######## design 1 ########
==> design_1/port_trees.png <==
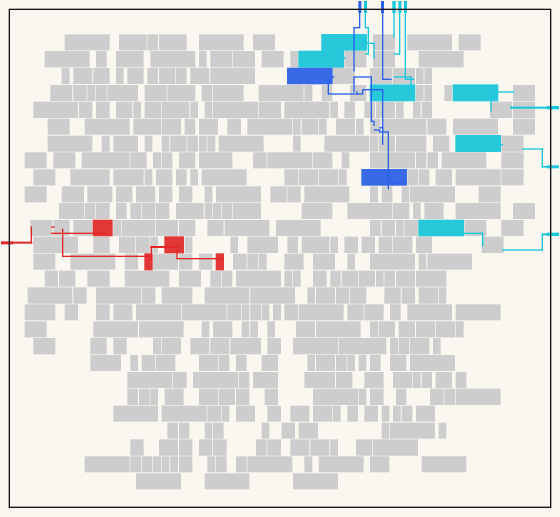

[src/rtl/parking_pkg.sv]
// parking_pkg
// Shared definitions for the parking ticket issuer:
//   - state_t    : ticket FSM states
//   - SEG_*      : active-low 7-segment patterns, bit order {g,f,e,d,c,b,a}
//   - seg7()     : 0..9 and 'F' to segment pattern, anything else blanks
//   - lfsr_next(): one step of the 8-bit PIN LFSR (x^8 + x^6 + x^5 + x^4 + 1)
package parking_pkg;

    typedef enum logic [1:0] {
        ST_IDLE     = 2'd0,
        ST_ISSUE    = 2'd1,
        ST_WAIT_ACK = 2'd2
    } state_t;

    localparam logic [6:0] SEG_0     = 7'h40;
    localparam logic [6:0] SEG_1     = 7'h79;
    localparam logic [6:0] SEG_2     = 7'h24;
    localparam logic [6:0] SEG_3     = 7'h30;
    localparam logic [6:0] SEG_4     = 7'h19;
    localparam logic [6:0] SEG_5     = 7'h12;
    localparam logic [6:0] SEG_6     = 7'h02;
    localparam logic [6:0] SEG_7     = 7'h78;
    localparam logic [6:0] SEG_8     = 7'h00;
    localparam logic [6:0] SEG_9     = 7'h10;
    localparam logic [6:0] SEG_F     = 7'h0E;
    localparam logic [6:0] SEG_BLANK = 7'h7F;

    function automatic logic [6:0] seg7(input logic [3:0] val);
        logic [6:0] seg;
        case (val)
            4'd0:    seg = SEG_0;
            4'd1:    seg = SEG_1;
            4'd2:    seg = SEG_2;
            4'd3:    seg = SEG_3;
            4'd4:    seg = SEG_4;
            4'd5:    seg = SEG_5;
            4'd6:    seg = SEG_6;
            4'd7:    seg = SEG_7;
            4'd8:    seg = SEG_8;
            4'd9:    seg = SEG_9;
            4'd15:   seg = SEG_F;
            default: seg = SEG_BLANK;
        endcase
        return seg;
    endfunction

    // Fibonacci form: feedback is the XOR of stages 8,6,5,4 shifted in at the bottom.
    // The map is invertible, so a nonzero state never reaches all-zero.
    function automatic logic [7:0] lfsr_next(input logic [7:0] cur);
        return {cur[6:0], cur[7] ^ cur[5] ^ cur[4] ^ cur[3]};
    endfunction

endpackage

[src/rtl/sync_edge.sv]
// sync_edge
// Two-flop synchronizer followed by a rising-edge detector on the
// polarity-corrected level.
//   clk, reset_n : system clock, synchronous active-low reset
//   i_async      : asynchronous input
//   o_pulse      : one-cycle pulse when the input becomes active
// ACTIVE_LOW = 1 treats a low input as active. Polarity is folded in before
// the first flop so that cleared flops always mean "inactive" and no pulse
// appears when reset is released.
module sync_edge #(
    parameter logic ACTIVE_LOW = 1'b0
) (
    input  logic clk,
    input  logic reset_n,
    input  logic i_async,
    output logic o_pulse
);

    logic r_meta;
    logic r_sync;
    logic r_prev;

    // Synchronizer chain plus one-cycle history for edge detection.
    always_ff @(posedge clk) begin
        if (!reset_n) begin
            r_meta <= 1'b0;
            r_sync <= 1'b0;
            r_prev <= 1'b0;
        end else begin
            r_meta <= i_async ^ ACTIVE_LOW;
            r_sync <= r_meta;
            r_prev <= r_sync;
        end
    end

    assign o_pulse = r_sync & ~r_prev;

endmodule

[src/rtl/parking_ticket_issuer.sv]
// parking_ticket_issuer
// Entrance kiosk: on a ticket request (lot not full) draws a 2+2 bit PIN from
// an LFSR, presents it to the gate with pin_valid until ack or timeout, and
// tracks lot occupancy from gate acks and the exit sensor.
//   clk, reset_n           : 50 MHz clock, synchronous active-low reset
//   ticket_req_n           : raw push button, active low, asynchronous
//   sensor_exit            : exit-lane sensor, active high, asynchronous
//   ticket_ack             : one-cycle gate pulse, car entered on this ticket
//   pin_1, pin_2           : PIN digits to the gate
//   pin_valid              : PIN digits are a live ticket
//   lot_full, occupancy    : lot status
//   HEX_PIN1/HEX_PIN2/HEX_OCC : active-low segment drives {g,f,e,d,c,b,a}
// All outputs come straight from flops; the displays are registered in the
// same cycle as the values they show.
module parking_ticket_issuer
    import parking_pkg::*;
#(
    parameter int         CAPACITY    = 8,
    parameter int         HOLD_CYCLES = 500_000_000,
    parameter logic [7:0] LFSR_SEED   = 8'hA5
) (
    input  logic       clk,
    input  logic       reset_n,
    input  logic       ticket_req_n,
    input  logic       sensor_exit,
    input  logic       ticket_ack,
    output logic [1:0] pin_1,
    output logic [1:0] pin_2,
    output logic       pin_valid,
    output logic       lot_full,
    output logic [3:0] occupancy,
    output logic [6:0] HEX_PIN1,
    output logic [6:0] HEX_PIN2,
    output logic [6:0] HEX_OCC
);

    localparam logic [3:0]  CAP_VAL   = 4'(CAPACITY);
    localparam logic [28:0] HOLD_LAST = 29'(HOLD_CYCLES - 1);

    logic        w_req_pulse;
    logic        w_exit_pulse;
    logic        w_ack_ok;

    state_t      r_state;
    logic [7:0]  r_lfsr;
    logic [28:0] r_hold_cnt;
    logic [1:0]  r_pin_1;
    logic [1:0]  r_pin_2;
    logic        r_pin_valid;
    logic [3:0]  r_occupancy;
    logic        r_lot_full;
    logic [6:0]  r_hex_pin1;
    logic [6:0]  r_hex_pin2;
    logic [6:0]  r_hex_occ;

    state_t      w_state_nxt;
    logic [28:0] w_hold_nxt;
    logic [1:0]  w_pin_1_nxt;
    logic [1:0]  w_pin_2_nxt;
    logic        w_pin_valid_nxt;
    logic [3:0]  w_occ_nxt;
    logic        w_full_nxt;
    logic [6:0]  w_hex_pin1_nxt;
    logic [6:0]  w_hex_pin2_nxt;
    logic [6:0]  w_hex_occ_nxt;

    sync_edge #(.ACTIVE_LOW(1'b1)) u_req_sync (
        .clk     (clk),
        .reset_n (reset_n),
        .i_async (ticket_req_n),
        .o_pulse (w_req_pulse)
    );

    sync_edge #(.ACTIVE_LOW(1'b0)) u_exit_sync (
        .clk     (clk),
        .reset_n (reset_n),
        .i_async (sensor_exit),
        .o_pulse (w_exit_pulse)
    );

    // Only an ack against a live ticket counts as an entry.
    assign w_ack_ok = (r_state == ST_WAIT_ACK) && ticket_ack;

    // Ticket FSM next state and PIN/hold-counter updates.
    always_comb begin
        w_state_nxt     = r_state;
        w_hold_nxt      = r_hold_cnt;
        w_pin_1_nxt     = r_pin_1;
        w_pin_2_nxt     = r_pin_2;
        w_pin_valid_nxt = r_pin_valid;
        case (r_state)
            ST_IDLE: begin
                if (w_req_pulse && !r_lot_full) begin
                    w_state_nxt = ST_ISSUE;
                end else begin
                    w_state_nxt = ST_IDLE;
                end
            end
            ST_ISSUE: begin
                w_pin_1_nxt     = r_lfsr[1:0];
                w_pin_2_nxt     = r_lfsr[3:2];
                w_pin_valid_nxt = 1'b1;
                w_hold_nxt      = 29'd0;
                w_state_nxt     = ST_WAIT_ACK;
            end
            ST_WAIT_ACK: begin
                // Ack wins over a timeout landing in the same cycle.
                if (ticket_ack) begin
                    w_pin_valid_nxt = 1'b0;
                    w_state_nxt     = ST_IDLE;
                end else if (r_hold_cnt == HOLD_LAST) begin
                    w_pin_valid_nxt = 1'b0;
                    w_state_nxt     = ST_IDLE;
                end else begin
                    w_hold_nxt = r_hold_cnt + 29'd1;
                end
            end
            default: begin
                w_pin_valid_nxt = 1'b0;
                w_state_nxt     = ST_IDLE;
            end
        endcase
    end

    // Occupancy with saturation; simultaneous entry and exit cancel out.
    always_comb begin
        w_occ_nxt = r_occupancy;
        if (w_ack_ok && !w_exit_pulse) begin
            if (r_occupancy != CAP_VAL) begin
                w_occ_nxt = r_occupancy + 4'd1;
            end else begin
                w_occ_nxt = r_occupancy;
            end
        end else if (w_exit_pulse && !w_ack_ok) begin
            if (r_occupancy != 4'd0) begin
                w_occ_nxt = r_occupancy - 4'd1;
            end else begin
                w_occ_nxt = r_occupancy;
            end
        end else begin
            w_occ_nxt = r_occupancy;
        end
        w_full_nxt = (w_occ_nxt == CAP_VAL);
    end

    // Display patterns derived from next-state values so they change with their sources.
    always_comb begin
        w_hex_pin1_nxt = w_pin_valid_nxt ? seg7({2'b00, w_pin_1_nxt}) : SEG_BLANK;
        w_hex_pin2_nxt = w_pin_valid_nxt ? seg7({2'b00, w_pin_2_nxt}) : SEG_BLANK;
        w_hex_occ_nxt  = w_full_nxt ? SEG_F : seg7(w_occ_nxt);
    end

    // State, LFSR and output registers.
    always_ff @(posedge clk) begin
        if (!reset_n) begin
            r_state     <= ST_IDLE;
            r_lfsr      <= LFSR_SEED;
            r_hold_cnt  <= 29'd0;
            r_pin_1     <= 2'd0;
            r_pin_2     <= 2'd0;
            r_pin_valid <= 1'b0;
            r_occupancy <= 4'd0;
            r_lot_full  <= 1'b0;
            r_hex_pin1  <= SEG_BLANK;
            r_hex_pin2  <= SEG_BLANK;
            r_hex_occ   <= SEG_0;
        end else begin
            r_state     <= w_state_nxt;
            r_lfsr      <= lfsr_next(r_lfsr);
            r_hold_cnt  <= w_hold_nxt;
            r_pin_1     <= w_pin_1_nxt;
            r_pin_2     <= w_pin_2_nxt;
            r_pin_valid <= w_pin_valid_nxt;
            r_occupancy <= w_occ_nxt;
            r_lot_full  <= w_full_nxt;
            r_hex_pin1  <= w_hex_pin1_nxt;
            r_hex_pin2  <= w_hex_pin2_nxt;
            r_hex_occ   <= w_hex_occ_nxt;
        end
    end

    assign pin_1     = r_pin_1;
    assign pin_2     = r_pin_2;
    assign pin_valid = r_pin_valid;
    assign lot_full  = r_lot_full;
    assign occupancy = r_occupancy;
    assign HEX_PIN1  = r_hex_pin1;
    assign HEX_PIN2  = r_hex_pin2;
    assign HEX_OCC   = r_hex_occ;

endmodule

[config.mk]
export PLATFORM = sky130hd
export DESIGN_NAME = parking_ticket_issuer
export DESIGN_NICKNAME = d
export VERILOG_FILES = /design/src/rtl/parking_pkg.sv /design/src/rtl/sync_edge.sv /design/src/rtl/parking_ticket_issuer.sv
export SDC_FILE = /design/constraint.sdc
export NUM_CORES = 1
export LEC_CHECK = 0
export CORE_AREA = 2 2 85 78
export DETAILED_ROUTE_END_ITERATION = 16
export DIE_AREA = 0 0 87 80
export PLACE_DENSITY = 0.79
export SLEW_MARGIN = 20
export SYNTH_ARGS = -nofsm -noshare
export SYNTH_HDL_FRONTEND = slang
export SYNTH_HIERARCHICAL = 1
export SYNTH_SLANG_ARGS = --single-unit
[constraint.sdc]
create_clock -name clk -period 2.96 [get_ports clk]
set_input_delay 0.74 -clock clk [delete_from_list [all_inputs] [get_ports clk]]
set_output_delay 0.74 -clock clk [all_outputs]
set_load 0.02 [all_outputs]
######## design 2 ########
<file path="src/rtl/regfile_wb_arb.sv">
// Arbitrates the single register-file write port between pipeline writeback and a
// two-entry queue of multi-cycle unit results, with an anti-starvation force for aux.
module regfile_wb_arb #(
   parameter int FIFO_DEPTH = 2,
   parameter int STARVE_MAX = 3
) (
   input  logic        clk,
   input  logic        rst,
   input  logic        wb_valid,
   input  logic [4:0]  wb_no,
   input  logic [31:0] wb_data,
   output logic        wb_stall,
   input  logic        aux_valid,
   output logic        aux_ready,
   input  logic [4:0]  aux_no,
   input  logic [31:0] aux_data,
   output logic        reg_write,
   output logic [4:0]  reg_no_in,
   output logic [31:0] reg_data_in,
   output logic [31:0] busy_mask
);

   typedef enum logic [1:0] {GNT_IDLE, GNT_WB, GNT_AUX} grant_t;

   localparam logic [1:0] DEPTH_C   = 2'(FIFO_DEPTH);
   localparam logic [1:0] STARVE_LD = 2'(STARVE_MAX);

   logic [1:0]  count;
   logic [1:0]  starve_left;
   logic [4:0]  slot_no   [2];
   logic [31:0] slot_data [2];
   logic        out_is_aux;
   grant_t      grant;
   logic        wb_req;
   logic        fifo_ne;
   logic        forced;
   logic        push;
   logic        pop;

   // starve_left counts down the WB wins still allowed while aux waits; zero forces aux.
   assign wb_req    = wb_valid && (wb_no != 5'd0);
   assign fifo_ne   = (count != 2'd0);
   assign forced    = fifo_ne && (starve_left == 2'd0);
   assign aux_ready = (count < DEPTH_C) && !rst;
   assign wb_stall  = forced && wb_req && !rst;
   assign push      = aux_valid && aux_ready && (aux_no != 5'd0);
   assign pop       = (grant == GNT_AUX);

   always_comb begin
      grant = GNT_IDLE;
      if (forced)
         grant = GNT_AUX;
      else if (wb_req)
         grant = GNT_WB;
      else if (fifo_ne)
         grant = GNT_AUX;
   end

   always_ff @(posedge clk) begin
      if (rst) begin
         count       <= 2'd0;
         starve_left <= STARVE_LD;
      end else begin
         case ({push, pop})
            2'b10:   count <= count + 2'd1;
            2'b01:   count <= count - 2'd1;
            default: count <= count;
         endcase
         if ((grant == GNT_WB) && fifo_ne)
            starve_left <= starve_left - 2'd1;
         else if ((grant == GNT_AUX) || !fifo_ne)
            starve_left <= STARVE_LD;
      end
   end

   // Slot 0 is always the head; a pop shifts slot 1 down, and a push lands behind it.
   always_ff @(posedge clk) begin
      if (pop) begin
         slot_no[0]   <= slot_no[1];
         slot_data[0] <= slot_data[1];
      end
      if (push) begin
         if ((count == 2'd0) || ((count == 2'd1) && pop)) begin
            slot_no[0]   <= aux_no;
            slot_data[0] <= aux_data;
         end else begin
            slot_no[1]   <= aux_no;
            slot_data[1] <= aux_data;
         end
      end
   end

   always_ff @(posedge clk) begin
      if (rst) begin
         reg_write   <= 1'b0;
         reg_no_in   <= 5'd0;
         reg_data_in <= 32'd0;
         out_is_aux  <= 1'b0;
      end else begin
         reg_write  <= (grant != GNT_IDLE);
         out_is_aux <= (grant == GNT_AUX);
         case (grant)
            GNT_WB: begin
               reg_no_in   <= wb_no;
               reg_data_in <= wb_data;
            end
            GNT_AUX: begin
               reg_no_in   <= slot_no[0];
               reg_data_in <= slot_data[0];
            end
            default: begin
               reg_no_in   <= reg_no_in;
               reg_data_in <= reg_data_in;
            end
         endcase
      end
   end

   // A register stays busy until its aux write has left the output stage.
   always_comb begin
      busy_mask = 32'd0;
      if (count != 2'd0)
         busy_mask[slot_no[0]] = 1'b1;
      if (count == 2'd2)
         busy_mask[slot_no[1]] = 1'b1;
      if (reg_write && out_is_aux)
         busy_mask[reg_no_in] = 1'b1;
   end

endmodule

</file>
<file path="config.mk">
export PLATFORM = sky130hd
export DESIGN_NAME = regfile_wb_arb
export DESIGN_NICKNAME = d
export VERILOG_FILES = /design/src/rtl/regfile_wb_arb.sv
export SDC_FILE = /design/constraint.sdc
export NUM_CORES = 1
export LEC_CHECK = 0
export ABC_AREA = 0
export ABC_CLOCK_PERIOD_IN_PS = 5500
export CAP_MARGIN = 25
export CORE_MARGIN = 5
export CORE_UTILIZATION = 49
export DETAILED_ROUTE_END_ITERATION = 16
export PLACE_DENSITY = 0.81
export SLEW_MARGIN = 5
export SYNTH_ARGS = -nofsm -noshare
export SYNTH_HDL_FRONTEND = slang
export SYNTH_SLANG_ARGS = --single-unit
</file>
<file path="constraint.sdc">
create_clock -name clk -period 5.5 [get_ports clk]
set_input_delay 1.1 -clock clk [delete_from_list [all_inputs] [get_ports clk]]
set_output_delay 1.1 -clock clk [all_outputs]
set_load 0.02 [all_outputs]
</file>
######## design 3 ########
**config.mk**
```make
export PLATFORM = sky130hd
export DESIGN_NAME = rc4_key_cycle
export DESIGN_NICKNAME = d
export VERILOG_FILES = /design/src/rtl/rc4_key_cycle.sv
export SDC_FILE = /design/constraint.sdc
export NUM_CORES = 1
export LEC_CHECK = 0
export CORE_MARGIN = 1
export CORE_UTILIZATION = 40
export DETAILED_ROUTE_END_ITERATION = 7
export PLACE_DENSITY = 0.74
export SYNTH_ARGS = -nofsm -noshare
export SYNTH_HDL_FRONTEND = slang
export SYNTH_SLANG_ARGS = --single-unit
```
**constraint.sdc**
```tcl
create_clock -name clk -period 5 [get_ports clk]
set_input_delay 1 -clock clk [delete_from_list [all_inputs] [get_ports clk]]
set_output_delay 1 -clock clk [all_outputs]
set_load 0.01 [all_outputs]
```
**src/rtl/rc4_key_cycle.sv**
```systemverilog
// Sequences candidate RC4 keys through an external decrypt core until one
// decrypts validly (DONE) or the keyspace up to KEY_MAX is exhausted (NO_SOL).
module rc4_key_cycle #(
  parameter logic [23:0] KEY_MAX = 24'h3FFFFF
) (
  input  logic        clk,
  input  logic        reset,
  input  logic        start,
  input  logic        enable,
  input  logic        dc_done,
  input  logic        dc_invalid,
  output logic [23:0] sc_key,
  output logic        reset_decrypt,
  output logic        start_decrypt,
  output logic        no_sol
);

  // Upper three bits carry the outputs directly; low nibble keeps codes unique.
  typedef enum logic [6:0] {
    IDLE          = 7'b000_0000,
    RESET_MANUAL  = 7'b001_0001,
    WAIT_DECRYPT  = 7'b010_0010,
    KEY_INC       = 7'b000_0011,
    RESET_DECRYPT = 7'b001_0100,
    DONE          = 7'b000_0101,
    CHK_KEY       = 7'b000_0111,
    NO_SOL        = 7'b100_1000
  } state_t;

  state_t      state;
  state_t      state_next;
  logic [23:0] key_next;

  always_ff @(posedge clk or negedge reset) begin
    if (!reset) begin
      state  <= IDLE;
      sc_key <= '0;
    end else if (enable) begin
      state  <= state_next;
      sc_key <= key_next;
    end
  end

  always_comb begin
    state_next = state;
    key_next   = sc_key;
    case (state)
      IDLE:          if (start) state_next = RESET_MANUAL;
      RESET_MANUAL: begin
        key_next   = '0;
        state_next = WAIT_DECRYPT;
      end
      WAIT_DECRYPT: begin
        if (dc_invalid)   state_next = CHK_KEY;
        else if (dc_done) state_next = DONE;
      end
      CHK_KEY:       state_next = (sc_key == KEY_MAX) ? NO_SOL : KEY_INC;
      KEY_INC: begin
        // Guard keeps the key from wrapping even if KEY_INC is reached at KEY_MAX.
        if (sc_key != KEY_MAX) key_next = sc_key + 24'd1;
        state_next = RESET_DECRYPT;
      end
      RESET_DECRYPT: state_next = WAIT_DECRYPT;
      DONE:          state_next = DONE;
      NO_SOL:        state_next = NO_SOL;
      default:       state_next = IDLE;
    endcase
  end

  assign no_sol        = state[6];
  assign start_decrypt = state[5];
  assign reset_decrypt = state[4];

endmodule

```
######## design 4 ########
<file path="src/rtl/serial_byte_loader.sv">
// Serial-to-parallel word loader with a one-entry valid/ready output buffer.
// Optional even-parity bit per word when PARITY_CHECK_EN is defined.
module serial_byte_loader #(
    parameter int WIDTH     = 8,
    parameter bit MSB_FIRST = 1'b1
) (
    input  logic             clk,
    input  logic             rst,
    input  logic             sin,
    input  logic             sin_valid,
    input  logic             sync,
    input  logic             out_ready,
    input  logic             ovr_clr,
    output logic [WIDTH-1:0] d_out,
    output logic             out_valid,
    output logic             busy,
`ifdef PARITY_CHECK_EN
    output logic             par_err,
`endif
    output logic             overrun
);

    localparam int CNT_W = $clog2(WIDTH + 1);

    typedef enum logic [1:0] {
        IDLE  = 2'd0,
        SHIFT = 2'd1
`ifdef PARITY_CHECK_EN
        ,
        PAR   = 2'd2
`endif
    } state_t;

    state_t             state, state_nxt;
    logic [CNT_W-1:0]   count, count_nxt;
    logic [WIDTH-1:0]   shreg, shreg_nxt;
    logic [WIDTH-1:0]   shifted;
    logic [WIDTH-1:0]   word;
    logic               word_done;
    logic               par_fail;
    logic               buf_free;

    function automatic logic [WIDTH-1:0] shift_in(input logic [WIDTH-1:0] cur, input logic b);
        if (MSB_FIRST)
            return {cur[WIDTH-2:0], b};
        else
            return {b, cur[WIDTH-1:1]};
    endfunction

    // A sync edge restarts from an empty register, so the new word never mixes with stale bits.
    assign shifted  = shift_in(sync ? '0 : shreg, sin);
    assign buf_free = !out_valid || out_ready;
    assign busy     = (count != '0);

    always_comb begin
        state_nxt = state;
        count_nxt = count;
        shreg_nxt = shreg;
        word      = shifted;
        word_done = 1'b0;
        par_fail  = 1'b0;
        if (sync) begin
            if (sin_valid) begin
                state_nxt = SHIFT;
                count_nxt = CNT_W'(1);
                shreg_nxt = shifted;
            end else begin
                state_nxt = IDLE;
                count_nxt = '0;
                shreg_nxt = '0;
            end
        end else if (sin_valid) begin
            case (state)
                IDLE: begin
                    state_nxt = SHIFT;
                    count_nxt = CNT_W'(1);
                    shreg_nxt = shifted;
                end
                SHIFT: begin
                    if (count == CNT_W'(WIDTH - 1)) begin
`ifdef PARITY_CHECK_EN
                        state_nxt = PAR;
                        count_nxt = CNT_W'(WIDTH);
                        shreg_nxt = shifted;
`else
                        state_nxt = IDLE;
                        count_nxt = '0;
                        shreg_nxt = '0;
                        word_done = 1'b1;
`endif
                    end else begin
                        count_nxt = count + CNT_W'(1);
                        shreg_nxt = shifted;
                    end
                end
`ifdef PARITY_CHECK_EN
                PAR: begin
                    // Data word is already complete in shreg; sin is the even-parity bit.
                    word      = shreg;
                    state_nxt = IDLE;
                    count_nxt = '0;
                    shreg_nxt = '0;
                    if ((^shreg ^ sin) == 1'b0)
                        word_done = 1'b1;
                    else
                        par_fail = 1'b1;
                end
`endif
                default: begin
                    state_nxt = IDLE;
                    count_nxt = '0;
                end
            endcase
        end
    end

    always_ff @(posedge clk or posedge rst) begin
        if (rst) begin
            state <= IDLE;
            count <= '0;
            shreg <= '0;
        end else begin
            state <= state_nxt;
            count <= count_nxt;
            shreg <= shreg_nxt;
        end
    end

    // Output buffer: a completing word loads only if the slot is free or being handed off now.
    always_ff @(posedge clk or posedge rst) begin
        if (rst) begin
            d_out     <= '0;
            out_valid <= 1'b0;
            overrun   <= 1'b0;
        end else begin
            if (word_done && buf_free) begin
                d_out     <= word;
                out_valid <= 1'b1;
            end else if (out_ready) begin
                out_valid <= 1'b0;
            end
            if (word_done && !buf_free)
                overrun <= 1'b1;
            else if (ovr_clr)
                overrun <= 1'b0;
        end
    end

`ifdef PARITY_CHECK_EN
    always_ff @(posedge clk or posedge rst) begin
        if (rst)
            par_err <= 1'b0;
        else if (par_fail)
            par_err <= 1'b1;
        else if (ovr_clr)
            par_err <= 1'b0;
    end
`endif

endmodule

</file>
<file path="config.mk">
export PLATFORM = sky130hd
export DESIGN_NAME = serial_byte_loader
export DESIGN_NICKNAME = d
export VERILOG_FILES = /design/src/rtl/serial_byte_loader.sv
export SDC_FILE = /design/constraint.sdc
export NUM_CORES = 1
export LEC_CHECK = 0
export ABC_CLOCK_PERIOD_IN_PS = 1590
export CORE_MARGIN = 2
export CORE_UTILIZATION = 49
export CTS_BUF_LIST = sky130_fd_sc_hd__clkbuf_4 sky130_fd_sc_hd__clkbuf_8
export DETAILED_ROUTE_END_ITERATION = 10
export PLACE_DENSITY = 0.77
export SLEW_MARGIN = 20
export SYNTH_ARGS = -nofsm -noshare
export SYNTH_HDL_FRONTEND = slang
export SYNTH_SLANG_ARGS = --single-unit
</file>
<file path="constraint.sdc">
create_clock -name clk -period 1.59 [get_ports clk]
set_input_delay 0.318 -clock clk [delete_from_list [all_inputs] [get_ports clk]]
set_output_delay 0.318 -clock clk [all_outputs]
set_load 0.01 [all_outputs]
</file>
######## design 5 ########
==> src/rtl/pc_seq.sv <==
// pc_seq: fetch PC sequencer with BOOT/RUN/HOLD control, prioritised redirects and a one-entry pending redirect; optional trap support under `TRAP_VECTOR_EN`
module pc_seq #(
  parameter logic [31:0] RESET_PC = 32'h0000_0000,
  parameter logic [31:0] TRAP_VEC = 32'h0000_0100
) (
  input  logic        clk_pc,
  input  logic        rst_pc,
  input  logic        stall,
  input  logic        fetch_ready,
  input  logic        br_taken,
  input  logic [31:0] br_target,
  input  logic        jmp,
  input  logic [31:0] jmp_target,
  input  logic        trap,
  input  logic        trap_ret,
  output logic [31:0] pc,
  output logic        pc_valid,
  output logic        flush,
  output logic [31:0] epc
);
  typedef enum logic [1:0] {BOOT, RUN, HOLD} state_t;
  state_t      state;
  logic        red_v, red_trap, pend_v, pend_trap;
  logic [31:0] red_t, pend_t;
`ifdef TRAP_VECTOR_EN
  // pick the highest-priority redirect this cycle: trap, trap_ret, jmp, br_taken
  always_comb begin
    red_v    = trap | trap_ret | jmp | br_taken;
    red_trap = trap;
    red_t    = (trap ? TRAP_VEC : trap_ret ? epc : jmp ? jmp_target : br_target) & ~32'd3;
  end
  // remember the PC of the trapping instruction when the trap redirect is taken
  always_ff @(posedge clk_pc or posedge rst_pc) begin
    if (rst_pc) epc <= 32'd0;
    else if (state != BOOT && !stall && (red_v ? red_trap : (pend_v && pend_trap))) epc <= pc;
  end
`else
  logic unused;
  // without trap support only jmp and br_taken can redirect
  always_comb begin
    red_v    = jmp | br_taken;
    red_trap = 1'b0;
    red_t    = (jmp ? jmp_target : br_target) & ~32'd3;
  end
  assign epc    = 32'd0;
  assign unused = ^{trap, trap_ret, TRAP_VEC, pend_trap};
`endif
  // state, pc, pending redirect and flush; a stalled redirect is parked until stall drops
  always_ff @(posedge clk_pc or posedge rst_pc) begin
    if (rst_pc) begin
      state     <= BOOT;
      pc        <= RESET_PC;
      pc_valid  <= 1'b0;
      flush     <= 1'b0;
      pend_v    <= 1'b0;
      pend_trap <= 1'b0;
      pend_t    <= 32'd0;
    end else begin
      flush <= 1'b0;
      if (state == BOOT) begin
        state    <= RUN;
        pc_valid <= 1'b1;
      end else if (stall) begin
        state <= HOLD;
        if (red_v) begin
          pend_v    <= 1'b1;
          pend_t    <= red_t;
          pend_trap <= red_trap;
        end
      end else if (red_v || pend_v) begin
        pc     <= red_v ? red_t : pend_t;
        flush  <= 1'b1;
        pend_v <= 1'b0;
        state  <= RUN;
      end else if (fetch_ready) begin
        pc    <= pc + 32'd4;
        state <= RUN;
      end else begin
        state <= HOLD;
      end
    end
  end
endmodule

==> config.mk <==
export PLATFORM = sky130hd
export DESIGN_NAME = pc_seq
export DESIGN_NICKNAME = d
export VERILOG_FILES = /design/src/rtl/pc_seq.sv
export SDC_FILE = /design/constraint.sdc
export NUM_CORES = 1
export LEC_CHECK = 0
export ABC_AREA = 1
export CAP_MARGIN = 5
export CORE_UTILIZATION = 53
export CTS_BUF_LIST = sky130_fd_sc_hd__clkbuf_8
export CTS_CLUSTER_SIZE = 24
export DETAILED_ROUTE_END_ITERATION = 12
export GPL_ROUTABILITY_DRIVEN = 0
export PLACE_DENSITY = 0.89
export RECOVER_POWER = 100
export SLEW_MARGIN = 20
export SYNTH_ARGS = -nofsm -noshare
export SYNTH_HDL_FRONTEND = slang
export SYNTH_SLANG_ARGS = --single-unit
==> constraint.sdc <==
create_clock -name clk_pc -period 5.8 [get_ports clk_pc]
set_input_delay 1.16 -clock clk_pc [delete_from_list [all_inputs] [get_ports clk_pc]]
set_output_delay 1.16 -clock clk_pc [all_outputs]
set_load 0.1 [all_outputs]

## Gallery

Signal metal coverage by tile.
picture 1
Bar = 20 um. 23 x 23 tiles, from dark purple (low) to yellow (high), scaled to the fullest tile. Values are wire area over tile area, all layers added.
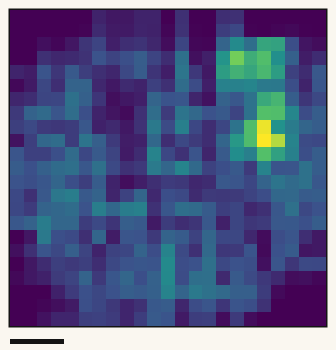
picture 2
Bar = 20 um. 14 x 14 tiles, from dark purple (low) to yellow (high), scaled to the fullest tile. Values are wire area over tile area, all layers added.
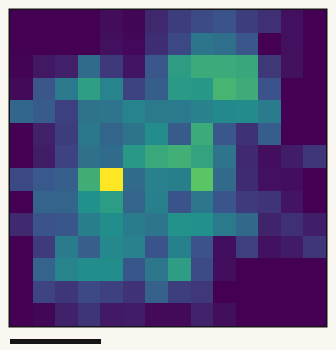
picture 3
Bar = 20 um. 10 x 10 tiles, from dark purple (low) to yellow (high), scaled to the fullest tile. Values are wire area over tile area, all layers added.
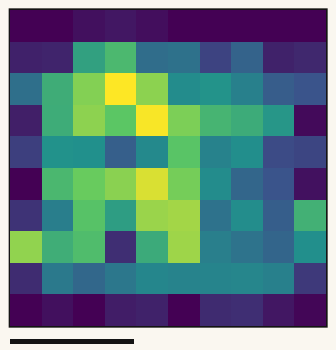
picture 4
Bar = 20 um. 17 x 16 tiles, from dark purple (low) to yellow (high), scaled to the fullest tile. Values are wire area over tile area, all layers added.
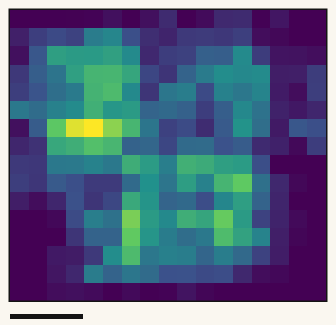
picture 5
Bar = 20 um. 19 x 19 tiles, from dark purple (low) to yellow (high), scaled to the fullest tile. Values are wire area over tile area, all layers added.
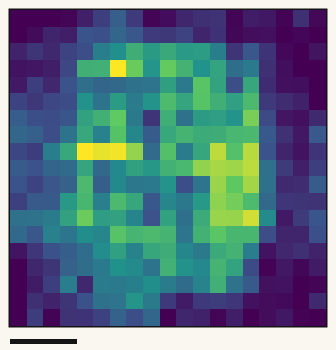
Picture 3 comes from design 4.
Picture 5 comes from design 5.
Picture 2 comes from design 3.
Picture 1 comes from design 2.
Picture 4 comes from design 1.

==> design_1/sizing.png <==
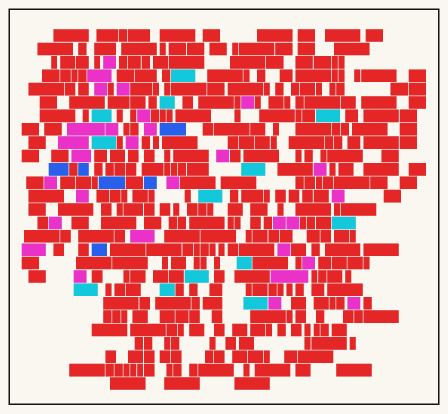
legend:
  blue:
    size: x2
    cells: 6
    share: 1.4%
  cyan:
    size: x6 and larger
    cells: 13
    share: 3.1%
    most_used: clkbuf_8
  red:
    size: x1 and smaller
    cells: 372
    share: 89%
    most_used: dfxtp_1
  magenta:
    size: x3 and x4
    cells: 29
    share: 6.9%
    most_used: buf_4

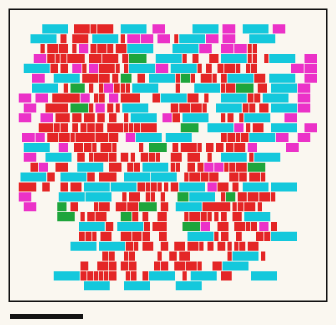
(design_1/class_map.png)
Bar = 20 um.
legend:
  green:
    class: clock drivers and dummy loads
    cells: 16
    share_of_their_area: 4.7%
  cyan:
    class: sequential cells
    cells: 73
    share_of_their_area: 38%
  red:
    class: remaining logic cells
    cells: 277
    share_of_their_area: 45%
  magenta:
    class: remaining buffers and delay cells
    cells: 54
    share_of_their_area: 13%

## Picture notes: design_1/port_trees.png
legend:
  red:
    port: ticket_ack
    direction: input
    edge: left
    end_cells: 4
    buffers: 2
    wire: 49.5 um
  cyan:
    port: HEX_PIN2
    direction: output
    edge: 4 top, 3 right
    end_cells: 6
    buffers: 7
    wire: 78.3 um
  blue:
    port: pin_2
    direction: output
    edge: top
    end_cells: 2
    buffers: 2
    wire: 73.8 um

==> flow_summary.ini, design 1 <==
; generated from flow reports
[critical_path]
critical_path_class = flip-flop to flip-flop
worst_path_dominant_cell_family = simple AND/OR/NAND/NOR gates
endpoint = HEX_OCC[2]
timing.rr.start = occupancy[0]
slowest_stage = dfxtp_1
required_ps = 3200

[synth]
synth_stat.cells = 369
yosys.area.top_type = dfxtp_1
syn_area_per_cell_um2 = 8.98
synth.distinct_cells = 57
syn_area_mm2 = 0.00331
ys_seq_share_pct = 44.1

[layout]
utilization_pct = 65.8
buffers = 54
layout_top_cells = 73 x dfxtp_1, 46 x nor2_1, 35 x clkdlybuf4s50_1, 29 x nand2_1, 24 x o21ai_0
nMultiInputCombCells = 265
seq_share_pct = 36.7

[final_timing]
rsz0062_at_grt = false
min_period_over_period_pct = 92.3
worst_slew_pin_slew_ps = 606
layout_setup_ws_ps = 229

[global_routing]
grt_pass1_vias = 2489
grt_max_degree = 22

[outcome]
status = finished, final reports clean

[place]
pre_cts_ws_ps = -35.6
place_hpwl_mm = 4.76

[clock_tree]
cts_setup_buffers = 0
cts_htree_levels = 3

[power_and_ir_drop]
p_clk_w = 0.000732
vdd_drop_max_uv = 293

[route]
wl_met3_um = 428
==> design 1: per-stage QoR <==
step	hold WS (ps)	power, W	instances	setup TNS, ps
after floorplan	386	0.00116	369	0
after global placement	392	0.00123	476	0
after detailed placement	418	0.00123	476	-91.1
after CTS	426	0.00197	492	0
after global routing	443	0.00202	492	0
final	417	0.00194	492	0
==> design 1: registers in the layout, indices dropped and copies added (netlist names), 2 cells and up <==
signal	count
r_hold_cnt	29
r_state	2
HEX_PIN1	6
occupancy	4
HEX_PIN2	5
r_lfsr	8
HEX_OCC	7
pin_2	2
pin_1	2
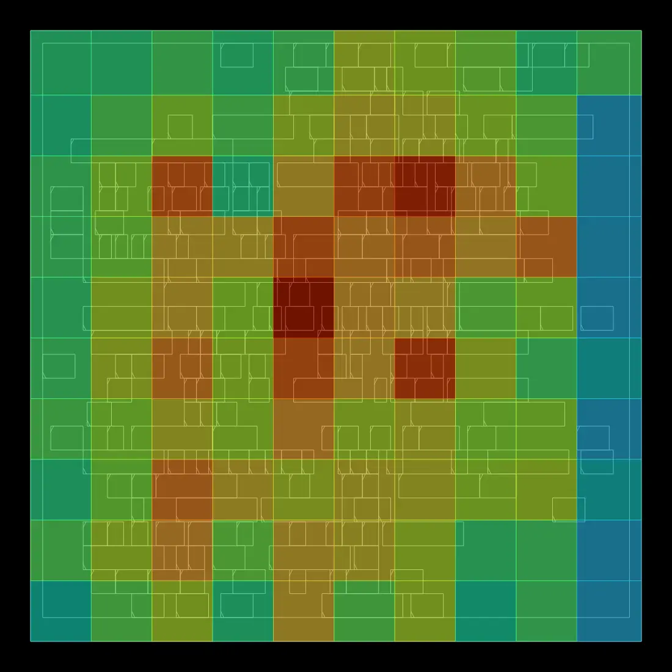
(design_3/congestion_map.png)
grt met2 use: 29.3%
met3 Use GR: 4.36%

==> flow_summary.ini, design 3 <==
; generated from flow reports
[outcome]
status = finished, final reports clean

[layout]
top_register = sc_key
utilization_pct = 52.0
finalNonFillerCells = 284
mostFrequentLayoutCell = clkdlybuf4s50_1
layout-drive-gt1-share_pct = 6.90

[final_timing]
fmax_mhz = 354
setup_viol = 0
hold_viol = 0
tns_ps = 0

[power_and_ir_drop]
vdd_drop_max_uv = 189
p_seq_w = 0.000325

[synth]
synth_stat.cells = 198
yosys-top-cells-count = 30 x dfrtp_1, 16 x a21oi_1, 15 x nand3_1
most_common_cell = dfrtp_1
ys_sh_simple_pct = 31.4
synthCells = 198
syn_nets = 205
syn_area_mm2 = 0.00182
ys_ff = 30
ys_sh_aoi_pct = 19.5
synth-main-ff-cell = dfrtp_1

[clock_tree]
cts_htree_levels = 2
clock-sinks = 30
clkTransAtPathRegs_ps = 60
cts_tree = yes
cts_resized = 0

[route]
num_vias = 1733
drt_pass1_iterations = 4

[place]
io_buffers = 32
gp_congestion = 0.890
place_hpwl_mm = 3.01

[global_routing]
gr-max-usage-layer = met2
grt_first_pass_wirelength_mm = 7.46

[critical_path]
cp.arrival_ps = 3030
reg2regPathDepth = 5
startpoint = enable
worstPathMaxFanout = 17
worstPathCellList = clkdlybuf4s50_1 -> nand2b_1 -> nor3_4 -> o31ai_2 -> or4_1 -> a21oi_1

[floorplanning]
chip_area_mm2 = 0.00482
io_pins = 33

[worst_hold_path]
hold_depth = 1
## design 3: worst reg2reg max path: cells and delay by family, from the launching register on
kind	cells	cell delay (ps)
flops	1	550
compound gates	1	870
mux	1	310
simple gates	3	580
## design 3: cell type report
type	instances	area, um2
inverters	5	18.8
multi-input cells	156	1020
fillers	393	2090
clock buffers	7	76.3
well taps	52	65.1
flip-flops and latches	30	751
repair buffers	34	335
## design 3: through the flow
step	hold slack, ps	area, um2
final	554	2260
after global routing	592	2260
after CTS	559	2260
after detailed placement	543	2190
after global placement	543	2190
after floorplan	557	1820
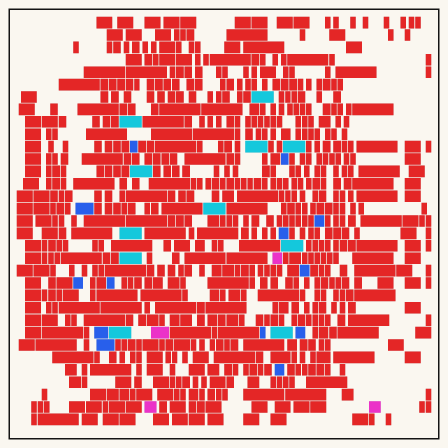
(design_5/sizing.png)
legend:
  cyan:
    size: x6 and larger
    cells: 11
    share: 1.5%
    most_used: clkbuf_8
  magenta:
    size: x3 and x4
    cells: 4
    share: 0.54%
    most_used: buf_4
  red:
    size: x1 and smaller
    cells: 716
    share: 96%
    most_used: nand2_1
  blue:
    size: x2
    cells: 13
    share: 1.7%
    most_used: nor2_2

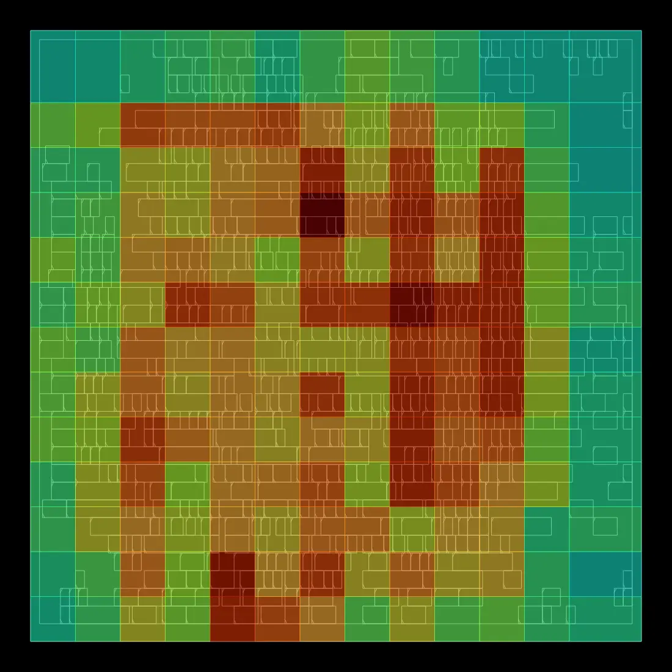
(design_5/congestion_map.png)
wire length per cell: 13.5 um
Global Route Usage Sum: 27.5%
met3 Use GR: 4.05%

==> flow_summary.ini, design 5 <==
; generated from flow reports
[outcome]
status = finished, final reports clean

[layout]
layout_top_cells = 168 x nand2_1, 91 x nor2_1, 86 x o21ai_0, 69 x dfrtp_1, 63 x clkdlybuf4s50_1
finalNonFillerCells = 849
layout-drive-gt1-share_pct = 3.76
nets = 814

[route]
wl_met3_mm = 1.02
wl_met2_mm = 5.40

[synth]
synth.distinct_cells = 35
synth-edff-count = 0
synthArstFlopShare_pct = 100
yosys.area.top_type = dfrtp_1

[power_and_ir_drop]
p_total_w = 0.00190
pg_comb_w = 0.000894

[final_timing]
setup_viol = 0
period_minus_slack_ps = 4790

[clock_tree]
root_buffer = clkbuf_8

[worst_hold_path]
min_from = pc[0]

[critical_path]
endpoint = pc[14]
==> design 5: stage by stage <==
stage               instance area [um2]  utilization (%)  setup WS, ps  hold slack, ps
global route                       5510             67.4           718             520
CTS                                5520             67.5          1600             495
global placement                   5360             65.5          1330             460
floorplan                          4590                -          2900             445
detailed placement                 5360             65.5          1250             477
finish                             5510             67.4          1010             493
==> design 5: cell type report <==
cell class	count	area share [%]
multi-input cells	506	41.2
well taps	105	2.39
clock buffers	11	2.75
clock inverters	3	0.250
flip-flops and latches	69	31.4
repair buffers	102	18.4
inverters	53	3.66
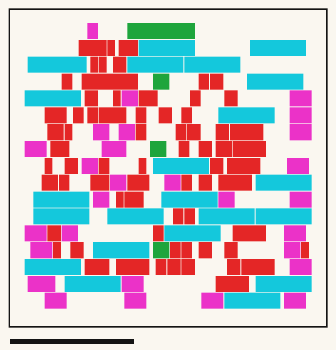
(design_4/class_map.png)
Bar = 20 um.
legend:
  magenta:
    class: remaining buffers and delay cells
    cells: 28
    share_of_their_area: 19%
  red:
    class: remaining logic cells
    cells: 69
    share_of_their_area: 37%
  green:
    class: clock drivers and dummy loads
    cells: 4
    share_of_their_area: 3.8%
  cyan:
    class: sequential cells
    cells: 22
    share_of_their_area: 40%

==> flow_summary.ini, design 4 <==
; generated from flow reports
[layout]
inverters = 5
seq_cells = 22
regArea_um2 = 552
n_clock_buffer = 3
nets = 133

[power_and_ir_drop]
seq_power_share_pct = 52.3

[place]
place_hpwl_mm = 1.44
place_inst = 145

[outcome]
failed_checks = negative setup slack
status = finished, violations left

[final_timing]
worst_slew_pin_slew_ps = 282
layout_setup_ws_ps = -7.85
setup_viol = 3

[synth]
ys_sh_aoi_pct = 8.44
top_cell_area_share_pct = 50.9
synth-edff-count = 0

[critical_path]
startpoint_type = flip-flop
required_ps = 1790
rr_endpoint = d_out[7]

[worst_hold_path]
hp-class = input pin to asynchronous set/reset pin

[route]
wl_per_cell_um = 13.1
wl_met2_mm = 1.04
drt-met1-wl_um = 862

[clock_tree]
cts_buffers = 3

[global_routing]
use_met3_pct = 2.63
-- design 4: how the worst max path moves through the flow --
stage,cells after the start,endpoint,startpoint
floorplan,5,d_out[0],count[0]
global placement,4,d_out[7],sync
detailed placement,4,d_out[7],sync
CTS,5,d_out[7],count[0]
global route,5,d_out[7],count[0]
finish,5,d_out[7],count[0]
-- design 4: stage by stage --
step	setup TNS, ps	area, um2	hold WS [ps]	util (%)
final	-16.7	1410	335	65.5
after global routing	-438	1410	363	65.5
after CTS	-339	1380	339	64.4
after detailed placement	-1040	1320	491	61.6
after global placement	-895	1320	501	61.6
after floorplan	0	1080	307	-
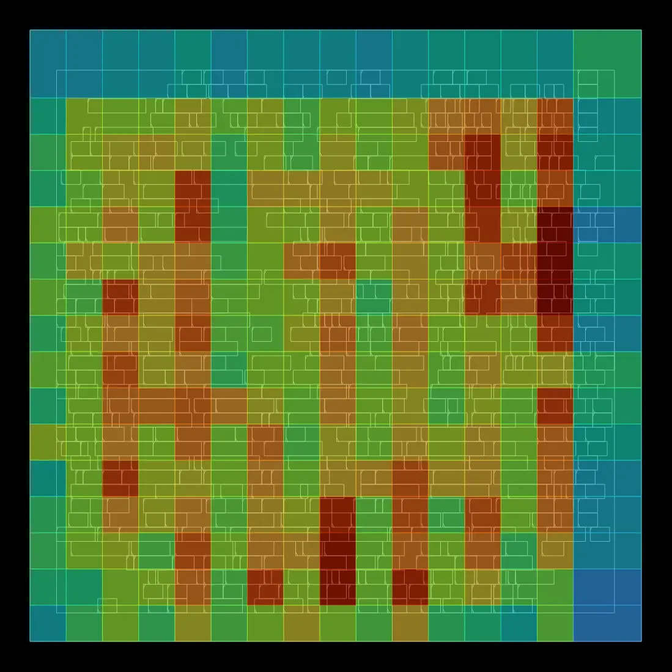
(design_2/congestion_map.png)
busiest grt layer: met2
Global Route Usage Sum: 20.6%

==> flow_summary.ini, design 2 <==
; generated from flow reports
[floorplanning]
chip_area_mm2 = 0.0136
io_pins = 150

[layout]
mostFrequentLayoutCell = clkdlybuf4s50_1
layout_top_cells = 148 x clkdlybuf4s50_1, 74 x mux2_2, 74 x edfxtp_1, 43 x dfxtp_1, 42 x nor2_1
reg_top3 = slot_data (64), reg_data_in (32), slot_no (10)
area_growth_pct = 39.8
comb_area_mm2 = 0.00235
nets = 672

[clock_tree]
cts_resized = 0

[critical_path]
startpoint_type = input pin

[synth]
synth_adder_area_share_pct = 1.80
synth-main-ff-cell = edfxtp_1
synthArstFlopShare_pct = 0
ys_sh_aoi_pct = 7.73
syn_area_per_cell_um2 = 12.7

[worst_hold_path]
hp-class = flip-flop to flip-flop

[route]
wl_per_cell_um = 18.8
wl_met2_mm = 6.94

[place]
gp_congestion = 0.860

[power_and_ir_drop]
vdd_drop_max_uv = 243
pg_comb_w = 0.000645

[outcome]
status = finished, final reports clean

[final_timing]
fin_skew_ps = 7.96
-- design 2: tightest hold or removal path, stage by stage (launching register included) --
cell and delay (ps):
dfxtp_1 320, mux2i_1 70, nor2_1 70
-- design 2: cell type report --
| cell class | count | area share [%] |
|---|---|---|
| Clock inverter | 14 | 1.93 |
| Inverter | 5 | 0.242 |
| Clock buffer | 18 | 5.53 |
| Sequential cell | 117 | 39.7 |
| Timing Repair Buffer | 155 | 20.0 |
| Tap cell | 140 | 2.26 |
| Multi-Input combinational cell | 290 | 30.3 |

######## design 6 ########
==> design_6/sizing.png <==
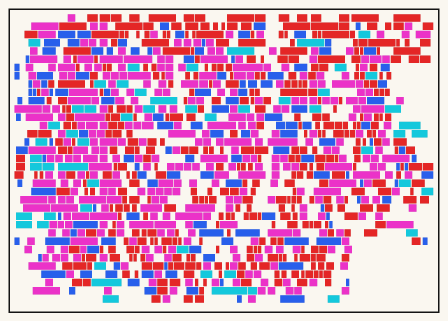

File: src/rtl/x3q_alu_pipe.sv
`default_nettype none
// ============================================================================
// Module      : x3q_alu_pipe
// Description : Parametrised, handshaked ALU for the x3q datapath. It sits
//               between decode/register-read and writeback. One operation is
//               accepted on a valid/ready handshake. Result and flags are
//               registered and held until the consumer takes them.
//               Modes: ADD, SUB, AND, OR, XOR, SHL, SHR (logical) and MUL.
// Revision    : 1.0 - initial release
// ----------------------------------------------------------------------------
// Configuration macro:
//   X3Q_ALU_MUL_EN - defined  : builds the iterative shift-add multiplier.
//                               MUL takes WIDTH cycles.
//                    undefined: mode 111 completes in one cycle with result 0.
// ----------------------------------------------------------------------------
// Ports:
//   clk            in   1      system clock, rising edge
//   reset          in   1      asynchronous, active-low reset
//   in_valid       in   1      a, b, mode valid this cycle
//   in_ready       out  1      block can accept an operation this cycle
//   a              in   WIDTH  operand A
//   b              in   WIDTH  operand B (bits [SHW-1:0] = shift amount)
//   mode           in   3      operation select
//   out_valid      out  1      result and flags valid
//   out_ready      in   1      consumer takes the result this cycle
//   result         out  WIDTH  registered result
//   equal_flag     out  1      a == b of the accepted operation
//   greater_a_flag out  1      a > b, unsigned
//   zero_flag      out  1      result == 0
//   carry_flag     out  1      carry / borrow / shift-out / MUL overflow
// ============================================================================
module x3q_alu_pipe #(
    parameter  int WIDTH = 16,
    localparam int SHW   = $clog2(WIDTH)
) (
    input  logic             clk,
    input  logic             reset,
    input  logic             in_valid,
    output logic             in_ready,
    input  logic [WIDTH-1:0] a,
    input  logic [WIDTH-1:0] b,
    input  logic [2:0]       mode,
    output logic             out_valid,
    input  logic             out_ready,
    output logic [WIDTH-1:0] result,
    output logic             equal_flag,
    output logic             greater_a_flag,
    output logic             zero_flag,
    output logic             carry_flag
);

    localparam logic [2:0] MODE_ADD = 3'b000;
    localparam logic [2:0] MODE_SUB = 3'b001;
    localparam logic [2:0] MODE_AND = 3'b010;
    localparam logic [2:0] MODE_OR  = 3'b011;
    localparam logic [2:0] MODE_XOR = 3'b100;
    localparam logic [2:0] MODE_SHL = 3'b101;
    localparam logic [2:0] MODE_SHR = 3'b110;
    localparam logic [2:0] MODE_MUL = 3'b111;

`ifdef X3Q_ALU_MUL_EN
    typedef enum logic [1:0] {
        ST_IDLE = 2'd0,
        ST_MUL  = 2'd1,
        ST_OUT  = 2'd2
    } state_t;
`else
    typedef enum logic [1:0] {
        ST_IDLE = 2'd0,
        ST_OUT  = 2'd2
    } state_t;
`endif

    state_t             state_q;
    logic               out_valid_q;
    logic [WIDTH-1:0]   result_q;
    logic               equal_q;
    logic               greater_q;
    logic               zero_q;
    logic               carry_q;

    logic               accept;
    logic [SHW-1:0]     shamt;
    logic [WIDTH:0]     add_ext;
    logic [WIDTH:0]     shl_ext;
    logic [WIDTH:0]     shr_ext;
    logic [WIDTH-1:0]   alu_res_d;
    logic               alu_carry_d;

`ifdef X3Q_ALU_MUL_EN
    logic [2*WIDTH-1:0] acc_q;
    logic [2*WIDTH-1:0] mcand_q;
    logic [WIDTH-1:0]   mplier_q;
    logic [SHW-1:0]     count_q;
    logic [2*WIDTH-1:0] acc_step_d;

    // One shift-add step: the multiplicand is pre-shifted to the current bit
    // position, so the step is a plain conditional add.
    assign acc_step_d = mplier_q[0] ? (acc_q + mcand_q) : acc_q;
`endif

    // A drain and a new accept may share an edge when the consumer is ready.
    assign in_ready = (state_q == ST_IDLE) || ((state_q == ST_OUT) && out_ready);
    assign accept   = in_valid && in_ready;

    // Upper bits of b are ignored for shifts.
    assign shamt   = b[SHW-1:0];
    assign add_ext = {1'b0, a} + {1'b0, b};
    // The extra bit above (SHL) or below (SHR) the operand catches the last
    // bit shifted out. It stays 0 for a zero shift amount.
    assign shl_ext = {1'b0, a} << shamt;
    assign shr_ext = {a, 1'b0} >> shamt;

    always_comb begin
        alu_res_d   = '0;
        alu_carry_d = 1'b0;
        case (mode)
            MODE_ADD: begin
                alu_res_d   = add_ext[WIDTH-1:0];
                alu_carry_d = add_ext[WIDTH];
            end
            MODE_SUB: begin
                alu_res_d   = a - b;
                alu_carry_d = (a < b);
            end
            MODE_AND: alu_res_d = a & b;
            MODE_OR:  alu_res_d = a | b;
            MODE_XOR: alu_res_d = a ^ b;
            MODE_SHL: begin
                alu_res_d   = shl_ext[WIDTH-1:0];
                alu_carry_d = shl_ext[WIDTH];
            end
            MODE_SHR: begin
                alu_res_d   = shr_ext[WIDTH:1];
                alu_carry_d = shr_ext[0];
            end
            // Single-cycle value for MUL when no multiplier is built.
            // With the multiplier present, this path is never registered.
            MODE_MUL: begin
                alu_res_d   = '0;
                alu_carry_d = 1'b0;
            end
            default: begin
                alu_res_d   = '0;
                alu_carry_d = 1'b0;
            end
        endcase
    end

    always_ff @(posedge clk or negedge reset) begin
        if (!reset) begin
            state_q     <= ST_IDLE;
            out_valid_q <= 1'b0;
            result_q    <= '0;
            equal_q     <= 1'b0;
            greater_q   <= 1'b0;
            zero_q      <= 1'b0;
            carry_q     <= 1'b0;
`ifdef X3Q_ALU_MUL_EN
            acc_q       <= '0;
            mcand_q     <= '0;
            mplier_q    <= '0;
            count_q     <= '0;
`endif
        end else begin
            case (state_q)
                ST_IDLE, ST_OUT: begin
                    if (accept) begin
                        // Comparison flags always come from the accepted operands.
                        equal_q   <= (a == b);
                        greater_q <= (a > b);
`ifdef X3Q_ALU_MUL_EN
                        if (mode == MODE_MUL) begin
                            state_q     <= ST_MUL;
                            out_valid_q <= 1'b0;
                            count_q     <= '0;
                            acc_q       <= '0;
                            mcand_q     <= {{WIDTH{1'b0}}, a};
                            mplier_q    <= b;
                        end else begin
`else
                        begin
`endif
                            state_q     <= ST_OUT;
                            out_valid_q <= 1'b1;
                            result_q    <= alu_res_d;
                            carry_q     <= alu_carry_d;
                            zero_q      <= (alu_res_d == '0);
                        end
                    end else if ((state_q == ST_OUT) && out_ready) begin
                        state_q     <= ST_IDLE;
                        out_valid_q <= 1'b0;
                    end
                end
`ifdef X3Q_ALU_MUL_EN
                ST_MUL: begin
                    acc_q    <= acc_step_d;
                    mcand_q  <= mcand_q << 1;
                    mplier_q <= mplier_q >> 1;
                    count_q  <= count_q + SHW'(1);
                    // The last step result goes straight into the output
                    // registers. out_valid rises WIDTH edges after the accept.
                    if (count_q == SHW'(WIDTH - 1)) begin
                        state_q     <= ST_OUT;
                        out_valid_q <= 1'b1;
                        result_q    <= acc_step_d[WIDTH-1:0];
                        carry_q     <= |acc_step_d[2*WIDTH-1:WIDTH];
                        zero_q      <= (acc_step_d[WIDTH-1:0] == '0);
                        count_q     <= '0;
                    end
                end
`endif
                default: begin
                    state_q     <= ST_IDLE;
                    out_valid_q <= 1'b0;
                end
            endcase
        end
    end

    assign out_valid      = out_valid_q;
    assign result         = result_q;
    assign equal_flag     = equal_q;
    assign greater_a_flag = greater_q;
    assign zero_flag      = zero_q;
    assign carry_flag     = carry_q;

endmodule
`default_nettype wire

File: config.mk
export PLATFORM = sky130hd
export DESIGN_NAME = x3q_alu_pipe
export DESIGN_NICKNAME = d
export VERILOG_FILES = /design/src/rtl/x3q_alu_pipe.sv
export SDC_FILE = /design/constraint.sdc
export NUM_CORES = 1
export LEC_CHECK = 0
export CORE_ASPECT_RATIO = 0.7
export CORE_UTILIZATION = 35
export DETAILED_ROUTE_END_ITERATION = 6
export PLACE_DENSITY = 0.61
export SETUP_SLACK_MARGIN = 0.15
export SYNTH_ARGS = -nofsm -noshare
export SYNTH_HDL_FRONTEND = slang
export SYNTH_SLANG_ARGS = --single-unit
File: constraint.sdc
create_clock -name clk -period 2.2 [get_ports clk]
set_input_delay 0.55 -clock clk [delete_from_list [all_inputs] [get_ports clk]]
set_output_delay 0.55 -clock clk [all_outputs]
set_load 0.01 [all_outputs]
######## design 7 ########
### config.mk
export PLATFORM = sky130hd
export DESIGN_NAME = obi_timer
export DESIGN_NICKNAME = d
export VERILOG_FILES = /design/src/rtl/obi_timer.sv
export SDC_FILE = /design/constraint.sdc
export NUM_CORES = 1
export LEC_CHECK = 0
export CAP_MARGIN = 15
export CORE_MARGIN = 2
export CORE_UTILIZATION = 55
export DETAILED_ROUTE_END_ITERATION = 7
export PLACE_DENSITY = 0.81
export SLEW_MARGIN = 25
export SYNTH_ARGS = -nofsm -noshare
export SYNTH_HDL_FRONTEND = slang
export SYNTH_SLANG_ARGS = --single-unit
### constraint.sdc
create_clock -name clk_i -period 12.8 [get_ports clk_i]
set_input_delay 1.92 -clock clk_i [delete_from_list [all_inputs] [get_ports clk_i]]
set_output_delay 1.92 -clock clk_i [all_outputs]
set_load 0.01 [all_outputs]
### src/rtl/obi_timer.sv
// OBI secondary timer: prescaled 32-bit up-counter with compare-match,
// optional auto-reload and a registered level interrupt.
module obi_timer #(
    parameter int unsigned PRESCALE_W  = 16,
    parameter logic [31:0] COMPARE_RST = 32'hFFFF_FFFF
) (
    input  logic        clk_i,
    input  logic        rst_i,
    input  logic        req_i,
    output logic        gnt_o,
    input  logic [31:0] addr_i,
    input  logic        we_i,
    input  logic [3:0]  be_i,
    input  logic [31:0] wdata_i,
    output logic        rvalid_o,
    output logic [31:0] rdata_o,
    output logic        irq_o
);

    localparam int unsigned DATA_W = 32;
    localparam int unsigned CTRL_W = 3;

    localparam logic [2:0] ADDR_CTRL     = 3'd0;
    localparam logic [2:0] ADDR_STATUS   = 3'd1;
    localparam logic [2:0] ADDR_COUNT    = 3'd2;
    localparam logic [2:0] ADDR_COMPARE  = 3'd3;
    localparam logic [2:0] ADDR_PRESCALE = 3'd4;

    logic [CTRL_W-1:0]     ctrl_q, ctrl_d;
    logic                  match_q, match_d;
    logic [DATA_W-1:0]     count_q, count_d;
    logic [DATA_W-1:0]     compare_q, compare_d;
    logic [PRESCALE_W-1:0] prescale_q, prescale_d;
    logic [PRESCALE_W-1:0] pcnt_q, pcnt_d;
    logic                  rvalid_q, rvalid_d;
    logic [DATA_W-1:0]     rdata_q, rdata_d;
    logic                  irq_q, irq_d;

    logic                  accept;
    logic                  wr_en;
    logic [2:0]            reg_sel;
    logic [DATA_W-1:0]     be_mask;
    logic [PRESCALE_W-1:0] prescale_mask;
    logic                  tick;
    logic                  match_hit;
    logic                  count_wr;
    logic [DATA_W-1:0]     read_val;
    logic                  unused_addr;

    logic ctrl_en, ctrl_auto_reload, ctrl_irq_en;

    assign ctrl_en          = ctrl_q[0];
    assign ctrl_auto_reload = ctrl_q[1];
    assign ctrl_irq_en      = ctrl_q[2];

    // The block never stalls, so grant simply follows request.
    assign gnt_o   = req_i;
    assign accept  = req_i & gnt_o;
    assign wr_en   = accept & we_i;
    assign reg_sel = addr_i[4:2];

    assign be_mask       = {{8{be_i[3]}}, {8{be_i[2]}}, {8{be_i[1]}}, {8{be_i[0]}}};
    assign prescale_mask = be_mask[PRESCALE_W-1:0];
    assign unused_addr   = ^{addr_i[31:5], addr_i[1:0]};

    // Prescaler; a write that leaves EN low also restarts the prescale count.
    always_comb begin
        tick   = 1'b0;
        pcnt_d = pcnt_q;
        if (ctrl_en) begin
            if (pcnt_q == prescale_q) begin
                tick   = 1'b1;
                pcnt_d = '0;
            end else begin
                pcnt_d = pcnt_q + PRESCALE_W'(1);
            end
        end
        if (wr_en && (reg_sel == ADDR_CTRL) && be_i[0] && !wdata_i[0]) begin
            pcnt_d = '0;
        end
    end

    // Counter: a bus write to COUNT overrides the tick for that cycle.
    always_comb begin
        count_d   = count_q;
        match_hit = 1'b0;
        count_wr  = wr_en && (reg_sel == ADDR_COUNT) && (|be_i);
        if (count_wr) begin
            count_d = (count_q & ~be_mask) | (wdata_i & be_mask);
        end else if (tick) begin
            if (count_q == compare_q) begin
                match_hit = 1'b1;
                count_d   = ctrl_auto_reload ? '0 : count_q + DATA_W'(1);
            end else begin
                count_d = count_q + DATA_W'(1);
            end
        end
    end

    // Configuration registers and MATCH (set beats a simultaneous clear).
    always_comb begin
        ctrl_d     = ctrl_q;
        compare_d  = compare_q;
        prescale_d = prescale_q;
        match_d    = match_q;
        if (wr_en) begin
            case (reg_sel)
                ADDR_CTRL: begin
                    if (be_i[0]) ctrl_d = wdata_i[CTRL_W-1:0];
                end
                ADDR_STATUS: begin
                    if (be_i[0] && wdata_i[0]) match_d = 1'b0;
                end
                ADDR_COMPARE: begin
                    compare_d = (compare_q & ~be_mask) | (wdata_i & be_mask);
                end
                ADDR_PRESCALE: begin
                    prescale_d = (prescale_q & ~prescale_mask)
                               | (wdata_i[PRESCALE_W-1:0] & prescale_mask);
                end
                default: ;
            endcase
        end
        if (match_hit) match_d = 1'b1;
    end

    always_comb begin
        read_val = '0;
        case (reg_sel)
            ADDR_CTRL:     read_val = {{(DATA_W-CTRL_W){1'b0}}, ctrl_q};
            ADDR_STATUS:   read_val = {{(DATA_W-1){1'b0}}, match_q};
            ADDR_COUNT:    read_val = count_q;
            ADDR_COMPARE:  read_val = compare_q;
            ADDR_PRESCALE: read_val = DATA_W'(prescale_q);
            default:       read_val = '0;
        endcase
    end

    // Response and interrupt, all registered.
    always_comb begin
        rvalid_d = accept;
        rdata_d  = (accept && !we_i) ? read_val : '0;
        irq_d    = match_q & ctrl_irq_en;
    end

    always_ff @(posedge clk_i or posedge rst_i) begin
        if (rst_i) begin
            ctrl_q     <= '0;
            match_q    <= 1'b0;
            count_q    <= '0;
            compare_q  <= COMPARE_RST;
            prescale_q <= '0;
            pcnt_q     <= '0;
            rvalid_q   <= 1'b0;
            rdata_q    <= '0;
            irq_q      <= 1'b0;
        end else begin
            ctrl_q     <= ctrl_d;
            match_q    <= match_d;
            count_q    <= count_d;
            compare_q  <= compare_d;
            prescale_q <= prescale_d;
            pcnt_q     <= pcnt_d;
            rvalid_q   <= rvalid_d;
            rdata_q    <= rdata_d;
            irq_q      <= irq_d;
        end
    end

    assign rvalid_o = rvalid_q;
    assign rdata_o  = rdata_q;
    assign irq_o    = irq_q;

endmodule

######## design 8 ########
## config.mk

```make
export PLATFORM = sky130hd
export DESIGN_NAME = sar_adc_ctrl_flat
export DESIGN_NICKNAME = d
export VERILOG_FILES = /design/src/rtl/sar_pkg.sv /design/src/rtl/sar_adc_ctrl_if.sv /design/src/rtl/comp_sync.sv /design/src/rtl/sar_adc_ctrl.sv /design/src/flat_wrapper.sv
export SDC_FILE = /design/constraint.sdc
export NUM_CORES = 1
export LEC_CHECK = 0
export CAP_MARGIN = 10
export CELL_PAD_IN_SITES_DETAIL_PLACEMENT = 2
export CELL_PAD_IN_SITES_GLOBAL_PLACEMENT = 2
export CORE_AREA = 2 2 111 59
export DETAILED_ROUTE_END_ITERATION = 7
export DIE_AREA = 0 0 113 61
export MAX_ROUTING_LAYER = met4
export PLACE_DENSITY_LB_ADDON = 0.1
export RECOVER_POWER = 100
export SYNTH_ARGS = -nofsm -noshare
export SYNTH_HDL_FRONTEND = slang
export SYNTH_HIERARCHICAL = 1
export SYNTH_SLANG_ARGS = --single-unit
```

## constraint.sdc

```tcl
create_clock -name clk -period 2.2 [get_ports clk]
set_input_delay 0.66 -clock clk [delete_from_list [all_inputs] [get_ports clk]]
set_output_delay 0.66 -clock clk [all_outputs]
set_load 0.01 [all_outputs]
```

## src/rtl/sar_pkg.sv

```systemverilog
// Shared types and constants for the successive-approximation ADC controller.
package sar_pkg;

  typedef enum logic [1:0] {
    IDLE,
    SETTLE,
    DECIDE
  } sar_state_t;

  localparam int SAR_WIDTH = 10;
  localparam logic [SAR_WIDTH-1:0] SAR_MIDSCALE = 10'h200;

endpackage

```

## src/rtl/sar_adc_ctrl_if.sv

```systemverilog
// Conversion request/result bundle between the SAR controller and its user.
// Handshake: start is a level request that is accepted on a clock edge only
// while busy is low; sample_valid is a one-cycle pulse with no back-pressure.
interface sar_adc_ctrl_if
  import sar_pkg::*;
#(
  parameter int WIDTH = SAR_WIDTH
);
  logic             start;
  logic             comp;
  logic [WIDTH-1:0] dac_out;
  logic             busy;
  logic [WIDTH-1:0] sample;
  logic             sample_valid;
  sar_state_t       state;

  modport master (
    output start, comp,
    input  dac_out, busy, sample, sample_valid, state
  );

  modport slave (
    input  start, comp,
    output dac_out, busy, sample, sample_valid, state
  );
endinterface

```

## src/rtl/comp_sync.sv

```systemverilog
// Multi-flop synchronizer bringing the asynchronous comparator into clk.
module comp_sync #(
  parameter int STAGES = 2
) (
  input  logic clk,
  input  logic rst_n,
  input  logic comp,
  output logic cs
);
  logic [STAGES-1:0] sync_q;

  always_ff @(posedge clk or negedge rst_n) begin
    if (!rst_n) begin
      sync_q <= '0;
    end else begin
      sync_q <= {sync_q[STAGES-2:0], comp};
    end
  end

  assign cs = sync_q[STAGES-1];
endmodule

```

## src/rtl/sar_adc_ctrl.sv

```systemverilog
// SAR ADC controller: binary search over the DAC bits using the synchronized
// comparator, one bit per SETTLE+DECIDE period.
module sar_adc_ctrl
  import sar_pkg::*;
#(
  parameter int WIDTH         = SAR_WIDTH,
  parameter int SETTLE_CYCLES = 4,
  parameter int SYNC_STAGES   = 2
) (
  input logic           clk,
  input logic           rst_n,
  sar_adc_ctrl_if.slave bus
);
  localparam int WAIT_MAX = SETTLE_CYCLES + SYNC_STAGES - 1;
  localparam int WAIT_W   = $clog2(WAIT_MAX + 1);
  localparam logic [WAIT_W-1:0] WAIT_LAST = WAIT_W'(WAIT_MAX);
  localparam logic [3:0]        MSB_IDX   = 4'(WIDTH - 1);
  localparam logic [WIDTH-1:0]  ONE       = WIDTH'(1);
  localparam logic [WIDTH-1:0]  MIDSCALE  = ONE << (WIDTH - 1);

  sar_state_t        state_q, state_d;
  logic [WIDTH-1:0]  result_q, result_d;
  logic [3:0]        bit_idx_q, bit_idx_d;
  logic [WAIT_W-1:0] wait_q, wait_d;
  logic [WIDTH-1:0]  dac_q, dac_d;
  logic              busy_q, busy_d;
  logic [WIDTH-1:0]  sample_q, sample_d;
  logic              valid_q, valid_d;

  logic              cs;
  logic [WIDTH-1:0]  bit_mask;
  logic [WIDTH-1:0]  next_mask;
  logic [WIDTH-1:0]  bit_val;

  comp_sync #(
    .STAGES(SYNC_STAGES)
  ) u_comp_sync (
    .clk  (clk),
    .rst_n(rst_n),
    .comp (bus.comp),
    .cs   (cs)
  );

  // Current trial bit kept when the input is at or above the DAC voltage.
  assign bit_mask  = ONE << bit_idx_q;
  assign next_mask = ONE << (bit_idx_q - 4'd1);
  assign bit_val   = cs ? (result_q | bit_mask) : result_q;

  always_comb begin
    state_d   = state_q;
    result_d  = result_q;
    bit_idx_d = bit_idx_q;
    wait_d    = wait_q;
    dac_d     = dac_q;
    busy_d    = busy_q;
    sample_d  = sample_q;
    valid_d   = 1'b0;

    case (state_q)
      IDLE: begin
        dac_d  = MIDSCALE;
        busy_d = 1'b0;
        if (bus.start) begin
          result_d  = '0;
          bit_idx_d = MSB_IDX;
          wait_d    = '0;
          busy_d    = 1'b1;
          state_d   = SETTLE;
        end
      end

      SETTLE: begin
        if (wait_q == WAIT_LAST) begin
          wait_d  = '0;
          state_d = DECIDE;
        end else begin
          wait_d = wait_q + 1'b1;
        end
      end

      DECIDE: begin
        result_d = bit_val;
        if (bit_idx_q != 4'd0) begin
          dac_d     = bit_val | next_mask;
          bit_idx_d = bit_idx_q - 4'd1;
          wait_d    = '0;
          state_d   = SETTLE;
        end else begin
          sample_d = bit_val;
          valid_d  = 1'b1;
          busy_d   = 1'b0;
          dac_d    = MIDSCALE;
          state_d  = IDLE;
        end
      end

      default: begin
        dac_d   = MIDSCALE;
        busy_d  = 1'b0;
        state_d = IDLE;
      end
    endcase
  end

  always_ff @(posedge clk or negedge rst_n) begin
    if (!rst_n) begin
      state_q   <= IDLE;
      result_q  <= '0;
      bit_idx_q <= '0;
      wait_q    <= '0;
      dac_q     <= MIDSCALE;
      busy_q    <= 1'b0;
      sample_q  <= '0;
      valid_q   <= 1'b0;
    end else begin
      state_q   <= state_d;
      result_q  <= result_d;
      bit_idx_q <= bit_idx_d;
      wait_q    <= wait_d;
      dac_q     <= dac_d;
      busy_q    <= busy_d;
      sample_q  <= sample_d;
      valid_q   <= valid_d;
    end
  end

  assign bus.dac_out      = dac_q;
  assign bus.busy         = busy_q;
  assign bus.sample       = sample_q;
  assign bus.sample_valid = valid_q;
  assign bus.state        = state_q;
endmodule
```

## src/flat_wrapper.sv

```systemverilog
// flat-port wrapper written by rule: the top's interface ports become plain ports
module sar_adc_ctrl_flat import sar_pkg::*;
#(
  parameter int WIDTH         = SAR_WIDTH,
  parameter int SETTLE_CYCLES = 4,
  parameter int SYNC_STAGES   = 2
)
  (clk, rst_n, bus_start, bus_comp, bus_dac_out, bus_busy, bus_sample, bus_sample_valid, bus_state);
  sar_adc_ctrl_if #(.WIDTH(WIDTH)) bus_i ();
  input logic clk;
  input logic rst_n;
  input wire logic [$bits(bus_i.start)-1:0] bus_start;
  input wire logic [$bits(bus_i.comp)-1:0] bus_comp;
  output wire logic [$bits(bus_i.dac_out)-1:0] bus_dac_out;
  output wire logic [$bits(bus_i.busy)-1:0] bus_busy;
  output wire logic [$bits(bus_i.sample)-1:0] bus_sample;
  output wire logic [$bits(bus_i.sample_valid)-1:0] bus_sample_valid;
  output wire logic [$bits(bus_i.state)-1:0] bus_state;
  assign bus_i.start = bus_start;
  assign bus_i.comp = bus_comp;
  assign bus_dac_out = bus_i.dac_out;
  assign bus_busy = bus_i.busy;
  assign bus_sample = bus_i.sample;
  assign bus_sample_valid = bus_i.sample_valid;
  assign bus_state = bus_i.state;
  sar_adc_ctrl #(.WIDTH(WIDTH), .SETTLE_CYCLES(SETTLE_CYCLES), .SYNC_STAGES(SYNC_STAGES)) u_core (.clk(clk), .rst_n(rst_n), .bus(bus_i));
endmodule
```

######## design 9 ########
<file path="src/rtl/alu_defs_pkg.sv">
// Shared definitions for the bitwise ALU: operation codes and FSM state encodings.
package alu_defs;

  typedef enum logic [2:0] {
    ALU_AND   = 3'b000,
    ALU_OR    = 3'b001,
    ALU_XOR   = 3'b010,
    ALU_NAND  = 3'b011,
    ALU_NOR   = 3'b100,
    ALU_XNOR  = 3'b101,
    ALU_PASSA = 3'b110,
    ALU_NOTA  = 3'b111
  } alu_op_e;

  typedef enum logic [1:0] {
    ST_IDLE = 2'b00,
    ST_RUN  = 2'b01,
    ST_DONE = 2'b10
  } alu_state_e;

endpackage

</file>
<file path="src/rtl/alu_bitwise_slice.sv">
// Combinational SLICE-wide bitwise op unit with per-slice zero and parity flags.
module alu_bitwise_slice
  import alu_defs::*;
#(
  parameter int unsigned SLICE = 8
) (
  input  logic [2:0]       op,
  input  logic [SLICE-1:0] a,
  input  logic [SLICE-1:0] b,
  output logic [SLICE-1:0] y,
  output logic             slice_zero,
  output logic             slice_parity
);

  always_comb begin
    y = '0;
    case (alu_op_e'(op))
      ALU_AND:   y = a & b;
      ALU_OR:    y = a | b;
      ALU_XOR:   y = a ^ b;
      ALU_NAND:  y = ~(a & b);
      ALU_NOR:   y = ~(a | b);
      ALU_XNOR:  y = ~(a ^ b);
      ALU_PASSA: y = a;
      ALU_NOTA:  y = ~a;
      default:   y = '0;
    endcase
    slice_zero   = ~|y;
    slice_parity = ^y;
  end

endmodule

</file>
<file path="src/rtl/alu_bitwise_seq.sv">
// Multi-cycle bitwise logic unit: processes WIDTH-bit operands SLICE bits per cycle,
// LSB slice first, behind a valid/ready handshake, with incremental zero/parity flags.
module alu_bitwise_seq
  import alu_defs::*;
#(
  parameter int unsigned WIDTH = 32,
  parameter int unsigned SLICE = 8
) (
  input  logic             clk,
  input  logic             reset,
  input  logic             in_valid,
  output logic             in_ready,
  input  logic [2:0]       op,
  input  logic [WIDTH-1:0] A,
  input  logic [WIDTH-1:0] B,
  output logic             out_valid,
  input  logic             out_ready,
  output logic [WIDTH-1:0] result,
  output logic             zero,
  output logic             parity,
  output logic             busy
);

  localparam int unsigned N  = WIDTH / SLICE;
  localparam int unsigned CW = (N > 1) ? $clog2(N) : 1;

  alu_state_e       state_q, state_d;
  logic [WIDTH-1:0] a_q, a_d, b_q, b_d, result_q, result_d;
  logic [2:0]       op_q, op_d;
  logic [CW-1:0]    cnt_q, cnt_d;
  logic             zero_q, zero_d, parity_q, parity_d;

  logic [SLICE-1:0] a_sl, b_sl, y_sl;
  logic             sl_zero, sl_parity;

  // Slice select by constant-index loop keeps every part-select static.
  always_comb begin
    a_sl = '0;
    b_sl = '0;
    for (int unsigned i = 0; i < N; i++) begin
      if (cnt_q == CW'(i)) begin
        a_sl = a_q[i*SLICE +: SLICE];
        b_sl = b_q[i*SLICE +: SLICE];
      end
    end
  end

  alu_bitwise_slice #(.SLICE(SLICE)) u_slice (
    .op           (op_q),
    .a            (a_sl),
    .b            (b_sl),
    .y            (y_sl),
    .slice_zero   (sl_zero),
    .slice_parity (sl_parity)
  );

  always_comb begin
    state_d  = state_q;
    a_d      = a_q;
    b_d      = b_q;
    op_d     = op_q;
    cnt_d    = cnt_q;
    result_d = result_q;
    zero_d   = zero_q;
    parity_d = parity_q;
    case (state_q)
      ST_IDLE: begin
        if (in_valid) begin
          a_d      = A;
          b_d      = B;
          op_d     = op;
          result_d = '0;
          zero_d   = 1'b0;
          parity_d = 1'b0;
          cnt_d    = '0;
          state_d  = ST_RUN;
        end
      end
      ST_RUN: begin
        for (int unsigned i = 0; i < N; i++) begin
          if (cnt_q == CW'(i)) result_d[i*SLICE +: SLICE] = y_sl;
        end
        // First slice seeds the accumulators instead of folding into stale flags.
        zero_d   = (cnt_q == '0) ? sl_zero   : (zero_q & sl_zero);
        parity_d = (cnt_q == '0) ? sl_parity : (parity_q ^ sl_parity);
        if (cnt_q == CW'(N - 1)) state_d = ST_DONE;
        else                     cnt_d   = cnt_q + CW'(1);
      end
      ST_DONE: begin
        if (out_ready) state_d = ST_IDLE;
      end
      default: state_d = ST_IDLE;
    endcase
  end

  always_ff @(posedge clk or posedge reset) begin
    if (reset) begin
      state_q  <= ST_IDLE;
      a_q      <= '0;
      b_q      <= '0;
      op_q     <= '0;
      cnt_q    <= '0;
      result_q <= '0;
      zero_q   <= 1'b0;
      parity_q <= 1'b0;
    end else begin
      state_q  <= state_d;
      a_q      <= a_d;
      b_q      <= b_d;
      op_q     <= op_d;
      cnt_q    <= cnt_d;
      result_q <= result_d;
      zero_q   <= zero_d;
      parity_q <= parity_d;
    end
  end

  always_comb begin
    in_ready  = (state_q == ST_IDLE);
    out_valid = (state_q == ST_DONE);
    busy      = (state_q == ST_RUN) || (state_q == ST_DONE);
    result    = result_q;
    zero      = zero_q;
    parity    = parity_q;
  end

endmodule
</file>
<file path="config.mk">
export PLATFORM = sky130hd
export DESIGN_NAME = alu_bitwise_seq
export DESIGN_NICKNAME = d
export VERILOG_FILES = /design/src/rtl/alu_defs_pkg.sv /design/src/rtl/alu_bitwise_slice.sv /design/src/rtl/alu_bitwise_seq.sv
export SDC_FILE = /design/constraint.sdc
export NUM_CORES = 1
export LEC_CHECK = 0
export ABC_AREA = 1
export ABC_CLOCK_PERIOD_IN_PS = 5550
export CORE_ASPECT_RATIO = 0.8
export CORE_MARGIN = 8
export CORE_UTILIZATION = 55
export CTS_CLUSTER_SIZE = 14
export DETAILED_ROUTE_END_ITERATION = 8
export MAX_ROUTING_LAYER = met4
export PLACE_DENSITY = 0.83
export SLEW_MARGIN = 20
export SYNTH_ARGS = -nofsm -noshare
export SYNTH_HDL_FRONTEND = slang
export SYNTH_HIERARCHICAL = 1
export SYNTH_SLANG_ARGS = --single-unit
</file>
<file path="constraint.sdc">
create_clock -name clk -period 5.55 [get_ports clk]
set_clock_uncertainty 0.2 [all_clocks]
set_input_delay 0.555 -clock clk [delete_from_list [all_inputs] [get_ports clk]]
set_output_delay 0.555 -clock clk [all_outputs]
set_load 0.05 [all_outputs]
</file>
==> design_7/class_map.png <==
Bar = 20 um.
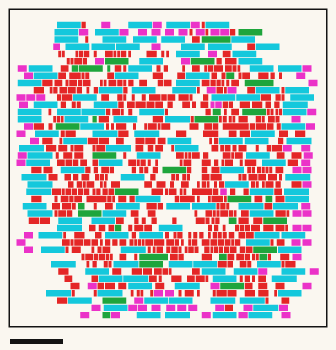
legend:
  magenta:
    class: remaining buffers and delay cells
    cells: 80
    share_of_their_area: 9.3%
  cyan:
    class: sequential cells
    cells: 134
    share_of_their_area: 40%
  green:
    class: clock drivers and dummy loads
    cells: 32
    share_of_their_area: 7.2%
  red:
    class: remaining logic cells
    cells: 539
    share_of_their_area: 43%

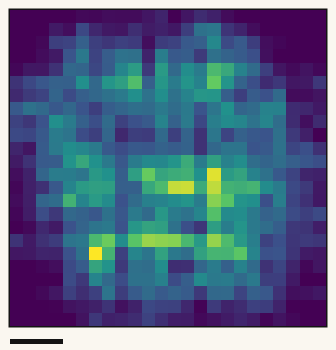
(design_7/route_heat.png)
Bar = 20 um. 24 x 24 tiles, from dark purple (low) to yellow (high), scaled to the fullest tile. Values are wire area over tile area, all layers added.
emptiest ninth of the die: top right
mean over tiles: 0.23
densest ninth of the die: middle
fullest tile: 0.83

==> flow_summary.ini, design 7 <==
; generated from flow reports
[outcome]
status = finished, final reports clean

[synth]
synth-edff-count = 0
ys_ff = 134
synth_chip_area_mm2 = 0.00721
synth-main-ff-cell = dfrtp_1
yosys.area.top_type = dfrtp_1

[layout]
buffers = 80
comb_area_mm2 = 0.00352
stdcell_area_mm2 = 0.00866
layout-drive-gt1-share_pct = 17.5
n_clock_buffer = 18
nMultiInputCombCells = 506
seq_cells = 134
layout.area.top_class = combinational gates

[final_timing]
fin_skew_ps = 7.94
relSlewSlack_pct = 35.0
min_period_over_period_pct = 39.3
final-max-slew-violation-count = 0
tns_ps = 0
rsz0062_at_grt = false

[power_and_ir_drop]
pg_comb_w = 0.000309
internal-power_w = 0.000946
clkPwrFrac_pct = 35.8

[floorplanning]
die_w_um = 118

[route]
top_layer = met4
wl_met2_mm = 8.92
routed_via_density = 6.25
drc = 0

[global_routing]
grt_first_pass_wirelength_mm = 30.4
grt_util_met2_pct = 43.9
overflow = 0

[critical_path]
worst-path-buf-inv = 2
reg2reg_setup_slack_ps = 10050
startpoint = req_i
crit_top_cell = clkdlybuf4s50_1

[clock_tree]
cts_resized = 0
root_buffer = clkbuf_16
hold_buffers = 0

[place]
place_hpwl_mm = 13.2

[worst_hold_path]
whs_endpoint = irq_o
design 7: cells in the final DEF, fill, tap and decap left out, types with 12 or more instances in the layout:
cell,Yosys,layout
inv_1,33,32
dfrtp_1,102,102
nor3_1,12,12
dfstp_2,32,32
xor2_1,19,19
a21oi_1,38,38
nor2_1,73,73
clkbuf_16,0,17
o221ai_1,17,17
mux2_2,50,50
nand3_1,17,17
nand4_1,30,30
xnor2_1,39,39
clkdlybuf4s50_1,0,76
mux2i_1,31,31
o21ai_0,14,14
nand2_1,55,55
nor4_1,15,14
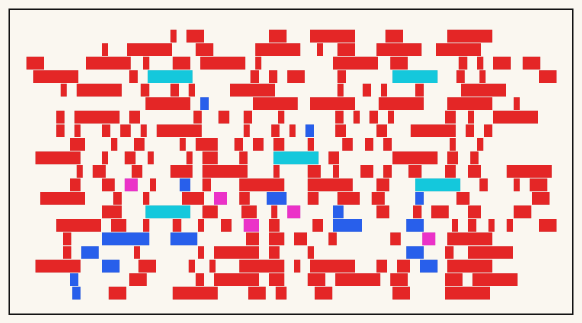
(design_8/sizing.png)
legend:
  cyan:
    size: x6 and larger
    cells: 5
    share: 2.2%
    most_used: clkbuf_16
  blue:
    size: x2
    cells: 16
    share: 7.0%
    most_used: a22o_2
  red:
    size: x1 and smaller
    cells: 202
    share: 89%
    most_used: dfrtp_1
  magenta:
    size: x3 and x4
    cells: 5
    share: 2.2%
    most_used: buf_4

==> flow_summary.ini, design 8 <==
; generated from flow reports
[outcome]
status = finished, violations left
failed_checks = design-rule violations

[synth]
syn_area_per_cell_um2 = 10.1
synth_stat.cells = 195
yosysWarnings = 6
most_common_cell = dfrtp_1

[final_timing]
period_minus_slack_ps = 2080
fin_skew_ps = 1.68

[flow_run]
drv_cap = 0

[layout]
layout.area.top_class = registers

[worst_hold_path]
min_from = u_core/u_comp_sync/sync_q[0]

[critical_path]
worstPathCellList = dlygate4sd3_1
critical_path_class = flip-flop to primary output
startpoint = u_core/bus.dac_out[9]
cp.arrival_ps = 1420

[floorplanning]
chip_area_mm2 = 0.00689
die_w_um = 113
die_y_um = 61

[route]
wl_met3_um = 244
drc = 2

[global_routing]
grt_util_met2_pct = 29.9
-- design 8: where the power goes --
part	internal [W]	total, W	switching (W)
Sequential	0.000867	0.000965	0.0000989
Clock	0.000420	0.000722	0.000302
Combinational	0.000286	0.000790	0.000504
-- design 8: cell families after synthesis --
| family | count (synthesis) | share of synthesized area [%] |
|---|---|---|
| AND/OR/NAND/NOR | 76 | 19.1 |
| buffers and inverters | 16 | 3.51 |
| flip-flops | 43 | 54.9 |
| XOR/XNOR | 1 | 0.447 |
| AND-OR/OR-AND | 53 | 18.3 |
| adder cells (fa/ha/maj) | 5 | 3.19 |
| multiplexers | 1 | 0.574 |
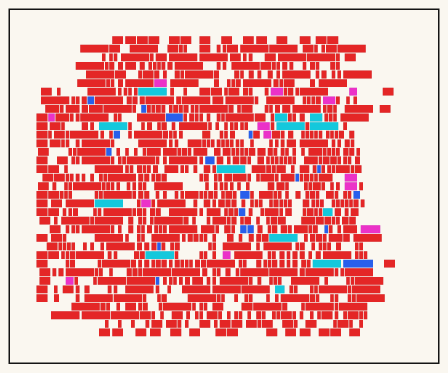
(design_9/sizing.png)
legend:
  red:
    size: x1 and smaller
    cells: 903
    share: 95%
    most_used: nand2_1
  cyan:
    size: x6 and larger
    cells: 13
    share: 1.4%
    most_used: clkbuf_16
  blue:
    size: x2
    cells: 18
    share: 1.9%
    most_used: inv_2
  magenta:
    size: x3 and x4
    cells: 13
    share: 1.4%

==> flow_summary.ini, design 9 <==
; generated from flow reports
[critical_path]
worst_path_dominant_cell_family = adder cells
timing.rr.start = cnt_q[0]
startpoint = cnt_q[0]
endpoint = parity
reg2regPathDepth = 20
critical_path_class = flip-flop to flip-flop
crit_top_cell = nand2_1
startpoint_type = flip-flop

[layout]
layout-drive-gt1-share_pct = 4.65
seq_share_pct = 35.0
nonClkBufAreaFrac_pct = 14.7
area_growth_pct = 19.8
comb_share_pct = 40.1
nMultiInputCombCells = 636

[synth]
most_common_cell = nand2_1
synth_stat.cells = 866
synth-main-ff-cell = dfrtp_1
yosys.area.top_type = dfrtp_1
synth-edff-count = 0

[worst_hold_path]
whs_endpoint = result[16]

[outcome]
status = finished, final reports clean

[final_timing]
fmax_mhz = 256
period_minus_slack_ps = 3910
hold_slack_ps = 272
setup_viol = 0

[place]
place_hpwl_mm = 11.9
gp_congestion = 0.897
io_buffers = 107

[floorplanning]
core_region_area_mm2 = 0.0113
die_y_um = 112

[flow_run]
warnings = 40
drv_cap = 0

[power_and_ir_drop]
clkPwrFrac_pct = 12.0

[clock_tree]
root_buffer = clkbuf_16
hold_buffers = 0
cts_htree_levels = 3
cts_resized = 0

[route]
wl_met3_mm = 1.12
ant_nets = 0
drt-met1-wl_mm = 7.45
drc = 0
-- design 9: kinds of logic after synthesis --
kind of cell               Yosys count  synth area share (%)
and+or+nand+nor                    543                  36.9
buffers and inverters              125                  10.1
DFF                                105                  41.9
AOI/OAI and AO/OA                   62                  5.11
adders and majority gates           28                  5.58
xor gates and xnor gates             3                 0.419
-- design 9: cells in the final DEF (no fill, tap or decap), drive strengths merged, types with 27 or more instances in the layout --
cell type / count
dfrtp: 105
nor2: 33
a21oi: 34
clkdlybuf4s50: 107
nand2: 400
o21ai: 27
inv: 83
nand3: 67
ha: 28
nand4: 31
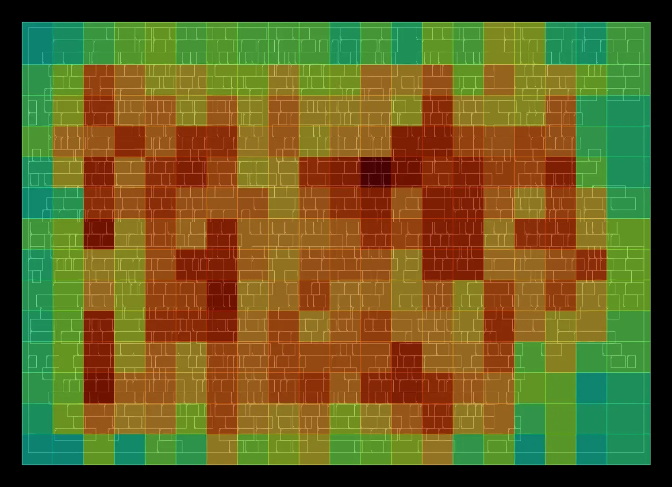
(design_6/congestion_map.png)
Global Route Usage Sum: 34.4%
grt met2 use: 56.3%
met3 Use GR: 7.37%

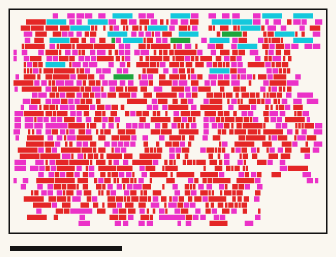
(design_6/class_map.png)
Bar = 50 um.
legend:
  green:
    class: clock drivers and dummy loads
    cells: 4
    share_of_their_area: 0.91%
  magenta:
    class: remaining buffers and delay cells
    cells: 378
    share_of_their_area: 36%
  cyan:
    class: sequential cells
    cells: 21
    share_of_their_area: 6.0%
  red:
    class: remaining logic cells
    cells: 557
    share_of_their_area: 57%

About design_6/sizing.png:
legend:
  magenta:
    size: x3 and x4
    cells: 349
    share: 36%
    most_used: buf_4
  cyan:
    size: x6 and larger
    cells: 53
    share: 5.5%
    most_used: buf_6
  blue:
    size: x2
    cells: 135
    share: 14%
    most_used: inv_2
  red:
    size: x1 and smaller
    cells: 423
    share: 44%
    most_used: nor2_1

==> flow_summary.ini, design 6 <==
; generated from flow reports
[final_timing]
setup_viol = 17
worst_slew_pin_slew_ps = 491
layout_setup_ws_ps = -856

[clock_tree]
clkTransAtPathRegs_ps = 60
cts_htree_levels = 1
hold_buffers = 0

[route]
finalWirelength_mm = 24.0
drt-met1-wl_mm = 10.3

[outcome]
status = finished, violations left
failed_checks = negative setup slack

[synth]
syn_area_per_cell_um2 = 7.57
synth-main-ff-cell = dfrtp_1
syn_nets = 714
ys_top_cells_by_area = ha_1 13%, dfrtp_1 11%, mux2i_1 5.1%, a21oi_1 4.8%, nor2_1 4.6%

[global_routing]
gr-max-usage-layer = met2

[flow_run]
drv_cap = 0

[place]
place_hpwl_mm = 17.9

[floorplanning]
core_region_area_mm2 = 0.0131
==> design 6: placed cells by master, fill, tap and decap left out, types with 10 or more instances in the layout <==
cell type	n
nor2_1	52
mux2i_1	23
nand3_1	10
o21ai_1	11
buf_4	277
dfrtp_1	21
buf_2	11
ha_1	22
nand2_1	37
buf_6	40
o21ai_0	19
a21oi_1	34
ha_4	24
clkdlybuf4s50_1	25
a211oi_1	19
inv_1	17
nor3_1	13
a21oi_2	10
dlygate4sd2_1	11
inv_2	25
o211ai_1	13
mux2_2	18

==> screenshots <==
Wires at chosen ports, followed through buffers.
shot_01.png
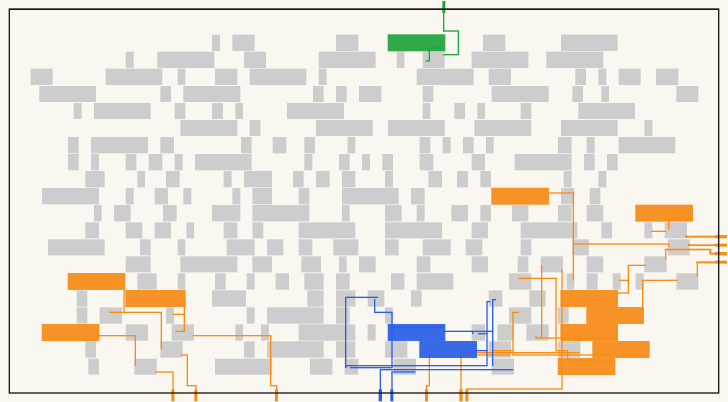
shot_02.png
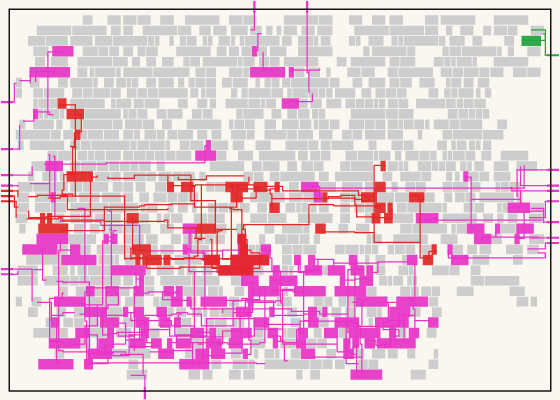
shot_03.png
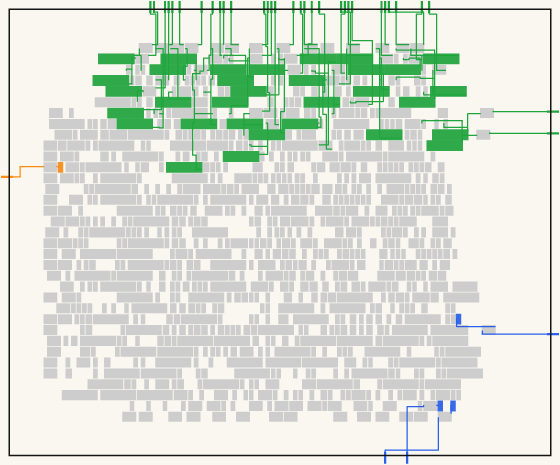
shot_04.png
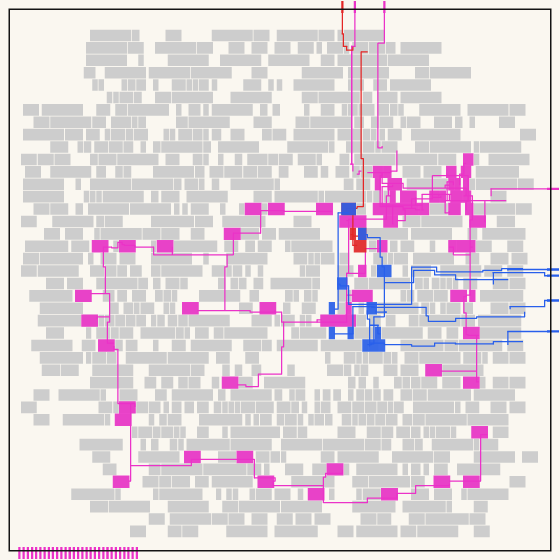
Of these, fewest cells: shot_01.png
For design 7, see shot_04.png.
For design 6, see shot_02.png.
For design 9, see shot_03.png.
For design 8, see shot_01.png.

Key to shot_04.png:
legend:
  blue:
    port: be_i
    direction: input
    edge: right
    end_cells: 12
    buffers: 4
    wire: 294 um
  red:
    port: we_i
    direction: input
    edge: top
    end_cells: 4
    buffers: 1
    wire: 63.0 um
  magenta:
    port: addr_i
    direction: input
    edge: 29 bottom, 2 top, 1 right
    end_cells: 60
    buffers: 4
    wire: 676 um



==> layout pictures side by side <==
Cell sizes after repair.
panel A
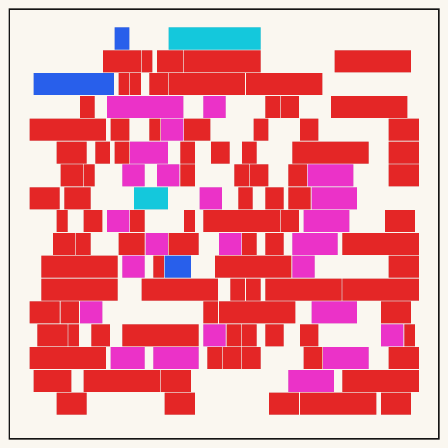
panel B
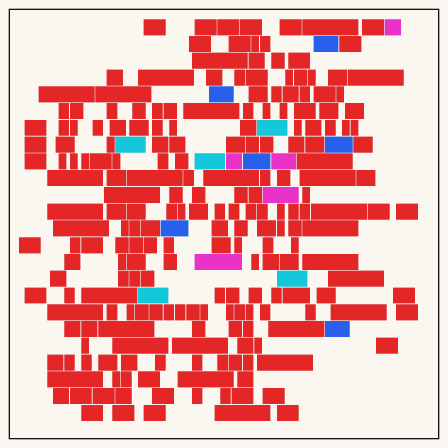
panel C
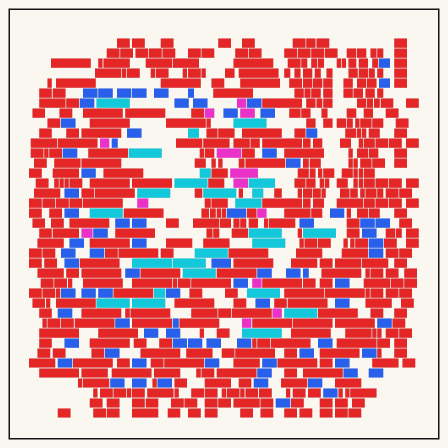
panel D
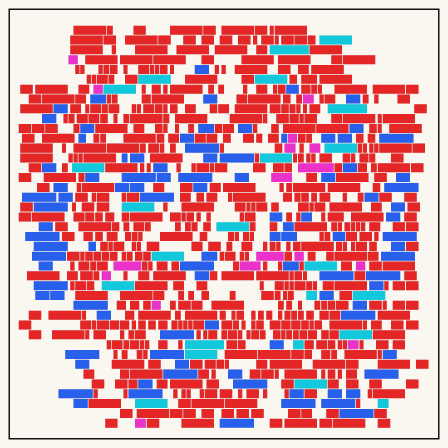
| from | picture |
|---|---|
| design 3 | panel B |
| design 4 | panel A |
| design 7 | panel D |
| design 2 | panel C |

Key to panel C:
legend:
  cyan:
    size: x6 and larger
    cells: 25
    share: 4.2%
    most_used: clkbuf_16
  magenta:
    size: x3 and x4
    cells: 13
    share: 2.2%
    most_used: buf_4
  red:
    size: x1 and smaller
    cells: 478
    share: 80%
    most_used: clkdlybuf4s50_1
  blue:
    size: x2
    cells: 83
    share: 14%
    most_used: mux2_2


==> screenshots <==
Routing congestion.
(a)
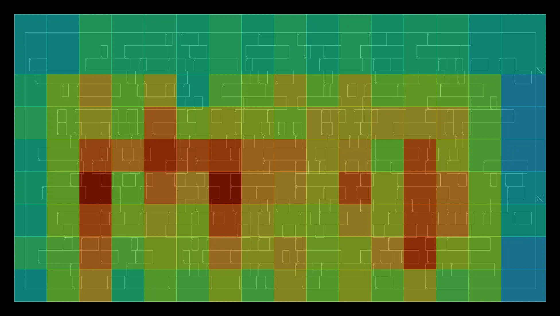
(b)
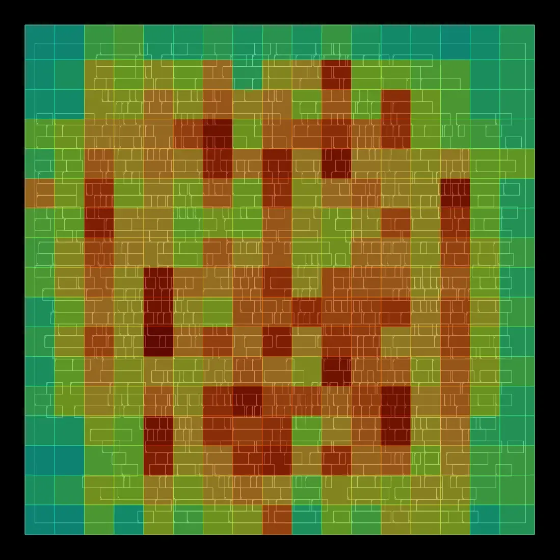
(c)
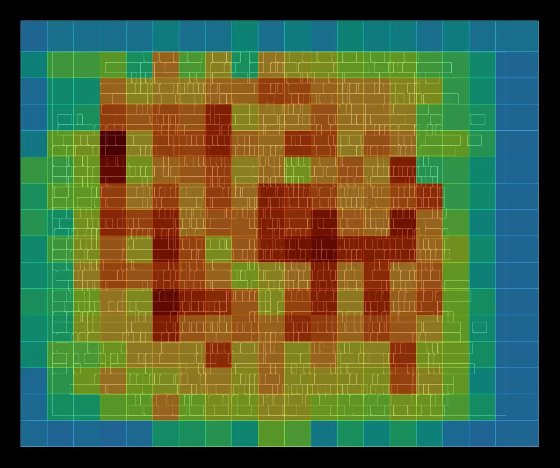
(d)
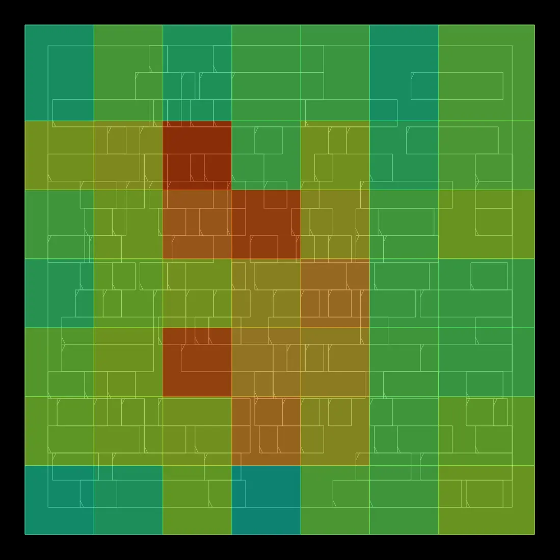
(e)
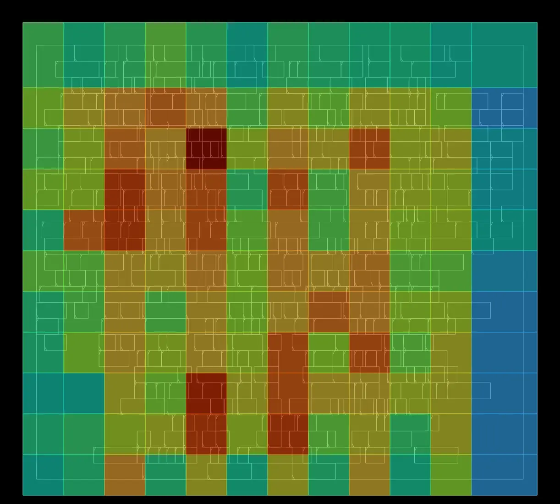
For design 1, see (e).
For design 4, see (d).
For design 8, see (a).
For design 7, see (b).
For design 9, see (c).

Power is estimated from default activity; no workload was simulated.
